==================== block 1
Figure 1. Drive-strength map (block 1).
Scale: 8 px per um.
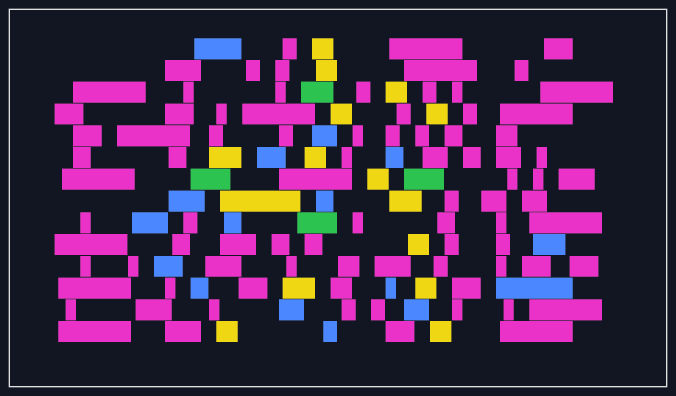
Figure 2. M3 wires (block 1).
Scale: 8 px per um.
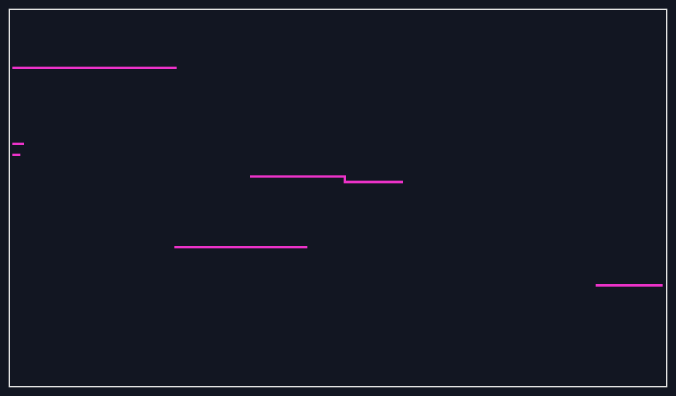
$ cat src/rtl/bus_arbiter.sv
// Two-master bus arbiter with round-robin priority, a one-cycle turnaround
// gap between tenures and a hold-time limit that revokes long tenures.
// Every output comes straight from a flip-flop.
module bus_arbiter #(
    parameter int MAX_HOLD = 64
) (
    input  logic clk,
    input  logic rstn,
    input  logic req1,
    input  logic req2,
    input  logic busy,
    output logic grant1,
    output logic grant2,
    output logic msel,
    output logic timeout
);

    typedef enum logic [1:0] {
        IDLE = 2'd0,
        GNT1 = 2'd1,
        GNT2 = 2'd2,
        GAP  = 2'd3
    } state_t;

    // Last cycle of a tenure: the counter value seen in the final grant cycle.
    localparam logic [7:0] HOLD_LAST = 8'(MAX_HOLD - 1);

    state_t     state_reg, state_next;
    logic [7:0] hold_cnt_reg, hold_cnt_next;
    logic       last2_reg, last2_next;     // 1: master 2 was served last
    logic       msel_reg, msel_next;
    logic       timeout_reg, timeout_next;
    logic       grant1_reg, grant2_reg;
    logic       arm_reg;                   // arbitration enabled one edge after reset release

    // Next-state, hold counter, round-robin and output decode.
    always_comb begin
        state_next    = state_reg;
        hold_cnt_next = hold_cnt_reg;
        last2_next    = last2_reg;
        msel_next     = msel_reg;
        timeout_next  = 1'b0;
        unique case (state_reg)
            IDLE: begin
                if (arm_reg && !busy) begin
                    if (req1 && req2) begin
                        // Both asking: serve whoever did not go last.
                        state_next = last2_reg ? GNT1 : GNT2;
                    end else if (req1) begin
                        state_next = GNT1;
                    end else if (req2) begin
                        state_next = GNT2;
                    end
                    if (state_next == GNT1) begin
                        msel_next     = 1'b0;
                        hold_cnt_next = 8'd0;
                    end else if (state_next == GNT2) begin
                        msel_next     = 1'b1;
                        hold_cnt_next = 8'd0;
                    end
                end
            end
            GNT1: begin
                if (!req1) begin
                    state_next = GAP;
                    last2_next = 1'b0;
                end else if (hold_cnt_reg == HOLD_LAST) begin
                    // Still requesting at the limit: revoke the tenure.
                    state_next   = GAP;
                    last2_next   = 1'b0;
                    timeout_next = 1'b1;
                end else begin
                    hold_cnt_next = hold_cnt_reg + 8'd1;
                end
            end
            GNT2: begin
                if (!req2) begin
                    state_next = GAP;
                    last2_next = 1'b1;
                end else if (hold_cnt_reg == HOLD_LAST) begin
                    state_next   = GAP;
                    last2_next   = 1'b1;
                    timeout_next = 1'b1;
                end else begin
                    hold_cnt_next = hold_cnt_reg + 8'd1;
                end
            end
            GAP: begin
                // Single turnaround cycle with no grant.
                state_next = IDLE;
            end
            default: state_next = IDLE;
        endcase
    end

    // State and registered outputs; reset forces everything idle at once.
    always_ff @(posedge clk or negedge rstn) begin
        if (!rstn) begin
            state_reg    <= IDLE;
            hold_cnt_reg <= 8'd0;
            last2_reg    <= 1'b1;
            msel_reg     <= 1'b0;
            timeout_reg  <= 1'b0;
            grant1_reg   <= 1'b0;
            grant2_reg   <= 1'b0;
            arm_reg      <= 1'b0;
        end else begin
            state_reg    <= state_next;
            hold_cnt_reg <= hold_cnt_next;
            last2_reg    <= last2_next;
            msel_reg     <= msel_next;
            timeout_reg  <= timeout_next;
            grant1_reg   <= (state_next == GNT1);
            grant2_reg   <= (state_next == GNT2);
            arm_reg      <= 1'b1;
        end
    end

    assign grant1  = grant1_reg;
    assign grant2  = grant2_reg;
    assign msel    = msel_reg;
    assign timeout = timeout_reg;

endmodule

$ cat config.mk
export PLATFORM = sky130hd
export DESIGN_NAME = bus_arbiter
export DESIGN_NICKNAME = d
export VERILOG_FILES = /design/src/rtl/bus_arbiter.sv
export SDC_FILE = /design/constraint.sdc
export NUM_CORES = 1
export LEC_CHECK = 0
export CAP_MARGIN = 20
export CELL_PAD_IN_SITES_DETAIL_PLACEMENT = 2
export CELL_PAD_IN_SITES_GLOBAL_PLACEMENT = 2
export CORE_AREA = 3 3 79 44
export DETAILED_ROUTE_END_ITERATION = 8
export DIE_AREA = 0 0 82 47
export PLACE_DENSITY = 0.76
export SYNTH_ARGS = -nofsm -noshare
export SYNTH_HDL_FRONTEND = slang
export SYNTH_SLANG_ARGS = --single-unit
$ cat constraint.sdc
create_clock -name clk -period 2.6 [get_ports clk]
set_input_delay 0.52 -clock clk [delete_from_list [all_inputs] [get_ports clk]]
set_output_delay 0.52 -clock clk [all_outputs]
set_load 0.01 [all_outputs]
==> flow_summary.json <==
{
  "rows": 14,
  "antenna_found_initial": 0,
  "arrival_ns": 2.64,
  "cp_slowest_cell": "a2111oi_4",
  "fin_tns_setup_ns": 0,
  "max_freq_ghz": 0.398,
  "drc": 0,
  "area_leaders": "dfrtp_1, ha_1, o21ai_0",
  "async_flop_share_pct": 100,
  "top_cell_area_share_pct": 38.8,
  "worst_ep_required_time_ns": 2.73,
  "drt_iter0_drc": 30,
  "largest_class": "combinational gates",
  "worstSetupPathType": "in2reg",
  "core_area_um2": 2870,
  "numSynthFlops": 16,
  "rrSetupSlack_ns": 0.09,
  "syn_nets": 110,
  "outcome": "finished clean",
  "grtUsageTotal_pct": 17.8,
  "buf_share_pct": 13.6,
  "tritoncts": "done"
}
## Picture notes: Figure 1
legend:
  drive 1 or less:
    color: magenta
    cells: 86
    share: 71%
  drive 6 and up:
    color: green
    cells: 4
    share: 3.3%
  drive 3 to 4:
    color: yellow
    cells: 15
    share: 12%
  drive 2:
    color: blue
    cells: 16
    share: 13%
bufs w/o clock: 20
Worst Setup Slack, final: 0.0894 ns
area added between synthesis and finish: 28.0%

## Picture notes: Figure 2
wire length on this layer: 66.0 um
nets with wire on the layer: 5
share of all routed wire: 2.2%
longest straight run: 20.2 um
Via Count: 844
Routed WL: 2950 um

## cells by family (layout without fill, tap and decap cells)
logic type	count (synthesis)	in the layout	share of synthesized area, %
AOI/OAI and AO/OA	29	29	23.0
adders and majority gates	7	7	9.04
DFF	16	16	41.5
muxes	2	2	2.20
other	1	1	0.387
and+or+nand+nor	34	34	19.6
buffers and inverters	9	32	4.26
## layer usage
metal	wire (um)	vias to the layer above	global-route usage, %
met5	0	-	0
met4	22	0	3.97
met3	66	2	5.17
met2	1380	7	28.9
met1	1470	435	23.9
li1	-	400	-

==================== block 2
Figure 3. Register map, names as in the netlist (block 2).
Scale: 8 px per um. Other sequential cells in the stronger gray, the rest of the logic in the fainter gray.
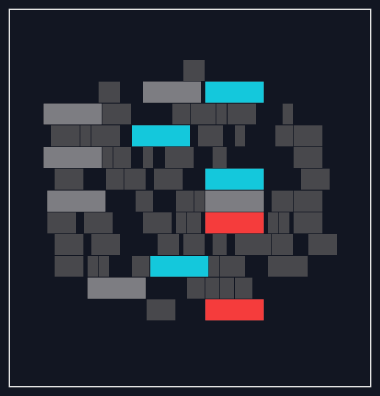
Figure 4. Wire density map (block 2).
Scale: 8 px per um. 9 x 9 tiles, from black (low) to pale yellow (high), scaled to the fullest tile. Values are wire area over tile area, all layers added.
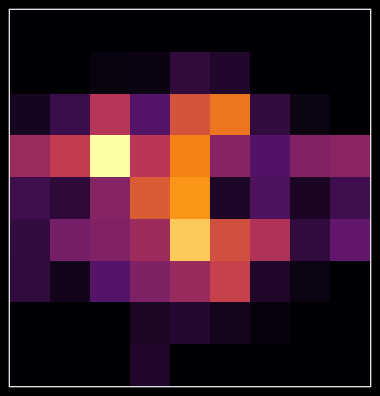
<file path="src/rtl/serial_word_feeder.sv">
// Parallel-to-serial feeder: accepts words over valid/ready and streams them one bit per clock,
// double-buffered through a holding register so consecutive words run without gaps.
module serial_word_feeder #(
    parameter int unsigned WIDTH     = 4,
    parameter bit          MSB_FIRST = 1'b1
) (
    input  logic             clk,
    input  logic             rst,
    input  logic [WIDTH-1:0] word_in,
    input  logic             word_valid,
    output logic             word_ready,
    input  logic             shift_en,
    output logic             bit_out,
    output logic             bit_valid,
    output logic             word_done,
    output logic             busy
);

    localparam int unsigned CW = (WIDTH > 1) ? $clog2(WIDTH) : 1;
    localparam logic [CW-1:0] LAST = CW'(WIDTH - 1);

    typedef enum logic {
        IDLE  = 1'b0,
        SHIFT = 1'b1
    } state_t;

    state_t             state, state_n;
    logic [WIDTH-1:0]   shift_reg, shift_reg_n;
    logic [WIDTH-1:0]   hold_reg, hold_reg_n;
    logic [CW-1:0]      cnt, cnt_n;
    logic               hold_full, hold_full_n;
    logic               active;

    // State and datapath registers
    always_ff @(posedge clk) begin
        if (rst) begin
            state     <= IDLE;
            shift_reg <= '0;
            hold_reg  <= '0;
            cnt       <= '0;
            hold_full <= 1'b0;
        end else begin
            state     <= state_n;
            shift_reg <= shift_reg_n;
            hold_reg  <= hold_reg_n;
            cnt       <= cnt_n;
            hold_full <= hold_full_n;
        end
    end

    // Next-state: accept into hold, then transfer/shift when enabled
    always_comb begin
        state_n     = state;
        shift_reg_n = shift_reg;
        hold_reg_n  = hold_reg;
        cnt_n       = cnt;
        hold_full_n = hold_full;

        // Accept only needs an empty hold, so it can never collide with a transfer
        if (word_valid && !hold_full) begin
            hold_reg_n  = word_in;
            hold_full_n = 1'b1;
        end

        if (shift_en) begin
            case (state)
                IDLE: begin
                    if (hold_full) begin
                        shift_reg_n = hold_reg;
                        cnt_n       = '0;
                        hold_full_n = 1'b0;
                        state_n     = SHIFT;
                    end
                end
                SHIFT: begin
                    if (cnt != LAST) begin
                        shift_reg_n = MSB_FIRST ? (shift_reg << 1) : (shift_reg >> 1);
                        cnt_n       = cnt + CW'(1);
                    end else if (hold_full) begin
                        shift_reg_n = hold_reg;
                        cnt_n       = '0;
                        hold_full_n = 1'b0;
                    end else begin
                        state_n = IDLE;
                    end
                end
                default: state_n = IDLE;
            endcase
        end
    end

    // Output decode from registers only
    assign active     = (state == SHIFT);
    assign word_ready = ~hold_full;
    assign bit_valid  = active;
    assign bit_out    = active & (MSB_FIRST ? shift_reg[WIDTH-1] : shift_reg[0]);
    assign word_done  = active & (cnt == LAST);
    assign busy       = active | hold_full;

endmodule

</file>
<file path="config.mk">
export PLATFORM = sky130hd
export DESIGN_NAME = serial_word_feeder
export DESIGN_NICKNAME = d
export VERILOG_FILES = /design/src/rtl/serial_word_feeder.sv
export SDC_FILE = /design/constraint.sdc
export NUM_CORES = 1
export LEC_CHECK = 0
export CORE_AREA = 4 4 41 43
export CTS_CLUSTER_SIZE = 30
export DETAILED_ROUTE_END_ITERATION = 10
export DIE_AREA = 0 0 45 47
export GPL_ROUTABILITY_DRIVEN = 0
export PLACE_DENSITY = 0.81
export SETUP_SLACK_MARGIN = 0.1
export SKIP_CTS_REPAIR_TIMING = 1
export SLEW_MARGIN = 20
export SYNTH_ARGS = -nofsm -noshare
export SYNTH_HDL_FRONTEND = slang
export SYNTH_SLANG_ARGS = --single-unit
</file>
<file path="constraint.sdc">
create_clock -name clk -period 3.1 [get_ports clk]
set_input_delay 0.62 -clock clk [delete_from_list [all_inputs] [get_ports clk]]
set_output_delay 0.62 -clock clk [all_outputs]
set_load 0.02 [all_outputs]
</file>
==> flow_summary.json <==
{
  "outcome": "finished clean",
  "max_freq_ghz": 0.449,
  "synthAoiAreaFrac_pct": 13.5,
  "fp_util_pct": 42.8,
  "cts_root_buf": "clkbuf_4",
  "setup_violations": 0,
  "edf_count": 0,
  "power_mw": 0.315,
  "cts_inserted_buffers": 3,
  "layout-drive-gt1-share_pct": 9.86,
  "async_flop_share_pct": 0,
  "cp_top_family": "buffers and inverters",
  "drc": 0,
  "diodes": 0,
  "signal_buffers": 12,
  "arrival_ns": 1.61,
  "rrSetupSlack_ns": 1.71,
  "cts.htree.levels": 1,
  "first_pass_iters": 4,
  "logic_family": "simple AND/OR/NAND/NOR gates",
  "openroad.warnings": 26,
  "comb_area_share_pct": 40.0,
  "maxCapViolCount": 0,
  "cp.depth": 3,
  "gr-total-overflow": 0
}
Notes on Figure 3 above:
legend:
  shift_reg:
    color: cyan
    flops: 4
  cnt:
    color: red
    flops: 2
register area: 240 um^2
fin util: 53.4%
sequential power: 0.170 mW

Notes on Figure 4 above:
emptiest ninth of the die: bottom right
mean over tiles: 0.076
nearly empty tiles: 36%
fullest tile: 0.40
tiles over half the peak: 12%
Routed WL: 978 um
Avg WL per Cell: 11.4 um

power by group through the flow:
stage / clock, mW / sequential, mW / combinational (mW)
after floorplan: 0 / 0.173 / 0.0353
after global placement: 0 / 0.174 / 0.0533
after detailed placement: 0 / 0.174 / 0.0547
after CTS: 0.0935 / 0.170 / 0.0547
after global routing: 0.102 / 0.172 / 0.0587
final: 0.0902 / 0.170 / 0.0542
synth_stat cells, drive strengths merged, types with 2 or more instances:
cell / n
nand2: 3
inv: 4
clkbuf: 2
o21ai: 3
a221oi: 2
mux2i: 6
nor2b: 2
nor2: 6
buf: 2
nand2b: 4
dfxtp: 12
and2: 2

==================== block 3
Figure 5. Drive-strength map (block 3).
Scale: 2 px per um.
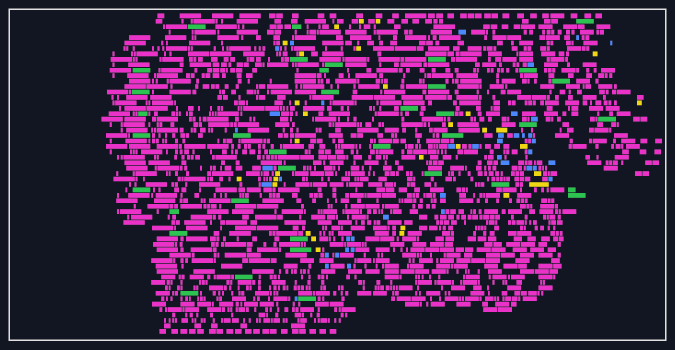
$ cat src/rtl/seq_fc_layer.sv
// rtl/seq_fc_layer.sv - time-multiplexed fully-connected layer, one shared MAC
// Optional build macro: SEQ_FC_FUSED_RELU_EN (clamps negative outputs to zero in writeback)
module seq_fc_layer #(
  parameter int N_IN   = 4,
  parameter int N_OUT  = 4,
  parameter int DW     = 8,
  parameter int BW     = 16,
  parameter int ACC_W  = 24,
  parameter int SHIFT  = 7,
  parameter int OW     = 8,
  parameter int ADDR_W = 8
) (
  input  logic                  clk,
  input  logic                  rst,
  input  logic                  start,
  input  logic [N_IN*DW-1:0]    in_vec,
  output logic                  busy,
  output logic                  done,
  output logic [N_OUT*OW-1:0]   out_vec,
  input  logic                  wr_en,
  input  logic [ADDR_W-1:0]     wr_addr,
  input  logic [BW-1:0]         wr_data
);

  localparam int NW = N_IN * N_OUT;
  localparam int IW = (N_IN > 1) ? $clog2(N_IN) : 1;
  localparam int JW = (N_OUT > 1) ? $clog2(N_OUT) : 1;

  localparam logic [1:0] S_IDLE = 2'd0;
  localparam logic [1:0] S_CALC = 2'd1;
  localparam logic [1:0] S_WB   = 2'd2;
  localparam logic [1:0] S_DONE = 2'd3;

  // Half-LSB rounding constant; zero when no shift is applied.
  localparam int RND_INT = (SHIFT > 0) ? (1 << ((SHIFT > 0) ? SHIFT - 1 : 0)) : 0;
  localparam logic signed [ACC_W:0] C_RND = (ACC_W+1)'(RND_INT);
  localparam logic signed [ACC_W:0] C_MAX = {{(ACC_W+2-OW){1'b0}}, {(OW-1){1'b1}}};
  localparam logic signed [ACC_W:0] C_MIN = {{(ACC_W+2-OW){1'b1}}, {(OW-1){1'b0}}};

  logic [1:0]              r_state;
  logic signed [DW-1:0]    r_w [NW];
  logic signed [BW-1:0]    r_b [N_OUT];
  logic [N_IN*DW-1:0]      r_x;
  logic [IW-1:0]           r_i;
  logic [JW-1:0]           r_j;
  logic signed [ACC_W-1:0] r_acc;
  logic [N_OUT*OW-1:0]     r_s;
  logic [N_OUT*OW-1:0]     r_out;

  logic                    w_idle;
  logic [31:0]             w_addr;
  logic signed [DW-1:0]    w_x_sel;
  logic signed [DW-1:0]    w_w_sel;
  logic signed [2*DW-1:0]  w_prod;
  logic signed [BW-1:0]    w_b0;
  logic signed [BW-1:0]    w_b_nxt;
  logic signed [ACC_W:0]   w_acc_ext;
  logic signed [ACC_W:0]   w_rnd;
  logic signed [ACC_W:0]   w_shr;
  logic signed [OW-1:0]    w_sat;
  logic signed [OW-1:0]    w_q;
  logic [N_OUT*OW-1:0]     w_s_next;
  logic                    w_i_last;
  logic                    w_j_last;

  assign w_idle   = (r_state == S_IDLE);
  assign w_addr   = 32'(wr_addr);
  assign w_i_last = (r_i == IW'(N_IN - 1));
  assign w_j_last = (r_j == JW'(N_OUT - 1));

  assign busy    = (r_state != S_IDLE);
  assign done    = (r_state == S_DONE);
  assign out_vec = r_out;

  // A bias[0] write in the accepting cycle must be seen by the accumulator preload.
  assign w_b0 = (wr_en && (w_addr == 32'(NW))) ? wr_data : r_b[0];

  // Operand muxes: pick x[i] and w[j][i] for the current MAC step.
  always_comb begin
    w_x_sel = '0;
    w_w_sel = '0;
    for (int i = 0; i < N_IN; i++) begin
      if (r_i == IW'(i)) begin
        w_x_sel = r_x[i*DW +: DW];
      end
    end
    for (int j = 0; j < N_OUT; j++) begin
      for (int i = 0; i < N_IN; i++) begin
        if ((r_j == JW'(j)) && (r_i == IW'(i))) begin
          w_w_sel = r_w[j*N_IN + i];
        end
      end
    end
  end

  // Bias of the next neuron, used to preload the accumulator when leaving WB.
  always_comb begin
    w_b_nxt = '0;
    for (int j = 0; j < N_OUT - 1; j++) begin
      if (r_j == JW'(j)) begin
        w_b_nxt = r_b[j+1];
      end
    end
  end

  assign w_prod    = w_x_sel * w_w_sel;
  assign w_acc_ext = {r_acc[ACC_W-1], r_acc};
  assign w_rnd     = w_acc_ext + C_RND;
  assign w_shr     = w_rnd >>> SHIFT;

  // Requantise: round-half-up shift, then clamp into the signed output range.
  always_comb begin
    if (w_shr > C_MAX) begin
      w_sat = C_MAX[OW-1:0];
    end else if (w_shr < C_MIN) begin
      w_sat = C_MIN[OW-1:0];
    end else begin
      w_sat = w_shr[OW-1:0];
    end
`ifdef SEQ_FC_FUSED_RELU_EN
    w_q = w_sat[OW-1] ? '0 : w_sat;
`else
    w_q = w_sat;
`endif
  end

  // Staging vector with the current neuron's result slotted in.
  always_comb begin
    w_s_next = r_s;
    for (int j = 0; j < N_OUT; j++) begin
      if (r_j == JW'(j)) begin
        w_s_next[j*OW +: OW] = w_q;
      end
    end
  end

  // Parameter store: writes land only while idle; out-of-range addresses are ignored.
  always_ff @(posedge clk) begin
    if (rst) begin
      for (int k = 0; k < NW; k++) begin
        r_w[k] <= '0;
      end
      for (int j = 0; j < N_OUT; j++) begin
        r_b[j] <= '0;
      end
    end else if (wr_en && w_idle) begin
      for (int k = 0; k < NW; k++) begin
        if (w_addr == 32'(k)) begin
          r_w[k] <= wr_data[DW-1:0];
        end
      end
      for (int j = 0; j < N_OUT; j++) begin
        if (w_addr == 32'(NW + j)) begin
          r_b[j] <= wr_data;
        end
      end
    end
  end

  // Sequencer: accept, N_IN MAC cycles plus one writeback per neuron, then a done cycle.
  always_ff @(posedge clk) begin
    if (rst) begin
      r_state <= S_IDLE;
      r_x     <= '0;
      r_i     <= '0;
      r_j     <= '0;
      r_acc   <= '0;
      r_s     <= '0;
      r_out   <= '0;
    end else begin
      case (r_state)
        S_IDLE: begin
          if (start) begin
            r_x     <= in_vec;
            r_i     <= '0;
            r_j     <= '0;
            r_acc   <= ACC_W'(w_b0);
            r_state <= S_CALC;
          end
        end
        S_CALC: begin
          r_acc <= r_acc + ACC_W'(w_prod);
          if (w_i_last) begin
            r_state <= S_WB;
          end else begin
            r_i <= r_i + IW'(1);
          end
        end
        S_WB: begin
          r_s <= w_s_next;
          if (w_j_last) begin
            // Publish every output in one edge so out_vec is valid during done.
            r_out   <= w_s_next;
            r_state <= S_DONE;
          end else begin
            r_j     <= r_j + JW'(1);
            r_i     <= '0;
            r_acc   <= ACC_W'(w_b_nxt);
            r_state <= S_CALC;
          end
        end
        S_DONE: begin
          r_state <= S_IDLE;
        end
        default: begin
          r_state <= S_IDLE;
        end
      endcase
    end
  end

endmodule

$ cat config.mk
export PLATFORM = sky130hd
export DESIGN_NAME = seq_fc_layer
export DESIGN_NICKNAME = d
export VERILOG_FILES = /design/src/rtl/seq_fc_layer.sv
export SDC_FILE = /design/constraint.sdc
export NUM_CORES = 1
export LEC_CHECK = 0
export CAP_MARGIN = 10
export CORE_ASPECT_RATIO = 0.5
export CORE_UTILIZATION = 35
export CTS_CLUSTER_SIZE = 30
export DETAILED_ROUTE_END_ITERATION = 12
export PLACE_DENSITY = 0.58
export SYNTH_ARGS = -nofsm -noshare
export SYNTH_HDL_FRONTEND = slang
export SYNTH_SLANG_ARGS = --single-unit
$ cat constraint.sdc
create_clock -name clk -period 15.12 [get_ports clk]
set_input_delay 1.512 -clock clk [delete_from_list [all_inputs] [get_ports clk]]
set_output_delay 1.512 -clock clk [all_outputs]
set_load 0.1 [all_outputs]
==> flow_summary.json <==
{
  "outcome": "finished clean",
  "cpPeakStageDelay_ns": 0.65,
  "clock_skew_ns": 0.0433,
  "slew_viol_final": 0,
  "yosys.area.top_type": "edfxtp_1",
  "crit_end": "r_acc[20]",
  "yosysMostFrequentCell": "nor2_1",
  "openroad.warnings": 39,
  "p_leak_nw": 8.28,
  "grt_pass1_wl_um": 76200,
  "dp_cells": 2600,
  "dp.final_hpwl_um": 34300,
  "end_kind": "register",
  "cp_max_fo": 69,
  "power_clock_mw": 0.743,
  "worstRegToRegCells": 25,
  "slew-limit-headroom_pct": 21.2,
  "fill_cells": 5193
}
Notes on Figure 5 above:
legend:
  drive 6 and up:
    color: green
    cells: 37
    share: 1.9%
  drive 2:
    color: blue
    cells: 41
    share: 2.1%
  drive 3 to 4:
    color: yellow
    cells: 31
    share: 1.6%
  drive 1 or less:
    color: magenta
    cells: 1846
    share: 94%
bufs w/o clock: 117
area added between synthesis and finish: 12.9%

## layout by cell type, fill, tap and decap left out, drive strengths merged, types with 25 or more instances in the layout
master / instances
a21oi: 143
a22oi: 28
a31oi: 30
and2: 42
buf: 25
clkbuf: 44
clkdlybuf4s50: 92
dfxtp: 118
edfxtp: 192
fa: 105
ha: 68
inv: 146
nand2: 194
nand3: 42
nor2: 249
nor2b: 26
o21ai: 108
## metal layers
layer	share of wire, %	track usage [%]	vias up
met5	0	0	-
met4	1.3	3.04	0
met3	4.4	1.74	45
met2	46	29.0	337
met1	48	25.9	6856
li1	-	-	6678

==================== block 4
Figure 6. M3 wires (block 4).
Scale: 8 px per um.
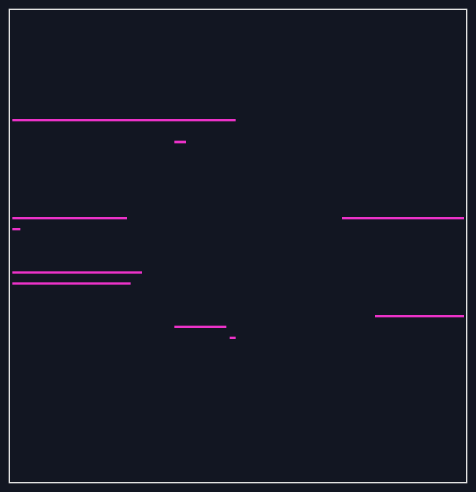
Figure 7. Clock nets (block 4).
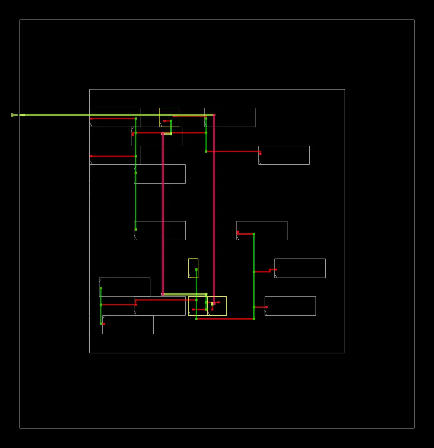
Figure 8. Drive-strength map (block 4).
Scale: 8 px per um.
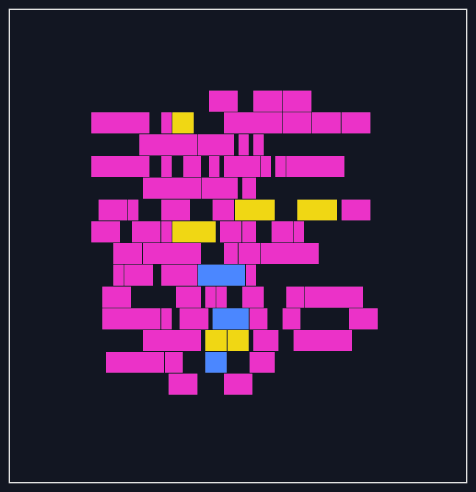
## src/rtl/truth_table_probe.sv

```systemverilog
// truth_table_probe: drives every input vector of a small combinational gate
// in ascending order, holds each one for HOLD cycles, samples the gate output
// on the last hold cycle and collects the results into a truth-table word.
// The captured word is presented on table_out, with bit i holding the gate
// output for input value i.
module truth_table_probe #(
    parameter int N_IN = 2,
    parameter int HOLD = 2
) (
    input  logic                   clk,
    input  logic                   rst,
    input  logic                   start,
    input  logic                   dut_out,
    output logic [N_IN-1:0]        dut_in,
    output logic                   sample,
    output logic [N_IN-1:0]        vec_idx,
    output logic                   busy,
    output logic                   done,
    output logic [(2**N_IN)-1:0]   table_out
);

    localparam int V  = 2 ** N_IN;
    localparam int HW = (HOLD > 1) ? $clog2(HOLD) : 1;

    // Last hold count of a vector; this is the cycle that captures dut_out.
    localparam logic [HW-1:0]   HOLD_LAST = HW'(HOLD - 1);
    // Highest input vector; sampling it ends the run.
    localparam logic [N_IN-1:0] VEC_LAST  = N_IN'(V - 1);

    typedef enum logic [1:0] {
        ST_IDLE  = 2'd0,
        ST_DRIVE = 2'd1,
        ST_DONE  = 2'd2
    } state_e;

    state_e          state_q, state_d;
    logic [N_IN-1:0] vec_idx_q, vec_idx_d;
    logic [HW-1:0]   hold_cnt_q, hold_cnt_d;
    logic [V-1:0]    table_q, table_d;
    logic [N_IN-1:0] dut_in_q, dut_in_d;
    logic            busy_q, busy_d;
    logic            done_q, done_d;
    logic            sample_s;

    // Sample strobe: the closing edge of this cycle captures dut_out.
    always_comb begin
        sample_s = (state_q == ST_DRIVE) && (hold_cnt_q == HOLD_LAST);
    end

    // Next-state, vector/hold counters and table capture.
    always_comb begin
        state_d    = state_q;
        vec_idx_d  = vec_idx_q;
        hold_cnt_d = hold_cnt_q;
        table_d    = table_q;
        case (state_q)
            ST_IDLE: begin
                if (start) begin
                    state_d    = ST_DRIVE;
                    table_d    = '0;
                    vec_idx_d  = '0;
                    hold_cnt_d = '0;
                end else begin
                    state_d    = ST_IDLE;
                end
            end
            ST_DRIVE: begin
                if (sample_s) begin
                    table_d[vec_idx_q] = dut_out;
                    hold_cnt_d         = '0;
                    // Wraps to 0 after the last vector, ready for the next run.
                    vec_idx_d          = vec_idx_q + N_IN'(1);
                    if (vec_idx_q == VEC_LAST) begin
                        state_d = ST_DONE;
                    end else begin
                        state_d = ST_DRIVE;
                    end
                end else begin
                    hold_cnt_d = hold_cnt_q + HW'(1);
                end
            end
            ST_DONE: begin
                state_d = ST_IDLE;
            end
            default: begin
                state_d    = ST_IDLE;
                vec_idx_d  = '0;
                hold_cnt_d = '0;
                table_d    = '0;
            end
        endcase
    end

    // Output decode from the next state so the outputs come straight from flops.
    always_comb begin
        dut_in_d = '0;
        busy_d   = 1'b0;
        done_d   = 1'b0;
        case (state_d)
            ST_IDLE: begin
                dut_in_d = '0;
            end
            ST_DRIVE: begin
                dut_in_d = vec_idx_d;
                busy_d   = 1'b1;
            end
            ST_DONE: begin
                done_d = 1'b1;
            end
            default: begin
                dut_in_d = '0;
            end
        endcase
    end

    // State and output registers with synchronous reset taking priority.
    always_ff @(posedge clk) begin
        if (rst) begin
            state_q    <= ST_IDLE;
            vec_idx_q  <= '0;
            hold_cnt_q <= '0;
            table_q    <= '0;
            dut_in_q   <= '0;
            busy_q     <= 1'b0;
            done_q     <= 1'b0;
        end else begin
            state_q    <= state_d;
            vec_idx_q  <= vec_idx_d;
            hold_cnt_q <= hold_cnt_d;
            table_q    <= table_d;
            dut_in_q   <= dut_in_d;
            busy_q     <= busy_d;
            done_q     <= done_d;
        end
    end

    // Port mapping.
    always_comb begin
        dut_in    = dut_in_q;
        sample    = sample_s;
        vec_idx   = vec_idx_q;
        busy      = busy_q;
        done      = done_q;
        table_out = table_q;
    end

endmodule
```

## config.mk

```make
export PLATFORM = sky130hd
export DESIGN_NAME = truth_table_probe
export DESIGN_NICKNAME = d
export VERILOG_FILES = /design/src/rtl/truth_table_probe.sv
export SDC_FILE = /design/constraint.sdc
export NUM_CORES = 1
export LEC_CHECK = 0
export CAP_MARGIN = 40
export CORE_AREA = 10 10 47 49
export DETAILED_ROUTE_END_ITERATION = 7
export DIE_AREA = 0 0 57 59
export PLACE_DENSITY = 0.76
export SLEW_MARGIN = 40
export SYNTH_ARGS = -nofsm -noshare
export SYNTH_HDL_FRONTEND = slang
export SYNTH_SLANG_ARGS = --single-unit
```

## constraint.sdc

```tcl
create_clock -name clk -period 4.4 [get_ports clk]
set_clock_uncertainty 0.15 [all_clocks]
set_input_delay 0.44 -clock clk [delete_from_list [all_inputs] [get_ports clk]]
set_output_delay 0.44 -clock clk [all_outputs]
set_load 0.02 [all_outputs]
```

==> flow_summary.json <==
{
  "first_pass_iters": 4,
  "end_kind": "primary output",
  "top_usage_layer": "met2",
  "viasPerCell": 5.14,
  "top_cells_by_count": "dfxtp_1, nor2_1, inv_1",
  "final_cell_mix": "clkdlybuf4s50_1, dfxtp_1, nor2_1",
  "die_y_um": 59,
  "openroad.warnings": 29,
  "slew-limit-headroom_pct": 73.9,
  "power.switching_mw": 0.0561,
  "yosysUniqueCellTypes": 26,
  "gr-usage-met1_pct": 8.84,
  "async_flop_share_pct": 0,
  "dieWidth_um": 57,
  "gr-total-overflow": 0,
  "nets": 84,
  "outcome": "finished clean",
  "netlist_instances": 60,
  "worst_ep_required_time_ns": 3.81,
  "ys_warn_count": 0,
  "fp_util_pct": 44.4,
  "yosysMostFrequentCell": "dfxtp_1",
  "worstSetupPathType": "reg2out",
  "edf_count": 0,
  "p_leak_nw": 0.318,
  "cpPeakStageDelay_ns": 0.60,
  "cp_max_fo": 10,
  "worstRegToRegCells": 5
}
## Picture notes: Figure 6
nets with wire on the layer: 8
longest straight run: 27.6 um
GR met3 Demand/Resource: 4.94%
Via Count: 468
Routed WL: 1310 um

## Picture notes: Figure 7
clock sink count: 13
flop count: 13
Num CTS Buffers: 3
clk ins delay skew pair: 0.28 ns

## Picture notes: Figure 8
legend:
  drive 2:
    color: blue
    cells: 3
    share: 4.0%
  drive 3 to 4:
    color: yellow
    cells: 6
    share: 8.0%
  drive 1 or less:
    color: magenta
    cells: 66
    share: 88%
bufs w/o clock: 14
Worst Setup Slack, final: 2.02 ns
area added between synthesis and finish: 25.2%
final instance area: 778 um^2

[how the worst max path moves through the flow]
| stage | startpoint | end | slack [ns] | cells after the start |
|---|---|---|---|---|
| finish | state_q[0] | sample | 2.02 | 3 |
| global route | state_q[0] | sample | 1.95 | 3 |
| CTS | state_q[0] | sample | 2.01 | 3 |
| detailed placement | state_q[0] | sample | 2.32 | 3 |
| global placement | state_q[0] | sample | 2.36 | 3 |
| floorplan | vec_idx[0] | vec_idx[1] | 2.77 | 5 |

==================== block 5
## src/rtl/gbc_rtc_target.sv

```systemverilog
// MBC3 real-time clock exposed as a pipelined Wishbone target.
// Live counters advance from an internal prescaler; register reads return the latched snapshot.
module gbc_rtc_target #(
  parameter int unsigned TICK_DIV = 4194304
) (
  input  logic       clk_i,
  input  logic       rst_ni,
  input  logic       cyc_i,
  input  logic       stb_i,
  input  logic       we_i,
  input  logic [2:0] adr_i,
  input  logic [7:0] dat_i,
  output logic [7:0] dat_o,
  output logic       ack_o,
  output logic       stall_o
);

  localparam int unsigned CW = $clog2(TICK_DIV);
  localparam logic [CW-1:0] CNT_MAX = CW'(TICK_DIV - 1);

  typedef enum logic [2:0] {
    REG_SEC   = 3'd0,
    REG_MIN   = 3'd1,
    REG_HOUR  = 3'd2,
    REG_DAY   = 3'd3,
    REG_CTL   = 3'd4,
    REG_LATCH = 3'd5
  } regSel_e;

  logic [CW-1:0] presc_q, presc_d;
  logic [5:0]    sec_q, sec_d, min_q, min_d;
  logic [4:0]    hour_q, hour_d;
  logic [8:0]    day_q, day_d;
  logic          halt_q, halt_d, carry_q, carry_d;
  logic [5:0]    lsec_q, lsec_d, lmin_q, lmin_d;
  logic [4:0]    lhour_q, lhour_d;
  logic [8:0]    lday_q, lday_d;
  logic          latchPrev_q, latchPrev_d;
  logic          ack_q, ack_d;
  logic [7:0]    dat_q, dat_d;

  logic       accept, wrEn, rdEn;
  logic       wrSec, wrMin, wrHour, wrDay, wrCtl, wrLatch;
  logic       tick, tickEff;
  logic [5:0] secCasc, minCasc;
  logic [4:0] hourCasc;
  logic [8:0] dayCasc;
  logic       secCo, minCo, hourCo, dayOvf;
  logic       minCi, hourCi, dayCi;
  logic [7:0] readData;

  assign accept  = cyc_i & stb_i;
  assign wrEn    = accept & we_i;
  assign rdEn    = accept & ~we_i;
  assign wrSec   = wrEn & (adr_i == REG_SEC);
  assign wrMin   = wrEn & (adr_i == REG_MIN);
  assign wrHour  = wrEn & (adr_i == REG_HOUR);
  assign wrDay   = wrEn & (adr_i == REG_DAY);
  assign wrCtl   = wrEn & (adr_i == REG_CTL);
  assign wrLatch = wrEn & (adr_i == REG_LATCH);

  // A seconds write restarts the prescaler, so it swallows any tick landing on the same edge.
  assign tick    = (presc_q == CNT_MAX) & ~halt_q;
  assign tickEff = tick & ~wrSec;

  always_comb begin
    secCasc  = sec_q;
    secCo    = 1'b0;
    minCasc  = min_q;
    minCo    = 1'b0;
    hourCasc = hour_q;
    hourCo   = 1'b0;
    dayCasc  = day_q;
    dayOvf   = 1'b0;

    if (tickEff) begin
      if (sec_q == 6'd59) begin
        secCasc = '0;
        secCo   = 1'b1;
      end else if (sec_q == 6'd63) begin
        secCasc = '0;
      end else begin
        secCasc = sec_q + 6'd1;
      end
    end

    minCi = secCo & ~wrSec;
    if (minCi) begin
      if (min_q == 6'd59) begin
        minCasc = '0;
        minCo   = 1'b1;
      end else if (min_q == 6'd63) begin
        minCasc = '0;
      end else begin
        minCasc = min_q + 6'd1;
      end
    end

    hourCi = minCo & ~wrMin;
    if (hourCi) begin
      if (hour_q == 5'd23) begin
        hourCasc = '0;
        hourCo   = 1'b1;
      end else if (hour_q == 5'd31) begin
        hourCasc = '0;
      end else begin
        hourCasc = hour_q + 5'd1;
      end
    end

    dayCi = hourCo & ~wrHour;
    if (dayCi) begin
      dayCasc = day_q + 9'd1;
      dayOvf  = (day_q == 9'd511);
    end
  end

  // Written fields override the cascade; the rest advance as though no write happened.
  always_comb begin
    sec_d   = wrSec  ? dat_i[5:0] : secCasc;
    min_d   = wrMin  ? dat_i[5:0] : minCasc;
    hour_d  = wrHour ? dat_i[4:0] : hourCasc;
    day_d   = dayCasc;
    halt_d  = halt_q;
    carry_d = carry_q | (dayOvf & ~wrDay);
    if (wrDay) begin
      day_d[7:0] = dat_i;
    end
    if (wrCtl) begin
      day_d[8] = dat_i[0];
      halt_d   = dat_i[6];
      carry_d  = dat_i[7];
    end

    if (halt_q || wrSec || tick) begin
      presc_d = '0;
    end else begin
      presc_d = presc_q + 1'b1;
    end
  end

  always_comb begin
    lsec_d      = lsec_q;
    lmin_d      = lmin_q;
    lhour_d     = lhour_q;
    lday_d      = lday_q;
    latchPrev_d = latchPrev_q;
    if (wrLatch) begin
      if (!latchPrev_q && dat_i[0]) begin
        lsec_d  = sec_q;
        lmin_d  = min_q;
        lhour_d = hour_q;
        lday_d  = day_q;
      end
      latchPrev_d = dat_i[0];
    end
  end

  always_comb begin
    readData = 8'hFF;
    case (adr_i)
      REG_SEC:   readData = {2'b00, lsec_q};
      REG_MIN:   readData = {2'b00, lmin_q};
      REG_HOUR:  readData = {3'b000, lhour_q};
      REG_DAY:   readData = lday_q[7:0];
      REG_CTL:   readData = {carry_q, halt_q, 5'b00000, lday_q[8]};
      REG_LATCH: readData = {7'b0000000, latchPrev_q};
      default:   readData = 8'hFF;
    endcase
    ack_d = accept;
    dat_d = rdEn ? readData : 8'h00;
  end

  always_ff @(posedge clk_i or negedge rst_ni) begin
    if (!rst_ni) begin
      presc_q     <= '0;
      sec_q       <= '0;
      min_q       <= '0;
      hour_q      <= '0;
      day_q       <= '0;
      halt_q      <= 1'b0;
      carry_q     <= 1'b0;
      lsec_q      <= '0;
      lmin_q      <= '0;
      lhour_q     <= '0;
      lday_q      <= '0;
      latchPrev_q <= 1'b0;
      ack_q       <= 1'b0;
      dat_q       <= '0;
    end else begin
      presc_q     <= presc_d;
      sec_q       <= sec_d;
      min_q       <= min_d;
      hour_q      <= hour_d;
      day_q       <= day_d;
      halt_q      <= halt_d;
      carry_q     <= carry_d;
      lsec_q      <= lsec_d;
      lmin_q      <= lmin_d;
      lhour_q     <= lhour_d;
      lday_q      <= lday_d;
      latchPrev_q <= latchPrev_d;
      ack_q       <= ack_d;
      dat_q       <= dat_d;
    end
  end

  assign ack_o   = ack_q;
  assign dat_o   = dat_q;
  assign stall_o = 1'b0;

endmodule

```

## config.mk

```make
export PLATFORM = sky130hd
export DESIGN_NAME = gbc_rtc_target
export DESIGN_NICKNAME = d
export VERILOG_FILES = /design/src/rtl/gbc_rtc_target.sv
export SDC_FILE = /design/constraint.sdc
export NUM_CORES = 1
export LEC_CHECK = 0
export CORE_ASPECT_RATIO = 1.75
export CORE_MARGIN = 8
export CORE_UTILIZATION = 60
export CTS_CLUSTER_SIZE = 12
export DETAILED_ROUTE_END_ITERATION = 12
export HOLD_SLACK_MARGIN = 0.02
export PLACE_DENSITY_LB_ADDON = 0.12
export SYNTH_ARGS = -nofsm -noshare
export SYNTH_HDL_FRONTEND = slang
export SYNTH_SLANG_ARGS = --single-unit
export TNS_END_PERCENT = 20
```

## constraint.sdc

```tcl
create_clock -name clk_i -period 3.4 [get_ports clk_i]
set_input_delay 0.85 -clock clk_i [delete_from_list [all_inputs] [get_ports clk_i]]
set_output_delay 0.85 -clock clk_i [all_outputs]
set_load 0.02 [all_outputs]
```

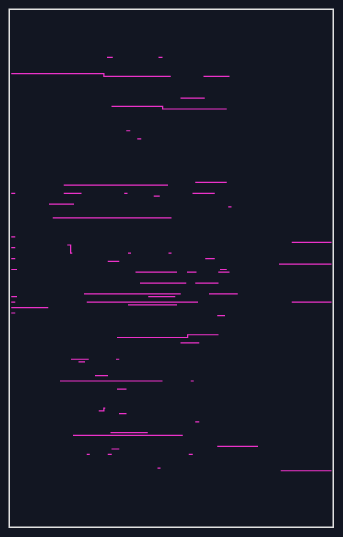
Figure 9: block 5, M3 wires.
Scale: 4 px per um.
wire length on this layer: 463 um
longest straight run: 29.4 um
Via Count: 3359
Routed WL: 10400 um
GR met3 Demand/Resource: 5.06%

==> flow_summary.json <==
{
  "hold_viol_final": 0,
  "period_minus_slack_ns": 2.80,
  "yosys.area_share.simple_pct": 21.6,
  "drt-met1-wl_um": 3820,
  "seq_share_pct": 42.8,
  "p_leak_nw": 2.22,
  "wl_met3_um": 463,
  "n_all_inverters": 6,
  "clk_pin_slew_ns": 0.06,
  "cp_cell_sequence": "clkdlybuf4s50_1, and3b_1, a311oi_2, nand4_4, or4b_1, a31oi_1",
  "top_layer": "met4",
  "cts.htree.levels": 3,
  "hp-start": "lday_q[2]",
  "grtUsageTotal_pct": 21.8,
  "dieWidth_um": 80.6,
  "yosys.area.top_type": "dfrtp_1",
  "timing_worst_slew_pin_value_ns": 1.06,
  "max_freq_ghz": 0.357,
  "grtUsageMet2_pct": 37.2,
  "die_area_um2": 10400,
  "synth.avg_cell_area_um2": 10.2,
  "slew-limit-headroom_pct": 29.4,
  "antenna_found_initial": 0,
  "top_cell_area_share_pct": 49.0,
  "numSynthFlops": 86,
  "logic_gates": 317,
  "rsz0062_at_grt": "no",
  "diodes": 0,
  "outcome": "finished clean",
  "signal_buffers": 36,
  "rr_startpoint": "presc_q[0]",
  "largest_register_ffs": 22,
  "top_usage_layer": "met2",
  "cp.depth": 6,
  "grt_pass1_vias": 3501,
  "syn_nets": 452,
  "clock_skew_ns": 0.00806,
  "cp_slowest_cell": "or4b_1",
  "fp_util_pct": 61.5,
  "post_cts_buffers": 0,
  "post_cts_resize_count": 0,
  "synthAoiAreaFrac_pct": 11.0,
  "final_cell_mix": "dfrtp_1, nor2_1, nand2_1, mux2_2, clkdlybuf4s50_1",
  "area_growth_syn_to_layout_pct": 14.7,
  "reg.largest.list": "presc_q (22), day_q (9), lday_q (9)"
}
==> stage by stage <==
stage | instances | total power [mW] | cell area, um^2 | setup slack (ns)
after floorplan | 429 | 1.56 | 4390 | 0.865
after global placement | 531 | 1.72 | 4730 | 0.294
after detailed placement | 531 | 1.75 | 4730 | 0.227
after CTS | 547 | 2.73 | 5030 | 0.615
after global routing | 547 | 2.83 | 5030 | 0.422
final | 547 | 2.70 | 5030 | 0.600

==================== block 6
$ cat src/rtl/simple_cpu_pkg.sv
// Shared opcodes, FSM states and instruction-field helpers for the parametrised accumulator CPU.
package simple_cpu_pkg;

  localparam int unsigned OPCODE_W   = 4;
  localparam int unsigned MAX_ADDR_W = 16;
  localparam int unsigned MAX_WORD_W = OPCODE_W + MAX_ADDR_W;

  typedef logic [OPCODE_W-1:0] opcode_t;

  localparam opcode_t OP_NOP = 4'h0;
  localparam opcode_t OP_LDI = 4'h1;
  localparam opcode_t OP_LD  = 4'h2;
  localparam opcode_t OP_ST  = 4'h3;
  localparam opcode_t OP_ADD = 4'h4;
  localparam opcode_t OP_SUB = 4'h5;
  localparam opcode_t OP_AND = 4'h6;
  localparam opcode_t OP_OR  = 4'h7;
  localparam opcode_t OP_XOR = 4'h8;
  localparam opcode_t OP_JMP = 4'h9;
  localparam opcode_t OP_JZ  = 4'hA;
  localparam opcode_t OP_JC  = 4'hB;
  localparam opcode_t OP_HLT = 4'hF;

  typedef enum logic [2:0] {
    ST_IDLE,
    ST_FETCH,
    ST_DECODE,
    ST_EXEC,
    ST_HALT
  } state_t;

  // Instruction words are {opcode, operand}; callers zero-extend them to MAX_WORD_W.
  function automatic opcode_t op_field(input logic [MAX_WORD_W-1:0] word,
                                       input int unsigned addr_w);
    return word[addr_w +: OPCODE_W];
  endfunction

  function automatic logic [MAX_ADDR_W-1:0] operand_field(input logic [MAX_WORD_W-1:0] word,
                                                          input int unsigned addr_w);
    return word[MAX_ADDR_W-1:0] & MAX_ADDR_W'((32'd1 << addr_w) - 32'd1);
  endfunction

  function automatic logic writes_acc(input opcode_t op);
    return op inside {OP_LDI, OP_LD, OP_ADD, OP_SUB, OP_AND, OP_OR, OP_XOR};
  endfunction

  function automatic logic is_logic_op(input opcode_t op);
    return op inside {OP_AND, OP_OR, OP_XOR};
  endfunction

endpackage

$ cat src/rtl/simple_cpu_param_if.sv
// Program-load bus: the loader (master) writes instruction words into program memory.
interface simple_cpu_param_if #(
  parameter int unsigned ADDR_W = 4
);
  logic              prog_we;
  logic [ADDR_W-1:0] prog_addr;
  logic [ADDR_W+3:0] prog_data;

  modport master (output prog_we, prog_addr, prog_data);
  modport slave  (input  prog_we, prog_addr, prog_data);
endinterface

$ cat src/rtl/simple_cpu_alu.sv
// Combinational datapath: produces the accumulator candidate plus carry/borrow and zero.
module simple_cpu_alu
  import simple_cpu_pkg::*;
#(
  parameter int unsigned DATA_W = 8,
  parameter int unsigned ADDR_W = 4
) (
  input  opcode_t           opcode,
  input  logic [DATA_W-1:0] acc,
  input  logic [DATA_W-1:0] mem_data,
  input  logic [ADDR_W-1:0] operand,
  output logic [DATA_W-1:0] result,
  output logic              carry,
  output logic              zero
);

  logic [DATA_W:0] wide;

  // Bit DATA_W of the widened result is carry-out for ADD and borrow for SUB.
  always_comb begin
    wide = '0;
    case (opcode)
      OP_LDI:  wide = {1'b0, DATA_W'(operand)};
      OP_LD:   wide = {1'b0, mem_data};
      OP_ADD:  wide = {1'b0, acc} + {1'b0, mem_data};
      OP_SUB:  wide = {1'b0, acc} - {1'b0, mem_data};
      OP_AND:  wide = {1'b0, acc & mem_data};
      OP_OR:   wide = {1'b0, acc | mem_data};
      OP_XOR:  wide = {1'b0, acc ^ mem_data};
      default: wide = {1'b0, acc};
    endcase
    result = wide[DATA_W-1:0];
    carry  = wide[DATA_W];
    zero   = (wide[DATA_W-1:0] == '0);
  end

endmodule

$ cat src/rtl/simple_cpu_param.sv
// Multi-cycle accumulator CPU with writable program/data memories and a debug read port.
// Define SIMPLE_CPU_BRANCH_EN to implement JZ/JC; otherwise those opcodes execute as NOP.
module simple_cpu_param
  import simple_cpu_pkg::*;
#(
  parameter int unsigned DATA_W = 8,
  parameter int unsigned ADDR_W = 4
) (
  input  logic                clk,
  input  logic                reset,
  input  logic                run,
  simple_cpu_param_if.slave   prog,
  input  logic [ADDR_W-1:0]   memory_address,
  output logic [DATA_W-1:0]   data_out,
  output logic [ADDR_W-1:0]   pc,
  output logic [DATA_W-1:0]   acc,
  output logic                busy,
  output logic                halted
);

  localparam int unsigned INSTR_W = OPCODE_W + ADDR_W;
  localparam int unsigned DEPTH   = 1 << ADDR_W;

  logic [INSTR_W-1:0] prog_mem [DEPTH];
  logic [DATA_W-1:0]  data_mem [DEPTH];

  state_t             state;
  logic [INSTR_W-1:0] ir;
  opcode_t            opcode;
  logic [ADDR_W-1:0]  operand;
  logic [DATA_W-1:0]  mdr;
  logic               zf;
  logic               cf;

  logic [DATA_W-1:0]  alu_result;
  logic               alu_carry;
  logic               alu_zero;
  logic               take_jump;

  simple_cpu_alu #(
    .DATA_W (DATA_W),
    .ADDR_W (ADDR_W)
  ) u_alu (
    .opcode   (opcode),
    .acc      (acc),
    .mem_data (mdr),
    .operand  (operand),
    .result   (alu_result),
    .carry    (alu_carry),
    .zero     (alu_zero)
  );

`ifdef SIMPLE_CPU_BRANCH_EN
  assign take_jump = (opcode == OP_JMP) || (opcode == OP_JZ && zf) || (opcode == OP_JC && cf);
`else
  assign take_jump = (opcode == OP_JMP);
`endif

  assign data_out = data_mem[memory_address];

  // Sequencer: each instruction walks FETCH -> DECODE -> EXEC.
  always_ff @(posedge clk or negedge reset) begin
    if (!reset) begin
      state   <= ST_IDLE;
      pc      <= '0;
      acc     <= '0;
      zf      <= 1'b0;
      cf      <= 1'b0;
      ir      <= '0;
      opcode  <= OP_NOP;
      operand <= '0;
      mdr     <= '0;
      busy    <= 1'b0;
      halted  <= 1'b0;
      for (int unsigned i = 0; i < DEPTH; i++) begin
        prog_mem[ADDR_W'(i)] <= '0;
        data_mem[ADDR_W'(i)] <= '0;
      end
    end else begin
      case (state)
        ST_IDLE, ST_HALT: begin
          if (prog.prog_we) prog_mem[prog.prog_addr] <= prog.prog_data;
          if (run) begin
            state  <= ST_FETCH;
            pc     <= '0;
            busy   <= 1'b1;
            halted <= 1'b0;
          end
        end
        ST_FETCH: begin
          ir    <= prog_mem[pc];
          state <= ST_DECODE;
        end
        ST_DECODE: begin
          opcode  <= op_field(MAX_WORD_W'(ir), ADDR_W);
          operand <= ADDR_W'(operand_field(MAX_WORD_W'(ir), ADDR_W));
          mdr     <= data_mem[ADDR_W'(operand_field(MAX_WORD_W'(ir), ADDR_W))];
          state   <= ST_EXEC;
        end
        ST_EXEC: begin
          if (writes_acc(opcode)) begin
            acc <= alu_result;
            zf  <= alu_zero;
          end
          if (opcode == OP_ADD || opcode == OP_SUB) cf <= alu_carry;
          else if (is_logic_op(opcode))             cf <= 1'b0;
          if (opcode == OP_ST) data_mem[operand] <= acc;
          // HLT parks pc on itself so a debugger sees where execution stopped.
          if (opcode == OP_HLT) begin
            state  <= ST_HALT;
            busy   <= 1'b0;
            halted <= 1'b1;
          end else begin
            state <= ST_FETCH;
            pc    <= take_jump ? operand : pc + ADDR_W'(1);
          end
        end
        default: begin
          state  <= ST_IDLE;
          busy   <= 1'b0;
          halted <= 1'b0;
        end
      endcase
    end
  end

endmodule

$ cat src/flat_wrapper.sv
// flat-port wrapper written by rule: the top's interface ports become plain ports
module simple_cpu_param_flat import simple_cpu_pkg::*;
#(
  parameter int unsigned DATA_W = 8,
  parameter int unsigned ADDR_W = 4
)
  (clk, reset, run, memory_address, data_out, pc, acc, busy, halted, prog_prog_we, prog_prog_addr, prog_prog_data);
  simple_cpu_param_if #(.ADDR_W(ADDR_W)) prog_i ();
  input  logic clk;
  input  logic reset;
  input  logic run;
  input  logic [ADDR_W-1:0] memory_address;
  output logic [DATA_W-1:0] data_out;
  output logic [ADDR_W-1:0] pc;
  output logic [DATA_W-1:0] acc;
  output logic busy;
  output logic halted;
  input wire logic [$bits(prog_i.prog_we)-1:0] prog_prog_we;
  input wire logic [$bits(prog_i.prog_addr)-1:0] prog_prog_addr;
  input wire logic [$bits(prog_i.prog_data)-1:0] prog_prog_data;
  assign prog_i.prog_we = prog_prog_we;
  assign prog_i.prog_addr = prog_prog_addr;
  assign prog_i.prog_data = prog_prog_data;
  simple_cpu_param #(.DATA_W(DATA_W), .ADDR_W(ADDR_W)) u_core (.clk(clk), .reset(reset), .run(run), .prog(prog_i), .memory_address(memory_address), .data_out(data_out), .pc(pc), .acc(acc), .busy(busy), .halted(halted));
endmodule
$ cat config.mk
export PLATFORM = sky130hd
export DESIGN_NAME = simple_cpu_param_flat
export DESIGN_NICKNAME = d
export VERILOG_FILES = /design/src/rtl/simple_cpu_pkg.sv /design/src/rtl/simple_cpu_param_if.sv /design/src/rtl/simple_cpu_alu.sv /design/src/rtl/simple_cpu_param.sv /design/src/flat_wrapper.sv
export SDC_FILE = /design/constraint.sdc
export NUM_CORES = 1
export LEC_CHECK = 0
export CAP_MARGIN = 20
export CORE_ASPECT_RATIO = 1.4
export CORE_MARGIN = 3
export CORE_UTILIZATION = 65
export DETAILED_ROUTE_END_ITERATION = 7
export PLACE_DENSITY = 0.81
export SYNTH_ARGS = -nofsm -noshare
export SYNTH_HDL_FRONTEND = slang
export SYNTH_SLANG_ARGS = --single-unit
$ cat constraint.sdc
create_clock -name clk -period 6.4 [get_ports clk]
set_clock_uncertainty 0.05 [all_clocks]
set_input_delay 1.28 -clock clk [delete_from_list [all_inputs] [get_ports clk]]
set_output_delay 1.28 -clock clk [all_outputs]
set_load 0.05 [all_outputs]
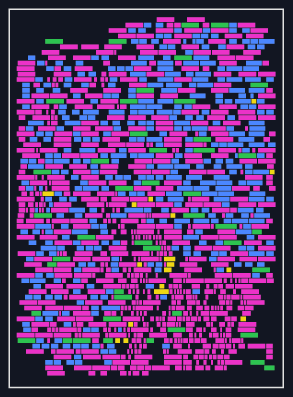
Figure 10: block 6, drive-strength map.
Scale: 2 px per um.
legend:
  drive 6 and up:
    color: green
    cells: 45
    share: 3.8%
  drive 2:
    color: blue
    cells: 394
    share: 34%
  drive 3 to 4:
    color: yellow
    cells: 17
    share: 1.5%
  drive 1 or less:
    color: magenta
    cells: 713
    share: 61%
area added between synthesis and finish: 10.8%
bufs w/o clock: 54

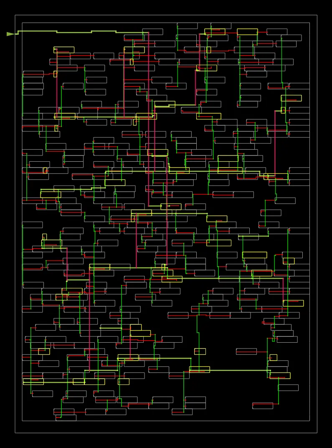
Figure 11: block 6, clock nets.
clock sink count: 297
clkbuf count: 45
Num CTS Buffers: 30
Clk. pwr: 1.85 mW
flop count: 297

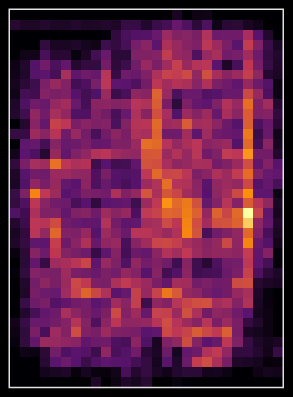
Figure 12: block 6, wire density map.
Scale: 2 px per um. 27 x 38 tiles, from black (low) to pale yellow (high), scaled to the fullest tile. Values are wire area over tile area, all layers added.
nearly empty tiles: 8.7%
tiles over half the peak: 12%
fullest tile: 0.76
emptiest ninth of the die: top left
mean over tiles: 0.22
densest ninth of the die: middle
Avg WL per Cell: 24.4 um
Via Count: 9649

==> flow_summary.json <==
{
  "outcome": "finished clean",
  "slew_viol_final": 0,
  "period_minus_slack_ns": 5.22,
  "syn_nets": 1178,
  "arrival_ns": 3.89,
  "buf_share_pct": 3.06,
  "drt-met1-wl_um": 14100,
  "async_flop_share_pct": 100,
  "viasPerCell": 6.54,
  "hold_ws_ns": 0.451,
  "synth.avg_cell_area_um2": 13.7,
  "fill_cells": 1534,
  "netlist_instances": 1132,
  "register_area_um2": 7430,
  "postLayoutCellArea_um2": 17100,
  "yosysChipArea_um2": 15500,
  "gr-total-overflow": 0,
  "rrSetupSlack_ns": 2.71,
  "yosys.area.top_type": "dfrtp_1",
  "syn_area_um2": 15500,
  "pin_count": 42,
  "rr_startpoint": "u_core.opcode[0]",
  "grt_pass1_wl_um": 57300,
  "cts_hold_buf": 0,
  "drtAntennaViolNets": 0,
  "grt_pass1_vias": 10300,
  "hold_depth": 1,
  "power-top-group": "registers",
  "p_comb_mw": 2.43,
  "max_freq_ghz": 0.192,
  "p_seq_mw": 2.87,
  "edf_count": 0,
  "setup_slack_ns": 1.18,
  "cts_root_buf": "clkbuf_16",
  "timing_worst_slew_pin_value_ns": 1.12,
  "dp_cells": 1420,
  "hp-start": "u_core.prog_mem[4]",
  "ir_worst_vdd_uv": 388,
  "clkPwrFrac_pct": 25.9
}
[critical path, cell delays in order]
cell and delay (ns):
buf_2 0.42, buf_4 0.41, mux4_2 0.55, mux4_2 0.49
clkdlybuf4s50_1 0.72
[sequential cells by signal, indices dropped and copies added (netlist names)]
signal / count
u_core.data_mem: 128
u_core.prog_mem: 128
u_core.halted: 1
u_core.busy: 1
u_core.ir: 8
u_core.pc: 4
u_core.state: 3
u_core.opcode: 4
u_core.acc: 8
u_core.operand: 4
u_core.mdr: 8

==================== block 7
--- src/rtl/plru_repl_unit_if.sv ---
// ============================================================================
// Module      : plru_repl_unit_if
// Description : Request/response bus between a cache controller and the
//               tree-PLRU replacement unit.
// Revision    : 1.0 - initial release
// ============================================================================
`default_nettype none

interface plru_repl_unit_if #(
    parameter int IDX_W = 7,
    parameter int WAY_W = 2
);
    logic             req_valid;
    logic             req_ready;
    logic [1:0]       req_op;
    logic [IDX_W-1:0] req_set;
    logic [WAY_W-1:0] req_way;
    logic             rsp_valid;
    logic [WAY_W-1:0] rsp_way;

    modport master (
        output req_valid, req_op, req_set, req_way,
        input  req_ready, rsp_valid, rsp_way
    );

    modport slave (
        input  req_valid, req_op, req_set, req_way,
        output req_ready, rsp_valid, rsp_way
    );
endinterface

`default_nettype wire

--- src/rtl/plru_repl_unit.sv ---
// ============================================================================
// Module      : plru_repl_unit
// Description : Tree pseudo-LRU replacement state for a set-associative cache
//               with TOUCH/ALLOC/PEEK/INVAL requests and 1-cycle responses.
//               Optional macro PLRU_STATS_EN adds TOUCH/ALLOC counters.
// Revision    : 1.0 - initial release
// ============================================================================
`default_nettype none

module plru_repl_unit #(
    parameter int SETS = 128,
    parameter int WAYS = 4
) (
    input  wire logic         clk,
    input  wire logic         reset,
    input  wire logic         flush,
    plru_repl_unit_if.slave   bus,
`ifdef PLRU_STATS_EN
    output logic [15:0]       stat_touch,
    output logic [15:0]       stat_alloc,
`endif
    output logic              busy
);

    localparam int IDX_W  = $clog2(SETS);
    localparam int WAY_W  = $clog2(WAYS);
    localparam int PLRU_W = WAYS - 1;

    localparam logic [1:0] OP_TOUCH = 2'b00;
    localparam logic [1:0] OP_ALLOC = 2'b01;
    localparam logic [1:0] OP_PEEK  = 2'b10;
    localparam logic [1:0] OP_INVAL = 2'b11;

    typedef enum logic [0:0] {
        ST_INIT  = 1'b0,
        ST_READY = 1'b1
    } state_t;

    state_t             r_state;
    state_t             w_state_nxt;
    logic [IDX_W-1:0]   r_ptr;
    logic [IDX_W-1:0]   w_ptr_nxt;
    logic               w_req_ready;

    logic [PLRU_W-1:0]  r_plru [SETS];
    logic [PLRU_W-1:0]  w_rd_bits;
    logic [PLRU_W-1:0]  w_upd_bits;
    logic [PLRU_W-1:0]  w_wr_data;
    logic [IDX_W-1:0]   w_wr_idx;
    logic               w_wr_en;
    logic               w_accept;
    logic [WAY_W-1:0]   w_victim;
    logic [WAY_W-1:0]   w_rsp_way_nxt;

    logic               r_rsp_valid;
    logic [WAY_W-1:0]   r_rsp_way;

    // Walk from the root following each node bit; the bits taken form the way.
    function automatic logic [WAY_W-1:0] f_victim(input logic [PLRU_W-1:0] bits);
        logic [WAY_W-1:0]  way;
        logic [PLRU_W-1:0] sh;
        int                node;
        way  = '0;
        node = 0;
        for (int lvl = 0; lvl < WAY_W; lvl++) begin
            sh   = bits >> node;
            way  = (way << 1) | WAY_W'(sh[0]);
            node = 2 * node + 1 + (sh[0] ? 1 : 0);
        end
        return way;
    endfunction

    // Every node on the way's path is pointed at the opposite subtree.
    function automatic logic [PLRU_W-1:0] f_touch(input logic [PLRU_W-1:0] bits,
                                                  input logic [WAY_W-1:0]  way);
        logic [PLRU_W-1:0] res;
        logic [PLRU_W-1:0] one;
        logic [WAY_W-1:0]  sh;
        int                node;
        res  = bits;
        one  = PLRU_W'(1);
        node = 0;
        for (int lvl = 0; lvl < WAY_W; lvl++) begin
            sh = way >> (WAY_W - 1 - lvl);
            if (sh[0]) begin
                res = res & ~(one << node);
            end else begin
                res = res | (one << node);
            end
            node = 2 * node + 1 + (sh[0] ? 1 : 0);
        end
        return res;
    endfunction

    always_ff @(posedge clk) begin
        if (reset) begin
            r_state <= ST_INIT;
            r_ptr   <= '0;
        end else begin
            r_state <= w_state_nxt;
            r_ptr   <= w_ptr_nxt;
        end
    end

    always_comb begin
        w_state_nxt = r_state;
        w_ptr_nxt   = r_ptr;
        w_req_ready = 1'b0;
        busy        = 1'b0;
        case (r_state)
            ST_INIT: begin
                busy = 1'b1;
                if (flush) begin
                    w_ptr_nxt = '0;
                end else begin
                    w_ptr_nxt = r_ptr + 1'b1;
                    if (r_ptr == IDX_W'(SETS - 1)) begin
                        w_state_nxt = ST_READY;
                    end
                end
            end
            ST_READY: begin
                w_req_ready = !flush;
                if (flush) begin
                    w_state_nxt = ST_INIT;
                    w_ptr_nxt   = '0;
                end
            end
            default: begin
                w_state_nxt = ST_INIT;
                w_ptr_nxt   = '0;
            end
        endcase
    end

    assign bus.req_ready = w_req_ready;

    // Reset overrides a request presented in the same cycle.
    assign w_accept  = bus.req_valid & w_req_ready & !reset;
    assign w_rd_bits = r_plru[bus.req_set];
    assign w_victim  = f_victim(w_rd_bits);

    always_comb begin
        w_upd_bits    = w_rd_bits;
        w_rsp_way_nxt = '0;
        case (bus.req_op)
            OP_TOUCH: begin
                w_upd_bits    = f_touch(w_rd_bits, bus.req_way);
                w_rsp_way_nxt = bus.req_way;
            end
            OP_ALLOC: begin
                w_upd_bits    = f_touch(w_rd_bits, w_victim);
                w_rsp_way_nxt = w_victim;
            end
            OP_PEEK: begin
                w_upd_bits    = w_rd_bits;
                w_rsp_way_nxt = w_victim;
            end
            OP_INVAL: begin
                w_upd_bits    = '0;
                w_rsp_way_nxt = '0;
            end
            default: begin
                w_upd_bits    = w_rd_bits;
                w_rsp_way_nxt = '0;
            end
        endcase
    end

    assign w_wr_en   = (r_state == ST_INIT) | (w_accept & (bus.req_op != OP_PEEK));
    assign w_wr_idx  = (r_state == ST_INIT) ? r_ptr : bus.req_set;
    assign w_wr_data = (r_state == ST_INIT) ? '0 : w_upd_bits;

    always_ff @(posedge clk) begin
        if (w_wr_en) begin
            r_plru[w_wr_idx] <= w_wr_data;
        end
    end

    always_ff @(posedge clk) begin
        if (reset) begin
            r_rsp_valid <= 1'b0;
            r_rsp_way   <= '0;
        end else begin
            r_rsp_valid <= w_accept;
            if (w_accept) begin
                r_rsp_way <= w_rsp_way_nxt;
            end
        end
    end

    assign bus.rsp_valid = r_rsp_valid;
    assign bus.rsp_way   = r_rsp_way;

`ifdef PLRU_STATS_EN
    logic [15:0] r_stat_touch;
    logic [15:0] r_stat_alloc;

    always_ff @(posedge clk) begin
        if (reset || flush) begin
            r_stat_touch <= '0;
            r_stat_alloc <= '0;
        end else begin
            if (w_accept && (bus.req_op == OP_TOUCH) && (r_stat_touch != 16'hFFFF)) begin
                r_stat_touch <= r_stat_touch + 16'd1;
            end
            if (w_accept && (bus.req_op == OP_ALLOC) && (r_stat_alloc != 16'hFFFF)) begin
                r_stat_alloc <= r_stat_alloc + 16'd1;
            end
        end
    end

    assign stat_touch = r_stat_touch;
    assign stat_alloc = r_stat_alloc;
`endif

endmodule

`default_nettype wire
--- src/flat_wrapper.sv ---
// flat-port wrapper written by rule: the top's interface ports become plain ports
module plru_repl_unit_flat 
#(
    parameter int SETS = 128,
    parameter int WAYS = 4
)
  (clk, reset, flush, busy, bus_req_valid, bus_req_op, bus_req_set, bus_req_way, bus_req_ready, bus_rsp_valid, bus_rsp_way);
  plru_repl_unit_if bus_i ();
  input  wire logic clk;
  input  wire logic reset;
  input  wire logic flush;
  output logic busy;
  input wire logic [$bits(bus_i.req_valid)-1:0] bus_req_valid;
  input wire logic [$bits(bus_i.req_op)-1:0] bus_req_op;
  input wire logic [$bits(bus_i.req_set)-1:0] bus_req_set;
  input wire logic [$bits(bus_i.req_way)-1:0] bus_req_way;
  output wire logic [$bits(bus_i.req_ready)-1:0] bus_req_ready;
  output wire logic [$bits(bus_i.rsp_valid)-1:0] bus_rsp_valid;
  output wire logic [$bits(bus_i.rsp_way)-1:0] bus_rsp_way;
  assign bus_i.req_valid = bus_req_valid;
  assign bus_i.req_op = bus_req_op;
  assign bus_i.req_set = bus_req_set;
  assign bus_i.req_way = bus_req_way;
  assign bus_req_ready = bus_i.req_ready;
  assign bus_rsp_valid = bus_i.rsp_valid;
  assign bus_rsp_way = bus_i.rsp_way;
  plru_repl_unit #(.SETS(SETS), .WAYS(WAYS)) u_core (.clk(clk), .reset(reset), .flush(flush), .bus(bus_i), .busy(busy));
endmodule
--- config.mk ---
export PLATFORM = sky130hd
export DESIGN_NAME = plru_repl_unit_flat
export DESIGN_NICKNAME = d
export VERILOG_FILES = /design/src/rtl/plru_repl_unit_if.sv /design/src/rtl/plru_repl_unit.sv /design/src/flat_wrapper.sv
export SDC_FILE = /design/constraint.sdc
export NUM_CORES = 1
export LEC_CHECK = 0
export CORE_MARGIN = 2
export CORE_UTILIZATION = 30
export CTS_BUF_LIST = sky130_fd_sc_hd__clkbuf_4
export DETAILED_ROUTE_END_ITERATION = 12
export DONT_BUFFER_PORTS = 1
export GPL_TIMING_DRIVEN = 0
export SYNTH_ARGS = -nofsm -noshare
export SYNTH_HDL_FRONTEND = slang
export SYNTH_SLANG_ARGS = --single-unit
--- constraint.sdc ---
create_clock -name clk -period 15.5 [get_ports clk]
set_input_delay 3.875 -clock clk [delete_from_list [all_inputs] [get_ports clk]]
set_output_delay 3.875 -clock clk [all_outputs]
set_load 0.05 [all_outputs]
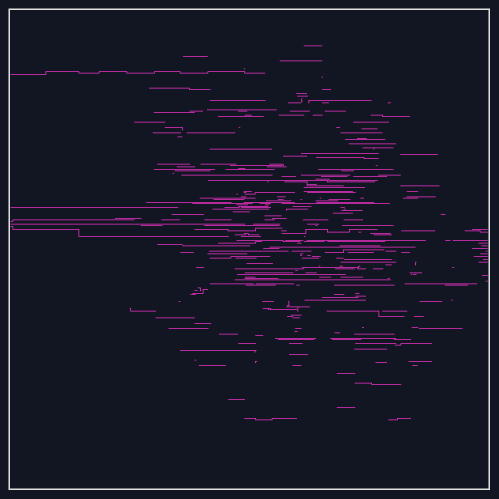
Figure 13: block 7, M3 wires.
Scale: 2 px per um.
nets with wire on the layer: 162
longest straight run: 117 um
share of all routed wire: 9.1%
GR met3 Demand/Resource: 4.56%
Routed WL: 46600 um
Via Count: 9916

==> flow_summary.json <==
{
  "p_seq_mw": 1.15,
  "outcome": "finished clean",
  "logic_gates": 537,
  "crit_path_start_kind": "input port",
  "postLayoutCellArea_um2": 19000,
  "power-top-group": "registers",
  "yosys.area.top_type": "edfxtp_1",
  "hp-start": "u_core.r_ptr[0]",
  "synth.avg_cell_area_um2": 16.7,
  "fin_tns_setup_ns": 0,
  "cp_slowest_cell": "nor2_1",
  "area_growth_syn_to_layout_pct": 14.6,
  "dp.final_hpwl_um": 30500,
  "maxCapViolCount": 0,
  "period_minus_slack_ns": 8.41,
  "top_cell_area_share_pct": 69.4,
  "wl_per_cell_um": 24.7,
  "logic_family": "multiplexers",
  "rsz0062_at_grt": "no",
  "final_cell_mix": "edfxtp_1, nor2_1, clkbuf_4",
  "ff_count": 395,
  "ys_sh_mux_pct": 13.8,
  "ys_warn_count": 0,
  "yosysChipArea_um2": 16600,
  "clock_area_share_pct": 6.55,
  "max-clock-path-buffers": 3,
  "clkbuf_count": 146,
  "dominantRegCellSynth": "edfxtp_1",
  "fill_cells": 5238,
  "diodes": 1,
  "insertion_delay_ns": 0.79,
  "viasPerCell": 5.25,
  "power.switching_mw": 0.496,
  "pwr-share-seq_pct": 54.1,
  "hold_ws_ns": 0.552,
  "cp.depth": 1,
  "worst_ep_required_time_ns": 11.62,
  "min_to": "u_core.r_ptr[0]",
  "worstRegToRegCells": 11,
  "drtAntennaViolNets": 0,
  "syn_nets": 1016,
  "cts_root_buf": "clkbuf_4",
  "dp_cells": 1712,
  "seq_share_pct": 61.8,
  "numPortBuffers": 0
}
-- registers in the layout, indices dropped and copies added, names as in the netlist --
name,cells
u_core.r_state,1
u_core.bus.rsp_valid,1
u_core.r_ptr,7
u_core.bus.rsp_way,2
u_core.r_plru,384
-- per-layer routing --
metal / global-route usage [%] / share of wire [%]
met1: 21.7 / 42
met2: 25.7 / 46
met3: 4.56 / 9.1
met4: 6.27 / 2.8
met5: 0 / 0.049

==================== block 8
Figure 14. Clock nets (block 8).
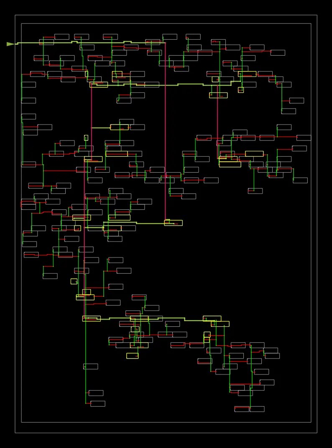
$ cat src/rtl/div_seq.sv
// div_seq: multicycle signed 32-bit divider (MIPS div rs, rt).
// Restoring division on operand magnitudes, 32 step cycles plus one sign-fix
// cycle. Quotient truncates toward zero; remainder takes the dividend's sign.
// Ports:
//   clk       system clock, rising edge
//   reset     synchronous active-high reset
//   DivStart  start request, sampled only in IDLE
//   Dividend  signed dividend, sampled on the accepting edge
//   Divisor   signed divisor, sampled on the accepting edge
//   DivHi     remainder (registered)
//   DivLo     quotient (registered)
//   DivDone   one-cycle pulse, DivHi/DivLo newly updated
//   DivZero   one-cycle pulse, divisor was zero, no result produced
//   DivBusy   high while RUN or FIX is in progress
module div_seq (
    input  logic        clk,
    input  logic        reset,
    input  logic        DivStart,
    input  logic [31:0] Dividend,
    input  logic [31:0] Divisor,
    output logic [31:0] DivHi,
    output logic [31:0] DivLo,
    output logic        DivDone,
    output logic        DivZero,
    output logic        DivBusy
);

    localparam int unsigned W  = 32;
    localparam int unsigned CW = 5;

    typedef enum logic [1:0] {
        S_IDLE = 2'd0,
        S_RUN  = 2'd1,
        S_FIX  = 2'd2
    } state_t;

    state_t          r_state, w_state;
    // Partial remainder: its top bit is always zero after a restoring step,
    // so only the low W bits are kept; the trial subtraction supplies bit W.
    logic [W-1:0]    r_rem,   w_rem;
    logic [W-1:0]    r_quo,   w_quo;
    logic [W-1:0]    r_dsr,   w_dsr;
    logic [CW-1:0]   r_cnt,   w_cnt;
    logic            r_sign_q, w_sign_q;
    logic            r_sign_r, w_sign_r;
    logic [W-1:0]    r_hi,    w_hi;
    logic [W-1:0]    r_lo,    w_lo;
    logic            r_done,  w_done;
    logic            r_zero,  w_zero;
    logic            r_busy,  w_busy;

    logic [W-1:0]    w_dvd_mag;
    logic [W-1:0]    w_dsr_mag;
    logic [W:0]      w_trial;

    // Two's-complement magnitudes; 0x80000000 maps to unsigned 2^31 exactly.
    assign w_dvd_mag = Dividend[W-1] ? W'(-Dividend) : Dividend;
    assign w_dsr_mag = Divisor[W-1]  ? W'(-Divisor)  : Divisor;

    // Trial subtraction of the shifted remainder; bit W set means "restore".
    assign w_trial = {r_rem, r_quo[W-1]} - {1'b0, r_dsr};

    // Next-state and datapath update.
    always_comb begin
        w_state  = r_state;
        w_rem    = r_rem;
        w_quo    = r_quo;
        w_dsr    = r_dsr;
        w_cnt    = r_cnt;
        w_sign_q = r_sign_q;
        w_sign_r = r_sign_r;
        w_hi     = r_hi;
        w_lo     = r_lo;
        w_done   = 1'b0;
        w_zero   = 1'b0;

        case (r_state)
            S_IDLE: begin
                if (DivStart) begin
                    if (Divisor == '0) begin
                        w_zero = 1'b1;
                    end else begin
                        w_dsr    = w_dsr_mag;
                        w_sign_q = Dividend[W-1] ^ Divisor[W-1];
                        w_sign_r = Dividend[W-1];
                        w_rem    = '0;
                        w_quo    = w_dvd_mag;
                        w_cnt    = CW'(W - 1);
                        w_state  = S_RUN;
                    end
                end
            end
            S_RUN: begin
                if (!w_trial[W]) begin
                    w_rem = w_trial[W-1:0];
                    w_quo = {r_quo[W-2:0], 1'b1};
                end else begin
                    w_rem = {r_rem[W-2:0], r_quo[W-1]};
                    w_quo = {r_quo[W-2:0], 1'b0};
                end
                w_cnt = r_cnt - CW'(1);
                if (r_cnt == '0) begin
                    w_state = S_FIX;
                end
            end
            S_FIX: begin
                w_lo    = r_sign_q ? W'(-r_quo) : r_quo;
                w_hi    = r_sign_r ? W'(-r_rem) : r_rem;
                w_done  = 1'b1;
                w_state = S_IDLE;
            end
            default: begin
                w_state = S_IDLE;
            end
        endcase

        w_busy = (w_state != S_IDLE);
    end

    // State and output registers.
    always_ff @(posedge clk) begin
        if (reset) begin
            r_state  <= S_IDLE;
            r_rem    <= '0;
            r_quo    <= '0;
            r_dsr    <= '0;
            r_cnt    <= '0;
            r_sign_q <= 1'b0;
            r_sign_r <= 1'b0;
            r_hi     <= '0;
            r_lo     <= '0;
            r_done   <= 1'b0;
            r_zero   <= 1'b0;
            r_busy   <= 1'b0;
        end else begin
            r_state  <= w_state;
            r_rem    <= w_rem;
            r_quo    <= w_quo;
            r_dsr    <= w_dsr;
            r_cnt    <= w_cnt;
            r_sign_q <= w_sign_q;
            r_sign_r <= w_sign_r;
            r_hi     <= w_hi;
            r_lo     <= w_lo;
            r_done   <= w_done;
            r_zero   <= w_zero;
            r_busy   <= w_busy;
        end
    end

    assign DivHi   = r_hi;
    assign DivLo   = r_lo;
    assign DivDone = r_done;
    assign DivZero = r_zero;
    assign DivBusy = r_busy;

endmodule

$ cat config.mk
export PLATFORM = sky130hd
export DESIGN_NAME = div_seq
export DESIGN_NICKNAME = d
export VERILOG_FILES = /design/src/rtl/div_seq.sv
export SDC_FILE = /design/constraint.sdc
export NUM_CORES = 1
export LEC_CHECK = 0
export ABC_AREA = 1
export ABC_CLOCK_PERIOD_IN_PS = 4050
export CORE_ASPECT_RATIO = 1.4
export CORE_MARGIN = 3
export CORE_UTILIZATION = 40
export DETAILED_ROUTE_END_ITERATION = 8
export RECOVER_POWER = 25
export SYNTH_ARGS = -nofsm -noshare
export SYNTH_HDL_FRONTEND = slang
export SYNTH_SLANG_ARGS = --single-unit
$ cat constraint.sdc
create_clock -name clk -period 4.05 [get_ports clk]
set_input_delay 0.81 -clock clk [delete_from_list [all_inputs] [get_ports clk]]
set_output_delay 0.81 -clock clk [all_outputs]
set_load 0.02 [all_outputs]
==> flow_summary.json <==
{
  "end_kind": "register",
  "ys_cells": 1981,
  "maxCapViolCount": 2,
  "violations": "max-capacitance violations, max-slew violations",
  "core_area_um2": 30200,
  "yosysChipArea_um2": 12300,
  "synthAoiAreaFrac_pct": 17.7,
  "clkbuf_count": 19,
  "top_cells_by_count": "nand2_1, inv_1, nor2_1",
  "logic_family": "simple AND/OR/NAND/NOR gates",
  "grt_max_degree": 65,
  "cts.htree.levels": 4,
  "arrival_ns": 3.66,
  "drc": 0,
  "max-clock-path-buffers": 2,
  "largest_class": "combinational gates",
  "die_area_um2": 33000,
  "outcome": "finished with violations",
  "slew_viol_final": 110,
  "pre_cts_slack_ns": 0.576,
  "dpl_cell_area_um2": 13900,
  "taps": 385,
  "buf_share_pct": 9.90,
  "async_flop_share_pct": 0,
  "area_growth_syn_to_layout_pct": 17.8,
  "cts_hold_buf": 0,
  "drtAntennaViolNets": 0
}
About Figure 14:
clk ins delay skew pair: 0.45 ns
flop count: 172
worst-case clock skew: 0.0120 ns
Clk. pwr: 1.77 mW

flip-flops by register name, indices dropped and copies added, names as in the netlist:
| name | cells |
|---|---|
| r_quo | 32 |
| DivZero | 1 |
| r_cnt | 5 |
| r_rem | 32 |
| r_dsr | 32 |
| DivHi | 32 |
| r_sign_q | 1 |
| DivDone | 1 |
| r_sign_r | 1 |
| DivBusy | 1 |
| DivLo | 32 |
| r_state | 2 |
worst paths after layout:
kind          endpoint  cells past startpoint
max reg2reg  DivLo[12]                      7
min reg2reg  r_dsr[18]                      2
max          DivLo[12]                      7
min          r_dsr[18]                      2

==================== block 9
Figure 15. Drive-strength map (block 9).
Scale: 8 px per um.
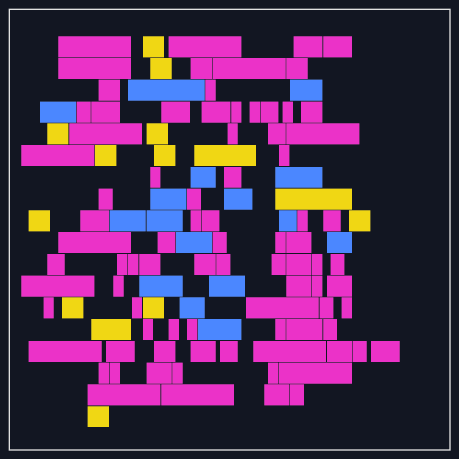
## src/rtl/traffic_pkg.sv

```systemverilog
// ----------------------------------------------------------------------------
// traffic_pkg
//   Encodings shared by the traffic-control blocks.
//   - lamp_t  : lamp drive code (RED=00, YELLOW=01, GREEN=10)
//   - state_t : phase scheduler state code, also exported for debug
//   - phase_t : which vehicle approach owns GREEN/YELLOW (NS=0, EW=1)
//   - lamp_for(): lamp code an approach shows for a given state/served phase
// ----------------------------------------------------------------------------
package traffic_pkg;

  typedef enum logic [1:0] {
    LAMP_RED    = 2'b00,
    LAMP_YELLOW = 2'b01,
    LAMP_GREEN  = 2'b10
  } lamp_t;

  typedef enum logic [2:0] {
    ST_CLEAR   = 3'd0,
    ST_GREEN   = 3'd1,
    ST_YELLOW  = 3'd2,
    ST_WALK    = 3'd3,
    ST_PREEMPT = 3'd4
  } state_t;

  typedef enum logic {
    PH_NS = 1'b0,
    PH_EW = 1'b1
  } phase_t;

  // Only the served approach can ever leave RED, which is what keeps the
  // two vehicle lamps from showing conflicting GREEN/YELLOW together.
  function automatic lamp_t lamp_for(state_t st, phase_t served, phase_t approach);
    lamp_t lamp;
    lamp = LAMP_RED;
    if (served == approach) begin
      case (st)
        ST_GREEN:  lamp = LAMP_GREEN;
        ST_YELLOW: lamp = LAMP_YELLOW;
        default:   lamp = LAMP_RED;
      endcase
    end
    return lamp;
  endfunction

endpackage

```

## src/rtl/phase_timer.sv

```systemverilog
// ----------------------------------------------------------------------------
// phase_timer
//   Up-counter that restarts on clr and saturates at limit.
//   Ports:
//     clk, rst_n : clock / asynchronous active-low reset
//     clr        : restart at 0 on this edge (state entry)
//     limit      : saturation value, also the compare value for `at`
//     count      : current count
//     at         : count == limit
// ----------------------------------------------------------------------------
module phase_timer #(
  parameter int CNT_W = 4
) (
  input  logic             clk,
  input  logic             rst_n,
  input  logic             clr,
  input  logic [CNT_W-1:0] limit,
  output logic [CNT_W-1:0] count,
  output logic             at
);

  logic [CNT_W-1:0] count_d;
  logic [CNT_W-1:0] count_q;

  // NOTE: every signal written here gets a default first, so no path leaves
  // it unassigned and no latch is inferred.
  always_comb begin
    count_d = count_q;
    if (clr) begin
      count_d = '0;
    end else if (count_q != limit) begin
      count_d = count_q + CNT_W'(1);
    end
  end

  // NOTE: state registers use non-blocking assignments so every flop samples
  // its pre-edge inputs regardless of process ordering.
  always_ff @(posedge clk or negedge rst_n) begin
    if (!rst_n) begin
      count_q <= '0;
    end else begin
      count_q <= count_d;
    end
  end

  assign count = count_q;
  assign at    = (count_q == limit);

endmodule

```

## src/rtl/traffic_phase_scheduler.sv

```systemverilog
// ----------------------------------------------------------------------------
// traffic_phase_scheduler
//   Actuated scheduler for a two-approach intersection with a pedestrian
//   walk phase and emergency preemption. Enforces min/max green, yellow and
//   all-red clearance, and drives the lamps from registers.
//   Ports:
//     clk, rst_n       : clock / asynchronous active-low reset
//     ns_req, ew_req   : vehicle detectors (level)
//     ped_req          : pedestrian button (pulse, latched)
//     emergency        : preemption request (level)
//     ns_light,ew_light: lamp codes (RED=00, YELLOW=01, GREEN=10)
//     ped_walk         : walk lamp
//     sched_state      : current state code (debug)
// ----------------------------------------------------------------------------
module traffic_phase_scheduler
  import traffic_pkg::*;
#(
  parameter int MIN_GREEN = 4,
  parameter int MAX_GREEN = 10,
  parameter int YELLOW_T  = 3,
  parameter int ALLRED_T  = 2,
  parameter int WALK_T    = 5,
  parameter int CNT_W     = 4
) (
  input  logic       clk,
  input  logic       rst_n,
  input  logic       ns_req,
  input  logic       ew_req,
  input  logic       ped_req,
  input  logic       emergency,
  output logic [1:0] ns_light,
  output logic [1:0] ew_light,
  output logic       ped_walk,
  output logic [2:0] sched_state
);

  // Exit compare values: a state lasting N cycles leaves when count == N-1.
  localparam logic [CNT_W-1:0] LIM_MIN_G  = CNT_W'(MIN_GREEN - 1);
  localparam logic [CNT_W-1:0] LIM_MAX_G  = CNT_W'(MAX_GREEN - 1);
  localparam logic [CNT_W-1:0] LIM_YELLOW = CNT_W'(YELLOW_T - 1);
  localparam logic [CNT_W-1:0] LIM_ALLRED = CNT_W'(ALLRED_T - 1);
  localparam logic [CNT_W-1:0] LIM_WALK   = CNT_W'(WALK_T - 1);

  state_t state_q, state_d;
  phase_t phase_q, phase_d;
  logic   ns_pend_q, ns_pend_d;
  logic   ew_pend_q, ew_pend_d;
  logic   ped_pend_q, ped_pend_d;
  lamp_t  ns_light_q, ns_light_d;
  lamp_t  ew_light_q, ew_light_d;
  logic   ped_walk_q, ped_walk_d;

  logic [CNT_W-1:0] count;
  logic [CNT_W-1:0] limit;
  logic             at;
  logic             timer_clr;

  logic own_req;
  logic own_pend;
  logic opp_pend;
  logic conflict;
  logic gap_out;
  logic max_out;
  logic enter_green;
  logic enter_walk;

  // ---------------------------------------------------------------------------
  // Phase timer: restarted on every state entry. In PREEMPT the limit is 0 so
  // the counter simply parks there; the hold is governed by emergency alone.
  // ---------------------------------------------------------------------------
  always_comb begin
    limit = '0;
    case (state_q)
      ST_CLEAR:  limit = LIM_ALLRED;
      ST_GREEN:  limit = LIM_MAX_G;
      ST_YELLOW: limit = LIM_YELLOW;
      ST_WALK:   limit = LIM_WALK;
      default:   limit = '0;
    endcase
  end

  assign timer_clr = (state_d != state_q);

  phase_timer #(
    .CNT_W (CNT_W)
  ) u_timer (
    .clk   (clk),
    .rst_n (rst_n),
    .clr   (timer_clr),
    .limit (limit),
    .count (count),
    .at    (at)
  );

  // ---------------------------------------------------------------------------
  // Request qualification relative to the approach in phase_q. In CLEAR,
  // phase_q is the last served approach, so opp_pend is the "other side".
  // ---------------------------------------------------------------------------
  assign own_req  = (phase_q == PH_NS) ? ns_req    : ew_req;
  assign own_pend = (phase_q == PH_NS) ? ns_pend_q : ew_pend_q;
  assign opp_pend = (phase_q == PH_NS) ? ew_pend_q : ns_pend_q;
  assign conflict = opp_pend | ped_pend_q;

  // Gap-out waits for minimum green and a quiet own detector; max-out ignores
  // the detector once the green has run MAX_GREEN cycles against a conflict.
  // `at` only means "max reached" while in GREEN, hence both are gated there.
  assign gap_out = (count >= LIM_MIN_G) && conflict && !own_req;
  assign max_out = at && conflict;

  // ---------------------------------------------------------------------------
  // Next-state logic
  // ---------------------------------------------------------------------------
  always_comb begin
    state_d = state_q;
    phase_d = phase_q;
    case (state_q)
      ST_CLEAR: begin
        if (at) begin
          if (emergency) begin
            state_d = ST_PREEMPT;
          end else if (ped_pend_q) begin
            state_d = ST_WALK;
          end else begin
            state_d = ST_GREEN;
            if (opp_pend) begin
              phase_d = (phase_q == PH_NS) ? PH_EW : PH_NS;
            end else if (own_pend) begin
              phase_d = phase_q;
            end else begin
              phase_d = PH_NS;  // rest phase
            end
          end
        end
      end
      ST_GREEN: begin
        if (emergency || gap_out || max_out) begin
          state_d = ST_YELLOW;
        end
      end
      ST_YELLOW: begin
        // Yellow always runs its full length, even under preemption.
        if (at) begin
          state_d = ST_CLEAR;
        end
      end
      ST_WALK: begin
        if (emergency || at) begin
          state_d = ST_CLEAR;
        end
      end
      ST_PREEMPT: begin
        if (!emergency) begin
          state_d = ST_CLEAR;
        end
      end
      default: begin
        state_d = ST_CLEAR;
      end
    endcase
  end

  // ---------------------------------------------------------------------------
  // Pending requests: a request arriving on the clearing edge keeps the bit set.
  // ---------------------------------------------------------------------------
  assign enter_green = (state_d == ST_GREEN) && (state_q != ST_GREEN);
  assign enter_walk  = (state_d == ST_WALK)  && (state_q != ST_WALK);

  always_comb begin
    ns_pend_d  = ns_req  | (ns_pend_q  & ~(enter_green && (phase_d == PH_NS)));
    ew_pend_d  = ew_req  | (ew_pend_q  & ~(enter_green && (phase_d == PH_EW)));
    ped_pend_d = ped_req | (ped_pend_q & ~enter_walk);
  end

  // ---------------------------------------------------------------------------
  // Lamp outputs are decoded from the next state and registered, so they move
  // on exactly the edge that enters a state.
  // ---------------------------------------------------------------------------
  always_comb begin
    ns_light_d = lamp_for(state_d, phase_d, PH_NS);
    ew_light_d = lamp_for(state_d, phase_d, PH_EW);
    ped_walk_d = (state_d == ST_WALK);
  end

  // Reset selects EW as last served so the first green after reset goes to NS.
  always_ff @(posedge clk or negedge rst_n) begin
    if (!rst_n) begin
      state_q    <= ST_CLEAR;
      phase_q    <= PH_EW;
      ns_pend_q  <= 1'b0;
      ew_pend_q  <= 1'b0;
      ped_pend_q <= 1'b0;
      ns_light_q <= LAMP_RED;
      ew_light_q <= LAMP_RED;
      ped_walk_q <= 1'b0;
    end else begin
      state_q    <= state_d;
      phase_q    <= phase_d;
      ns_pend_q  <= ns_pend_d;
      ew_pend_q  <= ew_pend_d;
      ped_pend_q <= ped_pend_d;
      ns_light_q <= ns_light_d;
      ew_light_q <= ew_light_d;
      ped_walk_q <= ped_walk_d;
    end
  end

  assign ns_light    = ns_light_q;
  assign ew_light    = ew_light_q;
  assign ped_walk    = ped_walk_q;
  assign sched_state = state_q;

endmodule

```

## config.mk

```make
export PLATFORM = sky130hd
export DESIGN_NAME = traffic_phase_scheduler
export DESIGN_NICKNAME = d
export VERILOG_FILES = /design/src/rtl/traffic_pkg.sv /design/src/rtl/phase_timer.sv /design/src/rtl/traffic_phase_scheduler.sv
export SDC_FILE = /design/constraint.sdc
export NUM_CORES = 1
export LEC_CHECK = 0
export CAP_MARGIN = 20
export CELL_PAD_IN_SITES_DETAIL_PLACEMENT = 0
export CELL_PAD_IN_SITES_GLOBAL_PLACEMENT = 2
export CORE_MARGIN = 1
export CORE_UTILIZATION = 37
export CTS_CLUSTER_DIAMETER = 50
export DETAILED_ROUTE_END_ITERATION = 12
export PLACE_DENSITY_LB_ADDON = 0.3
export SLEW_MARGIN = 20
export SYNTH_ARGS = -nofsm -noshare
export SYNTH_HDL_FRONTEND = slang
export SYNTH_SLANG_ARGS = --single-unit
```

## constraint.sdc

```tcl
create_clock -name clk -period 3.35 [get_ports clk]
set_clock_uncertainty 0.2 [all_clocks]
set_input_delay 0.67 -clock clk [delete_from_list [all_inputs] [get_ports clk]]
set_output_delay 0.67 -clock clk [all_outputs]
set_load 0.1 [all_outputs]
```

==> flow_summary.json <==
{
  "gr-usage-met1_pct": 24.1,
  "wirelength_um": 2030,
  "diodes": 0,
  "cp_slowest_cell": "clkdlybuf4s50_1",
  "ys_sh_adder_pct": 1.21,
  "area_leaders": "dfrtp_1, nand2_1, nor2_1",
  "final_cell_mix": "dfrtp_1, nand2_1, nor2_1",
  "fill_cells": 263,
  "rr_startpoint": "sched_state[0]",
  "async_flop_share_pct": 100,
  "period_minus_slack_ns": 2.63,
  "netlist_instances": 100,
  "cp_max_fo": 7,
  "setup_violations": 0,
  "grt_pass1_wl_um": 3490,
  "cts_root_buf": "clkbuf_4",
  "synth-xor-area-share_pct": 4.23,
  "outcome": "finished clean",
  "dominantRegCellSynth": "dfrtp_1",
  "rows": 18,
  "largest_register_ffs": 4,
  "fp_util_pct": 40.4,
  "hp-start": "ns_pend_q",
  "clk_pin_slew_ns": 0.09
}
## Picture notes: Figure 15
legend:
  drive 3 to 4:
    color: yellow
    cells: 14
    share: 12%
  drive 1 or less:
    color: magenta
    cells: 84
    share: 74%
  drive 2:
    color: blue
    cells: 16
    share: 14%
final instance area: 1180 um^2
Worst Setup Slack, final: 0.716 ns
area added between synthesis and finish: 13.5%
bufs w/o clock: 13

stage by stage:
stage	area [um^2]	util [%]	hold WS (ns)	instances
after global routing	1180	45.8	0.313	144
after detailed placement	1150	44.8	0.276	140
after CTS	1180	45.8	0.297	144
after global placement	1150	44.8	0.262	140
after floorplan	1040	-	0.174	100
final	1180	45.8	0.288	144
area by class of cell:
class	count	area [um^2]	share of cell area (%)
Multi-Input combinational cell	77	586	49.8
Sequential cell	16	402	34.1
Timing Repair Buffer	13	110	9.36
Tap cell	30	37.5	3.19
Clock buffer	4	26.3	2.23
Inverter	4	15.0	1.28

==================== block 10
==> src/rtl/pulse_interval_monitor.sv <==
// ============================================================================
// Module      : pulse_interval_monitor
// Description : Pulse statistics collector. Over a software-set window of
//               clk cycles it counts single-cycle pulses from the pulse
//               generator and measures pulse-to-pulse intervals (last, min,
//               max). Results stay frozen for readout until the next start
//               or clear.
// Revision    : 1.0 - initial release
// ----------------------------------------------------------------------------
// Ports:
//   clk            in   clock
//   rst_n          in   asynchronous active-low reset
//   pulse_in       in   pulse stream, one event per high cycle
//   start          in   begin a window (accepted in IDLE or DONE)
//   clear          in   synchronous abort to IDLE, highest priority
//   window_len     in   [WW] window length in cycles, 0 treated as 1
//   busy           out  measurement window in progress
//   done           out  results valid and frozen
//   pulse_count    out  [CW] pulses seen (saturating)
//   last_interval  out  [IW] most recent interval
//   min_interval   out  [IW] smallest interval (all-ones if none)
//   max_interval   out  [IW] largest interval
//   interval_valid out  at least one interval recorded
//   count_sat      out  pulse_count saturated (sticky)
//   interval_sat   out  a recorded interval was clipped (sticky)
// ============================================================================
`default_nettype none

module pulse_interval_monitor #(
  parameter int IW = 16,
  parameter int CW = 16,
  parameter int WW = 24
) (
  input  logic          clk,
  input  logic          rst_n,
  input  logic          pulse_in,
  input  logic          start,
  input  logic          clear,
  input  logic [WW-1:0] window_len,
  output logic          busy,
  output logic          done,
  output logic [CW-1:0] pulse_count,
  output logic [IW-1:0] last_interval,
  output logic [IW-1:0] min_interval,
  output logic [IW-1:0] max_interval,
  output logic          interval_valid,
  output logic          count_sat,
  output logic          interval_sat
);

  typedef enum logic [1:0] {
    S_IDLE    = 2'd0,
    S_MEASURE = 2'd1,
    S_DONE    = 2'd2
  } state_t;

  localparam logic [IW-1:0] C_IV_MAX  = '1;
  localparam logic [CW-1:0] C_CNT_MAX = '1;

  state_t        state_q, state_d;
  logic [WW-1:0] win_len_q, win_len_d;
  logic [WW-1:0] win_cnt_q, win_cnt_d;
  // gap_q is the distance from the previous pulse to the current cycle;
  // gap_ovf_q records that the true distance has gone past C_IV_MAX, so an
  // interval of exactly C_IV_MAX is still reported as unsaturated.
  logic [IW-1:0] gap_q, gap_d;
  logic          gap_ovf_q, gap_ovf_d;
  logic          have_prev_q, have_prev_d;
  logic [CW-1:0] count_q, count_d;
  logic [IW-1:0] last_q, last_d;
  logic [IW-1:0] min_q, min_d;
  logic [IW-1:0] max_q, max_d;
  logic          valid_q, valid_d;
  logic          csat_q, csat_d;
  logic          isat_q, isat_d;

  always_comb begin
    state_d     = state_q;
    win_len_d   = win_len_q;
    win_cnt_d   = win_cnt_q;
    gap_d       = gap_q;
    gap_ovf_d   = gap_ovf_q;
    have_prev_d = have_prev_q;
    count_d     = count_q;
    last_d      = last_q;
    min_d       = min_q;
    max_d       = max_q;
    valid_d     = valid_q;
    csat_d      = csat_q;
    isat_d      = isat_q;

    if (clear) begin
      state_d     = S_IDLE;
      win_len_d   = '0;
      win_cnt_d   = '0;
      gap_d       = '0;
      gap_ovf_d   = 1'b0;
      have_prev_d = 1'b0;
      count_d     = '0;
      last_d      = '0;
      min_d       = C_IV_MAX;
      max_d       = '0;
      valid_d     = 1'b0;
      csat_d      = 1'b0;
      isat_d      = 1'b0;
    end else begin
      case (state_q)
        S_IDLE, S_DONE: begin
          if (start) begin
            state_d     = S_MEASURE;
            win_len_d   = (window_len == '0) ? WW'(1) : window_len;
            win_cnt_d   = '0;
            gap_d       = '0;
            gap_ovf_d   = 1'b0;
            have_prev_d = 1'b0;
            count_d     = '0;
            last_d      = '0;
            min_d       = C_IV_MAX;
            max_d       = '0;
            valid_d     = 1'b0;
            csat_d      = 1'b0;
            isat_d      = 1'b0;
          end
        end

        S_MEASURE: begin
          if (pulse_in) begin
            if (count_q == C_CNT_MAX) csat_d = 1'b1;
            else                      count_d = count_q + CW'(1);

            if (have_prev_q) begin
              // gap_q already holds the clipped value when overflowed
              last_d  = gap_q;
              valid_d = 1'b1;
              if (gap_q < min_q) min_d = gap_q;
              if (gap_q > max_q) max_d = gap_q;
              if (gap_ovf_q)     isat_d = 1'b1;
            end
            have_prev_d = 1'b1;
            gap_d       = IW'(1);
            gap_ovf_d   = 1'b0;
          end else begin
            if (gap_q == C_IV_MAX) gap_ovf_d = 1'b1;
            else                   gap_d = gap_q + IW'(1);
          end

          // win_len_q >= 1, so win_len_q - 1 never wraps
          if (win_cnt_q == win_len_q - WW'(1)) state_d = S_DONE;
          else                                 win_cnt_d = win_cnt_q + WW'(1);
        end

        default: state_d = S_IDLE;
      endcase
    end
  end

  always_ff @(posedge clk or negedge rst_n) begin
    if (!rst_n) begin
      state_q     <= S_IDLE;
      win_len_q   <= '0;
      win_cnt_q   <= '0;
      gap_q       <= '0;
      gap_ovf_q   <= 1'b0;
      have_prev_q <= 1'b0;
      count_q     <= '0;
      last_q      <= '0;
      min_q       <= C_IV_MAX;
      max_q       <= '0;
      valid_q     <= 1'b0;
      csat_q      <= 1'b0;
      isat_q      <= 1'b0;
    end else begin
      state_q     <= state_d;
      win_len_q   <= win_len_d;
      win_cnt_q   <= win_cnt_d;
      gap_q       <= gap_d;
      gap_ovf_q   <= gap_ovf_d;
      have_prev_q <= have_prev_d;
      count_q     <= count_d;
      last_q      <= last_d;
      min_q       <= min_d;
      max_q       <= max_d;
      valid_q     <= valid_d;
      csat_q      <= csat_d;
      isat_q      <= isat_d;
    end
  end

  assign busy           = (state_q == S_MEASURE);
  assign done           = (state_q == S_DONE);
  assign pulse_count    = count_q;
  assign last_interval  = last_q;
  assign min_interval   = min_q;
  assign max_interval   = max_q;
  assign interval_valid = valid_q;
  assign count_sat      = csat_q;
  assign interval_sat   = isat_q;

endmodule

`default_nettype wire
==> config.mk <==
export PLATFORM = sky130hd
export DESIGN_NAME = pulse_interval_monitor
export DESIGN_NICKNAME = d
export VERILOG_FILES = /design/src/rtl/pulse_interval_monitor.sv
export SDC_FILE = /design/constraint.sdc
export NUM_CORES = 1
export LEC_CHECK = 0
export CAP_MARGIN = 20
export CORE_MARGIN = 8
export CORE_UTILIZATION = 29
export CTS_BUF_LIST = sky130_fd_sc_hd__clkbuf_4 sky130_fd_sc_hd__clkbuf_8 sky130_fd_sc_hd__clkbuf_16
export CTS_CLUSTER_DIAMETER = 50
export CTS_CLUSTER_SIZE = 25
export DETAILED_ROUTE_END_ITERATION = 16
export GPL_TIMING_DRIVEN = 1
export PLACE_DENSITY = 0.49
export REMOVE_ABC_BUFFERS = 1
export SLEW_MARGIN = 20
export SYNTH_ARGS = -nofsm -noshare
export SYNTH_HDL_FRONTEND = slang
export SYNTH_SLANG_ARGS = --single-unit
==> constraint.sdc <==
create_clock -name clk -period 4.2 [get_ports clk]
set_input_delay 0.84 -clock clk [delete_from_list [all_inputs] [get_ports clk]]
set_output_delay 0.84 -clock clk [all_outputs]
set_load 0.01 [all_outputs]
==> flow_summary.json <==
{
  "top_cells_by_count": "dfrtp_1, nand2_1, nor2_1",
  "met2_length_um": 10500,
  "dp.final_hpwl_um": 15200,
  "clk_pin_slew_ns": 0.06,
  "p_seq_mw": 1.39,
  "outcome": "finished clean",
  "cts_inserted_buffers": 17,
  "arrival_ns": 3.78,
  "fill_cells": 2610,
  "cts_sinks": 135,
  "ff_count": 135,
  "top_cell_area_share_pct": 39.2,
  "power_mw": 3.43,
  "crit_path_start_kind": "input port",
  "slew_viol_final": 0,
  "mostFrequentLayoutCell": "dfrtp_1",
  "fin_cells": 1237,
  "synthAoiAreaFrac_pct": 15.5,
  "yosys.area.top_type": "dfrtp_1",
  "grt_pass1_vias": 6422,
  "maxCapViolCount": 0,
  "register_area_um2": 3400
}
## worst paths after layout
| kind | start | slack (ns) | cells past startpoint | to |
|---|---|---|---|---|
| worst max-delay path | clear | 0.76 | 9 | min_interval[11] |
| worst max register to register | win_len_q[8] | 1.01 | 9 | win_cnt_q[8] |
| max in group asynchronous | rst_n | 2.88 | 2 | min_interval[2] |
| worst min-delay path | interval_sat | 0.50 | 2 | interval_sat |
| worst min register to register | interval_sat | 0.50 | 2 | interval_sat |
| min in group asynchronous | rst_n | 0.51 | 1 | max_interval[11] |
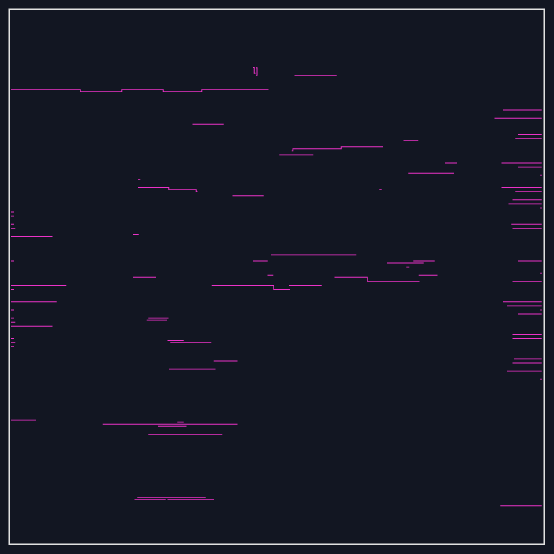
Figure 16: block 10, M3 wires.
Scale: 3 px per um.
longest straight run: 44.6 um
wire length on this layer: 848 um
main direction: horizontal
share of all routed wire: 4.0%
nets with wire on the layer: 70
Routed WL: 21100 um
Via Count: 6259
GR met3 Demand/Resource: 2.53%

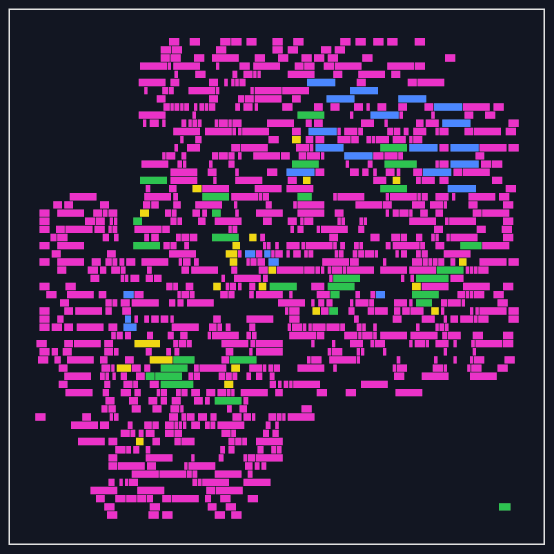
Figure 17: block 10, drive-strength map.
Scale: 3 px per um.
legend:
  drive 6 and up:
    color: green
    cells: 30
    share: 3.3%
  drive 1 or less:
    color: magenta
    cells: 826
    share: 92%
  drive 3 to 4:
    color: yellow
    cells: 22
    share: 2.4%
  drive 2:
    color: blue
    cells: 23
    share: 2.6%
Worst Setup Slack, final: 0.765 ns
final instance area: 9630 um^2

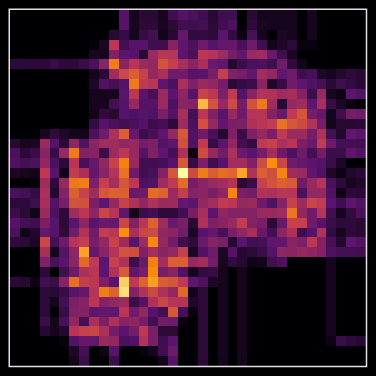
Figure 18: block 10, wire density map.
Scale: 2 px per um. 36 x 36 tiles, from black (low) to pale yellow (high), scaled to the fullest tile. Values are wire area over tile area, all layers added.
densest ninth of the die: middle
fullest tile: 0.47
mean over tiles: 0.10
emptiest ninth of the die: bottom right
Avg WL per Cell: 17.1 um
GRT Util Overall: 14.0%


==================== block 11
`config.mk`:
```
export PLATFORM = sky130hd
export DESIGN_NAME = div_seq
export DESIGN_NICKNAME = d
export VERILOG_FILES = /design/src/rtl/div_seq_pkg.sv /design/src/rtl/div_step.sv /design/src/rtl/div_seq.sv
export SDC_FILE = /design/constraint.sdc
export NUM_CORES = 1
export LEC_CHECK = 0
export CAP_MARGIN = 20
export CORE_MARGIN = 3
export CORE_UTILIZATION = 40
export DETAILED_ROUTE_END_ITERATION = 6
export DONT_BUFFER_PORTS = 1
export HOLD_SLACK_MARGIN = 0.12
export PLACE_DENSITY_LB_ADDON = 0.12
export SYNTH_ARGS = -nofsm -noshare
export SYNTH_HDL_FRONTEND = slang
export SYNTH_SLANG_ARGS = --single-unit
```
`constraint.sdc`:
```
create_clock -name clk -period 6.6 [get_ports clk]
set_input_delay 0.66 -clock clk [delete_from_list [all_inputs] [get_ports clk]]
set_output_delay 0.66 -clock clk [all_outputs]
set_load 0.02 [all_outputs]
```
`src/rtl/div_seq_pkg.sv`:
```
// Shared FSM encodings and control constants for the div_seq divide sequencer.
package div_seq_pkg;

    typedef enum logic [1:0] {
        DIV_FREE = 2'b00,
        DIV_ZERO = 2'b01,
        DIV_ON   = 2'b10,
        DIV_END  = 2'b11
    } div_state_e;

    localparam logic DIV_RESULT_READY     = 1'b1;
    localparam logic DIV_RESULT_NOT_READY = 1'b0;
    localparam logic DIV_START            = 1'b1;
    localparam logic DIV_STOP             = 1'b0;

endpackage

```
`src/rtl/div_step.sv`:
```
// One restoring-division iteration: shift {rem, quo} left, trial-subtract the divisor.
module div_step
    import div_seq_pkg::*;
#(
    parameter int DATA_W = 32
) (
    input  logic [2*DATA_W:0] work_i,
    input  logic [DATA_W-1:0] divisor_i,
    output logic [2*DATA_W:0] work_o
);

    logic [2*DATA_W:0] shifted;
    logic [DATA_W:0]   trial;

    always_comb begin
        shifted = work_i << 1;
        trial   = shifted[2*DATA_W:DATA_W] - {1'b0, divisor_i};
        work_o  = shifted;
        // A clear borrow bit means the partial remainder covered the divisor.
        if (!trial[DATA_W]) begin
            work_o = {trial, shifted[DATA_W-1:1], 1'b1};
        end
    end

endmodule

```
`src/rtl/div_seq.sv`:
```
// Multi-cycle DIV/DIVU sequencer with pipeline stall request.
// Define DIV_ANNUL_EN to let annul_i abort an in-flight divide and block acceptance.
module div_seq
    import div_seq_pkg::*;
#(
    parameter int DATA_W = 32
) (
    input  logic                  clk,
    input  logic                  rst,
    input  logic                  start_i,
    input  logic                  signed_div_i,
    input  logic [DATA_W-1:0]     opdata1_i,
    input  logic [DATA_W-1:0]     opdata2_i,
    input  logic                  annul_i,
    output logic [2*DATA_W-1:0]   result_o,
    output logic                  ready_o,
    output logic                  stall_req_o
);

    localparam int CNT_W = $clog2(DATA_W + 1);
    localparam logic [CNT_W-1:0] LAST_STEP = CNT_W'(DATA_W);
`ifdef DIV_ANNUL_EN
    localparam logic ANNUL_EN = 1'b1;
`else
    localparam logic ANNUL_EN = 1'b0;
`endif

    div_state_e          state_q, state_d;
    logic [CNT_W-1:0]    cnt_q, cnt_d;
    logic [2*DATA_W:0]   work_q, work_d, work_step;
    logic [DATA_W-1:0]   divisor_q, divisor_d;
    logic                neg_quo_q, neg_quo_d;
    logic                neg_rem_q, neg_rem_d;
    logic [2*DATA_W-1:0] result_q, result_d;
    logic                ready_q, ready_d;
    logic                annul_act;

    function automatic logic [DATA_W-1:0] abs_val(input logic signed [DATA_W-1:0] x);
        return x[DATA_W-1] ? DATA_W'(-x) : x;
    endfunction

    function automatic logic [DATA_W-1:0] neg_if(input logic neg, input logic [DATA_W-1:0] x);
        return neg ? ((~x) + DATA_W'(1)) : x;
    endfunction

    assign annul_act   = annul_i & ANNUL_EN;
    assign stall_req_o = start_i & ~ready_q;
    assign ready_o     = ready_q;
    assign result_o    = result_q;

    div_step #(.DATA_W(DATA_W)) u_step (
        .work_i    (work_q),
        .divisor_i (divisor_q),
        .work_o    (work_step)
    );

    always_comb begin
        state_d   = state_q;
        cnt_d     = cnt_q;
        work_d    = work_q;
        divisor_d = divisor_q;
        neg_quo_d = neg_quo_q;
        neg_rem_d = neg_rem_q;
        result_d  = result_q;
        ready_d   = ready_q;
        case (state_q)
            DIV_FREE: begin
                ready_d  = DIV_RESULT_NOT_READY;
                result_d = '0;
                if (start_i == DIV_START && !annul_act) begin
                    neg_rem_d = signed_div_i & opdata1_i[DATA_W-1];
                    neg_quo_d = signed_div_i & (opdata1_i[DATA_W-1] ^ opdata2_i[DATA_W-1]);
                    if (opdata2_i == '0) begin
                        state_d = DIV_ZERO;
                    end else begin
                        state_d   = DIV_ON;
                        cnt_d     = '0;
                        work_d    = {{(DATA_W+1){1'b0}},
                                     signed_div_i ? abs_val(opdata1_i) : opdata1_i};
                        divisor_d = signed_div_i ? abs_val(opdata2_i) : opdata2_i;
                    end
                end
            end
            DIV_ZERO: begin
                result_d = '0;
                if (annul_act) begin
                    state_d = DIV_FREE;
                    ready_d = DIV_RESULT_NOT_READY;
                end else begin
                    state_d = DIV_END;
                    ready_d = DIV_RESULT_READY;
                end
            end
            DIV_ON: begin
                if (annul_act) begin
                    state_d  = DIV_FREE;
                    ready_d  = DIV_RESULT_NOT_READY;
                    result_d = '0;
                end else if (cnt_q == LAST_STEP) begin
                    // Magnitudes are done; restore signs as the result is registered.
                    state_d  = DIV_END;
                    ready_d  = DIV_RESULT_READY;
                    result_d = {neg_if(neg_rem_q, work_q[2*DATA_W-1:DATA_W]),
                                neg_if(neg_quo_q, work_q[DATA_W-1:0])};
                end else begin
                    work_d = work_step;
                    cnt_d  = cnt_q + CNT_W'(1);
                end
            end
            DIV_END: begin
                if (start_i == DIV_STOP) begin
                    state_d  = DIV_FREE;
                    ready_d  = DIV_RESULT_NOT_READY;
                    result_d = '0;
                end
            end
            default: begin
                state_d = DIV_FREE;
            end
        endcase
    end

    always_ff @(posedge clk) begin
        if (rst) begin
            state_q  <= DIV_FREE;
            cnt_q    <= '0;
            result_q <= '0;
            ready_q  <= DIV_RESULT_NOT_READY;
        end else begin
            state_q  <= state_d;
            cnt_q    <= cnt_d;
            result_q <= result_d;
            ready_q  <= ready_d;
        end
    end

    // Datapath registers carry no reset; they are always loaded at accept.
    always_ff @(posedge clk) begin
        work_q    <= work_d;
        divisor_q <= divisor_d;
        neg_quo_q <= neg_quo_d;
        neg_rem_q <= neg_rem_d;
    end

endmodule

```
==> flow_summary.json <==
{
  "worst_ep_required_time_ns": 6.78,
  "post_cts_buffers": 0,
  "outcome": "finished clean",
  "hold_viol_final": 0,
  "pin_count": 135,
  "final_cell_mix": "nand2_1, o21ai_0, edfxtp_1",
  "yosysUniqueCellTypes": 68,
  "core_area_um2": 27200,
  "grt_max_degree": 78,
  "period_used_pct": 61.8,
  "largest_class": "combinational gates",
  "numSynthFlops": 171,
  "ys_cells": 1269,
  "p_seq_mw": 2.14,
  "signal_buffers": 14,
  "power_clock_mw": 1.10,
  "clock_skew_ns": 0.0175,
  "async_flop_share_pct": 0,
  "cts_root_buf": "clkbuf_16",
  "tritoncts": "done",
  "clkbuf_count": 18,
  "postLayoutCellArea_um2": 12200,
  "comb_area_um2": 6340,
  "gp_congestion": 0.915
}
## critical path: cells and delay by family (launching register included)
family / cells / cell delay (ns)
buffers and inverters: 2 / 0.34
AND-OR/OR-AND: 5 / 1.99
adder cells (fa/ha/maj): 2 / 0.59
flip-flops: 1 / 0.49
AND/OR/NAND/NOR: 2 / 0.41
## per-layer routing
metal  GRT usage [%]  up-vias  wire (um)
met3            4.19       29       2050
met1            30.1     4334      15500
met2            30.2      275      13200
li1                -     4594          -
met4            4.02        0        303
met5               0        -          0
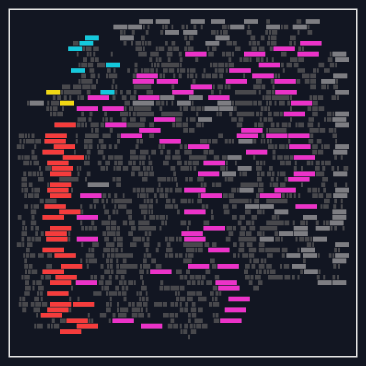
Figure 19: block 11, register map, names as in the netlist.
Scale: 2 px per um. Other sequential cells in the stronger gray, the rest of the logic in the fainter gray.
legend:
  divisor_q:
    color: red
    flops: 32
  work_q:
    color: magenta
    flops: 64
  state_q:
    color: yellow
    flops: 2
  cnt_q:
    color: cyan
    flops: 6
    where: top left
not colored: 67
register share of the cell area: 36.1%
register area: 4400 um^2
fin util: 44.9%

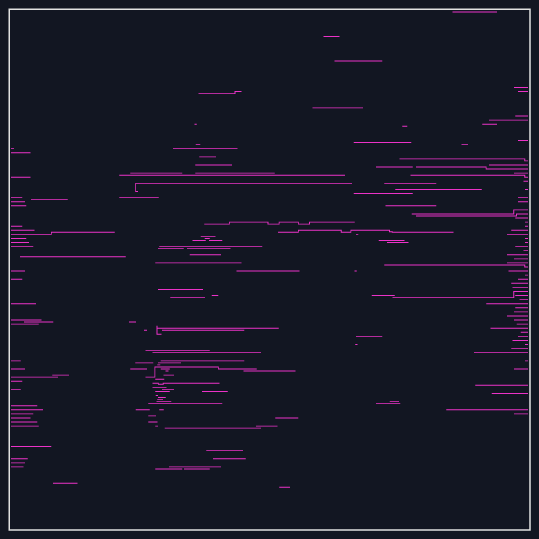
Figure 20: block 11, M3 wires.
Scale: 3 px per um.
wire length on this layer: 2050 um
main direction: horizontal
GR met3 Demand/Resource: 4.19%
Routed WL: 31000 um
Via Count: 9232


==================== block 12
Figure 21. Clock nets (block 12).
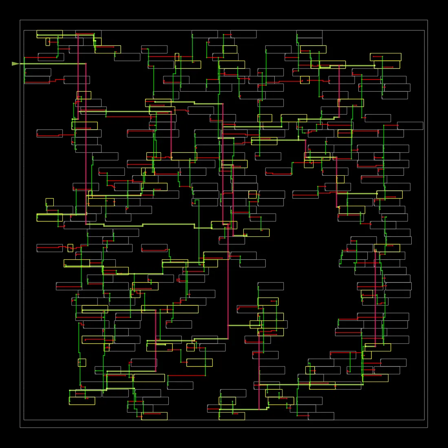
Figure 22. M3 wires (block 12).
Scale: 3 px per um.
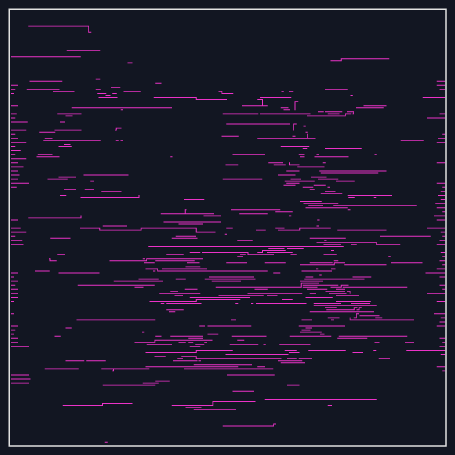
Figure 23. Wire density map (block 12).
Scale: 2 px per um. 29 x 29 tiles, from black (low) to pale yellow (high), scaled to the fullest tile. Values are wire area over tile area, all layers added.
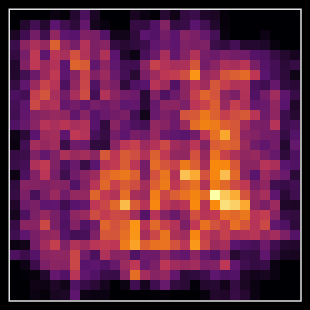
[src/rtl/mips_pkg.sv]
// Shared definitions for the MIPS core blocks: word width, opcodes,
// multiplier FSM states and a constant-evaluable ceil(log2) helper.
package mips_pkg;

  localparam int WORD_WIDTH = 32;

  localparam logic [5:0] OP_MUL = 6'h05;

  typedef enum logic [1:0] {
    ST_IDLE = 2'd0,
    ST_RUN  = 2'd1,
    ST_FIX  = 2'd2
  } mul_state_t;

  // Smallest r such that 2**r >= value; usable in localparam expressions.
  function automatic int clog2(input int value);
    int r;
    r = 0;
    for (int i = 0; i < 31; i++) begin
      if ((1 << i) < value) r = i + 1;
    end
    return r;
  endfunction

endpackage

[src/rtl/mul_pp_step.sv]
// One shift-add step of an unsigned radix-2^RADIX_BITS multiplier.
// The running product sits in the top of a 2*WIDTH accumulator; each step
// adds mcand*digit at bit WIDTH and shifts right by RADIX_BITS, so after
// WIDTH/RADIX_BITS steps the accumulator holds the exact full product.
module mul_pp_step #(
  parameter int WIDTH      = 32,
  parameter int RADIX_BITS = 1
) (
  input  logic [2*WIDTH-1:0]    i_acc,
  input  logic [WIDTH-1:0]      i_mcand,
  input  logic [RADIX_BITS-1:0] i_digit,
  output logic [2*WIDTH-1:0]    o_acc
);

  localparam int PW = WIDTH + RADIX_BITS;
  localparam int SW = 2 * WIDTH + RADIX_BITS;

  logic [PW-1:0] w_pp;
  logic [SW-1:0] w_sum;

  // The sum needs RADIX_BITS of headroom before the shift brings it back
  // into 2*WIDTH bits; the shifted-out low bits are always zero-weight.
  assign w_pp  = PW'(i_mcand) * PW'(i_digit);
  assign w_sum = SW'(i_acc) + {w_pp, {WIDTH{1'b0}}};
  assign o_acc = (2 * WIDTH)'(w_sum >> RADIX_BITS);

endmodule

[src/rtl/iter_mul_unit.sv]
// Multi-cycle integer multiplier for the EX stage MUL instruction.
// Multiplies operand magnitudes with a shift-add datapath, then fixes the
// sign and flags overflow in a final cycle.
//
//   state   | meaning
//   --------+-------------------------------------------------------------
//   ST_IDLE | waiting for start; results/overflow hold last product
//   ST_RUN  | one partial-product step per cycle, WIDTH/RADIX_BITS cycles
//   ST_FIX  | apply sign, register product and overflow, pulse done
module iter_mul_unit
  import mips_pkg::*;
#(
  parameter int WIDTH      = 32,
  parameter int RADIX_BITS = 1,
  parameter bit SIGNED_EN  = 1'b1
) (
  input  logic             clk1,
  input  logic             rst_n,
  input  logic             start,
  input  logic             abort,
  input  logic             is_signed,
  input  logic [WIDTH-1:0] op_a,
  input  logic [WIDTH-1:0] op_b,
  output logic             busy,
  output logic             done,
  output logic [WIDTH-1:0] result_lo,
  output logic [WIDTH-1:0] result_hi,
  output logic             overflow
);

  localparam int            N    = WIDTH / RADIX_BITS;
  localparam int            CW   = clog2(N + 1);
  localparam logic [CW-1:0] LAST = CW'(N - 1);

  mul_state_t r_state;
  mul_state_t w_state_nxt;

  logic               w_load;
  logic               w_step;
  logic               w_commit;
  logic               w_sgn;
  logic [WIDTH-1:0]   w_mag_a;
  logic [WIDTH-1:0]   w_mag_b;
  logic [2*WIDTH-1:0] w_acc_step;
  logic [2*WIDTH-1:0] w_prod;
  logic [WIDTH-1:0]   w_prod_hi;
  logic [WIDTH-1:0]   w_prod_lo;
  logic               w_ovf;

  logic [WIDTH-1:0]   r_mcand;
  logic [WIDTH-1:0]   r_mplier;
  logic [2*WIDTH-1:0] r_acc;
  logic [CW-1:0]      r_cnt;
  logic               r_neg;
  logic               r_sgn;
  logic               r_done;
  logic               r_overflow;
  logic [WIDTH-1:0]   r_result_lo;
  logic [WIDTH-1:0]   r_result_hi;

  assign w_sgn = SIGNED_EN & is_signed;

  // Unary minus of the most negative value wraps to itself, which read as
  // unsigned is exactly its magnitude, so no saturation is needed.
  assign w_mag_a = (w_sgn && op_a[WIDTH-1]) ? -op_a : op_a;
  assign w_mag_b = (w_sgn && op_b[WIDTH-1]) ? -op_b : op_b;

  mul_pp_step #(
    .WIDTH      (WIDTH),
    .RADIX_BITS (RADIX_BITS)
  ) u_step (
    .i_acc   (r_acc),
    .i_mcand (r_mcand),
    .i_digit (r_mplier[RADIX_BITS-1:0]),
    .o_acc   (w_acc_step)
  );

  assign w_prod    = r_neg ? -r_acc : r_acc;
  assign w_prod_hi = w_prod[2*WIDTH-1:WIDTH];
  assign w_prod_lo = w_prod[WIDTH-1:0];
  assign w_ovf     = r_sgn ? (w_prod_hi != {WIDTH{w_prod_lo[WIDTH-1]}})
                           : (w_prod_hi != '0);

  // State register.
  always_ff @(posedge clk1 or negedge rst_n) begin
    if (!rst_n) r_state <= ST_IDLE;
    else        r_state <= w_state_nxt;
  end

  // Next state and datapath strobes; abort overrides everything, including
  // a start seen in the same cycle and the commit of a finished product.
  always_comb begin
    w_state_nxt = r_state;
    w_load      = 1'b0;
    w_step      = 1'b0;
    w_commit    = 1'b0;
    if (abort) begin
      w_state_nxt = ST_IDLE;
    end else begin
      case (r_state)
        ST_IDLE: begin
          if (start) begin
            w_load      = 1'b1;
            w_state_nxt = ST_RUN;
          end
        end
        ST_RUN: begin
          w_step = 1'b1;
          if (r_cnt == LAST) w_state_nxt = ST_FIX;
        end
        ST_FIX: begin
          w_commit    = 1'b1;
          w_state_nxt = ST_IDLE;
        end
        default: w_state_nxt = ST_IDLE;
      endcase
    end
  end

  // Operand capture and shift-add accumulation, LSB digit first.
  always_ff @(posedge clk1 or negedge rst_n) begin
    if (!rst_n) begin
      r_mcand  <= '0;
      r_mplier <= '0;
      r_acc    <= '0;
      r_cnt    <= '0;
      r_neg    <= 1'b0;
      r_sgn    <= 1'b0;
    end else if (w_load) begin
      r_mcand  <= w_mag_a;
      r_mplier <= w_mag_b;
      r_acc    <= '0;
      r_cnt    <= '0;
      r_neg    <= w_sgn & (op_a[WIDTH-1] ^ op_b[WIDTH-1]);
      r_sgn    <= w_sgn;
    end else if (w_step) begin
      r_acc    <= w_acc_step;
      r_mplier <= r_mplier >> RADIX_BITS;
      r_cnt    <= r_cnt + CW'(1);
    end
  end

  // Result registers change only on a committed product; done pulses once.
  always_ff @(posedge clk1 or negedge rst_n) begin
    if (!rst_n) begin
      r_done      <= 1'b0;
      r_overflow  <= 1'b0;
      r_result_lo <= '0;
      r_result_hi <= '0;
    end else begin
      r_done <= w_commit;
      if (w_commit) begin
        r_result_lo <= w_prod_lo;
        r_result_hi <= w_prod_hi;
        r_overflow  <= w_ovf;
      end
    end
  end

  assign busy      = (r_state != ST_IDLE);
  assign done      = r_done;
  assign result_lo = r_result_lo;
  assign result_hi = r_result_hi;
  assign overflow  = r_overflow;

endmodule

[config.mk]
export PLATFORM = sky130hd
export DESIGN_NAME = iter_mul_unit
export DESIGN_NICKNAME = d
export VERILOG_FILES = /design/src/rtl/mips_pkg.sv /design/src/rtl/mul_pp_step.sv /design/src/rtl/iter_mul_unit.sv
export SDC_FILE = /design/constraint.sdc
export NUM_CORES = 1
export LEC_CHECK = 0
export CORE_MARGIN = 1
export CORE_UTILIZATION = 62
export CTS_CLUSTER_DIAMETER = 30
export CTS_CLUSTER_SIZE = 30
export DETAILED_ROUTE_END_ITERATION = 12
export GPL_ROUTABILITY_DRIVEN = 0
export HOLD_SLACK_MARGIN = 0.08
export MAX_ROUTING_LAYER = met4
export PLACE_DENSITY = 0.95
export RECOVER_POWER = 25
export SETUP_SLACK_MARGIN = 0.2
export SYNTH_ARGS = -nofsm -noshare
export SYNTH_HDL_FRONTEND = slang
export SYNTH_SLANG_ARGS = --single-unit
[constraint.sdc]
create_clock -name clk1 -period 11.2 [get_ports clk1]
set_input_delay 1.68 -clock clk1 [delete_from_list [all_inputs] [get_ports clk1]]
set_output_delay 1.68 -clock clk1 [all_outputs]
set_load 0.1 [all_outputs]
==> flow_summary.json <==
{
  "hold_depth": 2,
  "grt_pass1_vias": 11700,
  "cpPeakStageDelay_ns": 2.58,
  "cp_max_fo": 81,
  "outcome": "finished with violations",
  "hold_path.class": "reg2reg",
  "setup_slack_ns": 5.62,
  "violations": "max-capacitance violations, max-slew violations",
  "cp_slowest_cell": "clkbuf_1",
  "slew-limit-headroom_pct": -150,
  "fin_util_pct": 78.4,
  "die_area_um2": 21100,
  "clkPwrFrac_pct": 39.5,
  "logic_gates": 1177,
  "mostFrequentLayoutCell": "nand2_1",
  "largest_register_ffs": 64,
  "fin_tns_setup_ns": 0,
  "ir_worst_vdd_uv": 123,
  "taps": 265,
  "numPortBuffers": 135,
  "cp_top_family": "buffers and inverters",
  "maxCapViolCount": 2,
  "max-clock-path-buffers": 3,
  "yosysMostFrequentCell": "nand2_1",
  "period_minus_slack_ns": 5.58,
  "hp-start": "r_mcand[11]",
  "timing_worst_slew_pin_value_ns": 3.75,
  "crit_path_start_kind": "input port",
  "first_pass_iters": 6,
  "p_leak_nw": 6.86,
  "diodes": 0,
  "cts_root_buf": "clkbuf_16",
  "r2r_end": "r_acc[63]",
  "crit_end": "r_acc[10]",
  "pin_count": 136,
  "slew_viol_final": 123,
  "nets": 1692,
  "layout-drive-gt1-share_pct": 7.60,
  "ys_warn_count": 0,
  "max_freq_ghz": 0.179,
  "p_seq_mw": 0.989,
  "edf_count": 0,
  "worstSetupPathType": "in2async",
  "fin_cells": 1884
}
## Picture notes: Figure 21
clock sink count: 204
flop count: 204
Num CTS Buffers: 42
clkbuf count: 53

## Picture notes: Figure 22
nets with wire on the layer: 281
share of all routed wire: 8.5%
longest straight run: 64.9 um
Routed WL: 33600 um
GR met3 Demand/Resource: 5.60%
Via Count: 11.8k

## Picture notes: Figure 23
emptiest ninth of the die: top right
nearly empty tiles: 8.0%
tiles over half the peak: 20%
fullest tile: 0.82
Avg WL per Cell: 17.9 um
GRT Util Overall: 33.4%

-- routing by layer --
layer / GRT usage, % / share of wire [%]
met1: 42.4 / 40
met4: 12.9 / 3.2
met5: - / 0
met3: 5.60 / 8.5
met2: 53.4 / 48
-- cell families (layout without fill, tap and decap cells) --
logic type / after synthesis / after routing / share of synthesized area [%]
adder cells (fa/ha/maj): 37 / 37 / 3.70
AND/OR/NAND/NOR: 600 / 600 / 22.7
AND-OR/OR-AND: 380 / 380 / 18.5
flip-flops: 204 / 204 / 40.2
buffers and inverters: 105 / 238 / 3.77
XOR/XNOR: 154 / 154 / 10.7
multiplexers: 6 / 6 / 0.512


==> screenshots <==
M3 wires.
picture 1
Scale: 8 px per um.
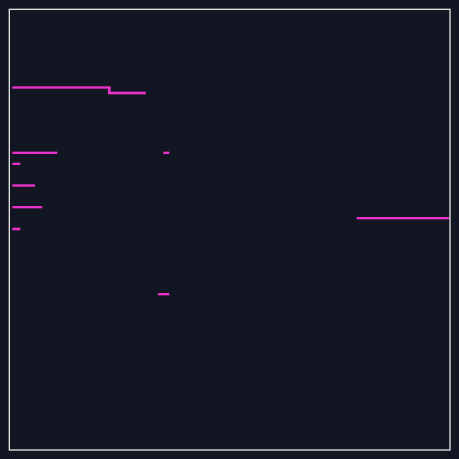
picture 2
Scale: 2 px per um.
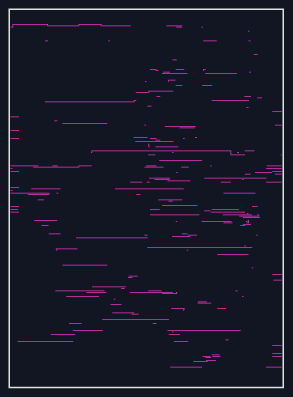
picture 3
Scale: 2 px per um.
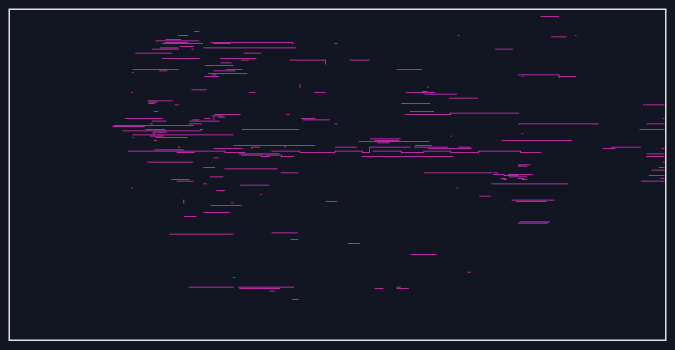
picture 4
Scale: 10 px per um.
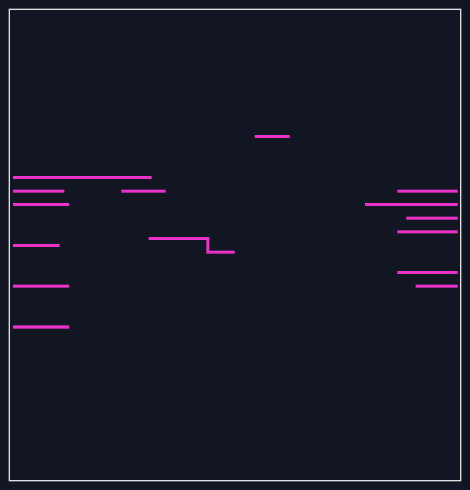
picture 5
Scale: 2 px per um.
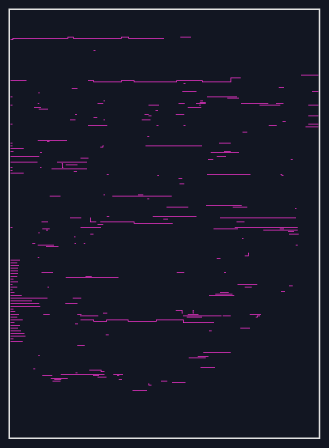
- smallest die: picture 4
block 9 -> picture 1
block 2 -> picture 4
block 8 -> picture 5
block 3 -> picture 3
block 6 -> picture 2


## Gallery

Wire density map.
shot_01.png
Scale: 6 px per um. 16 x 9 tiles, from black (low) to pale yellow (high), scaled to the fullest tile. Values are wire area over tile area, all layers added.
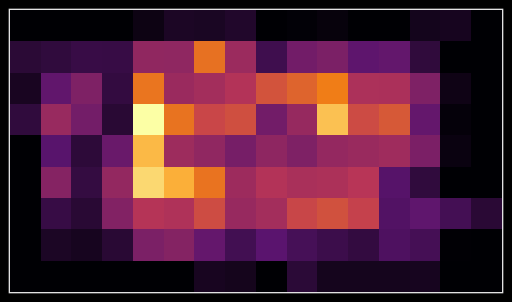
shot_02.png
Scale: 4 px per um. 16 x 26 tiles, from black (low) to pale yellow (high), scaled to the fullest tile. Values are wire area over tile area, all layers added.
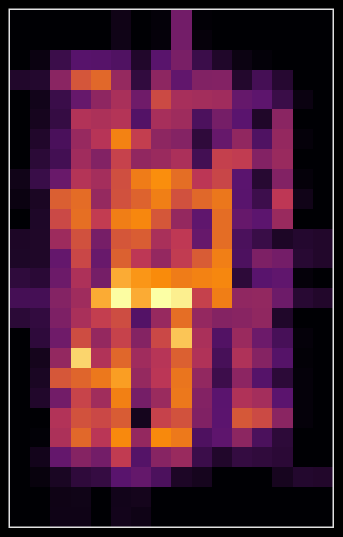
shot_03.png
Scale: 1.5 px per um. 24 x 24 tiles, from black (low) to pale yellow (high), scaled to the fullest tile. Values are wire area over tile area, all layers added.
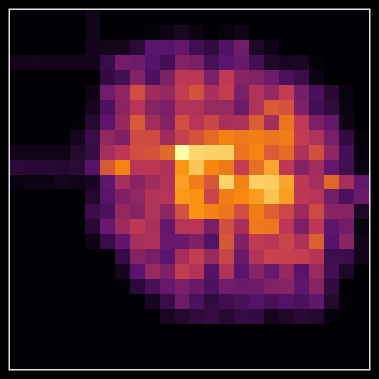
shot_04.png
Scale: 1.5 px per um. 33 x 16 tiles, from black (low) to pale yellow (high), scaled to the fullest tile. Values are wire area over tile area, all layers added.
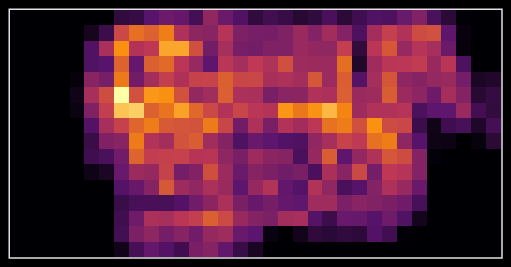
shot_05.png
Scale: 2 px per um. 15 x 21 tiles, from black (low) to pale yellow (high), scaled to the fullest tile. Values are wire area over tile area, all layers added.
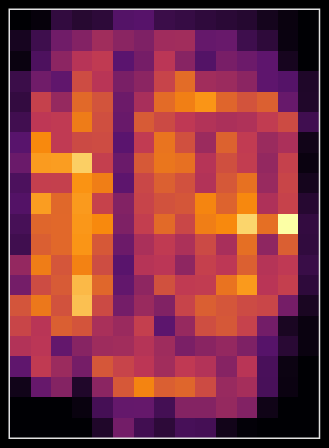
shot_06.png
Scale: 6 px per um. 11 x 11 tiles, from black (low) to pale yellow (high), scaled to the fullest tile. Values are wire area over tile area, all layers added.
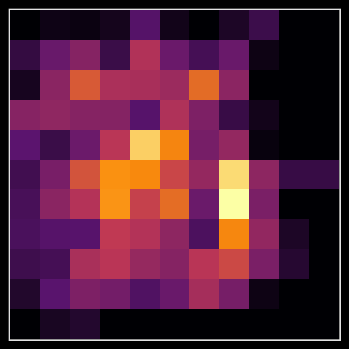
shot_05.png: block 8
shot_03.png: block 7
shot_02.png: block 5
shot_01.png: block 1
shot_06.png: block 9
shot_04.png: block 3
Of these, smallest die: shot_06.png

Power figures rest on the tool's default switching activity, not on a simulated workload.
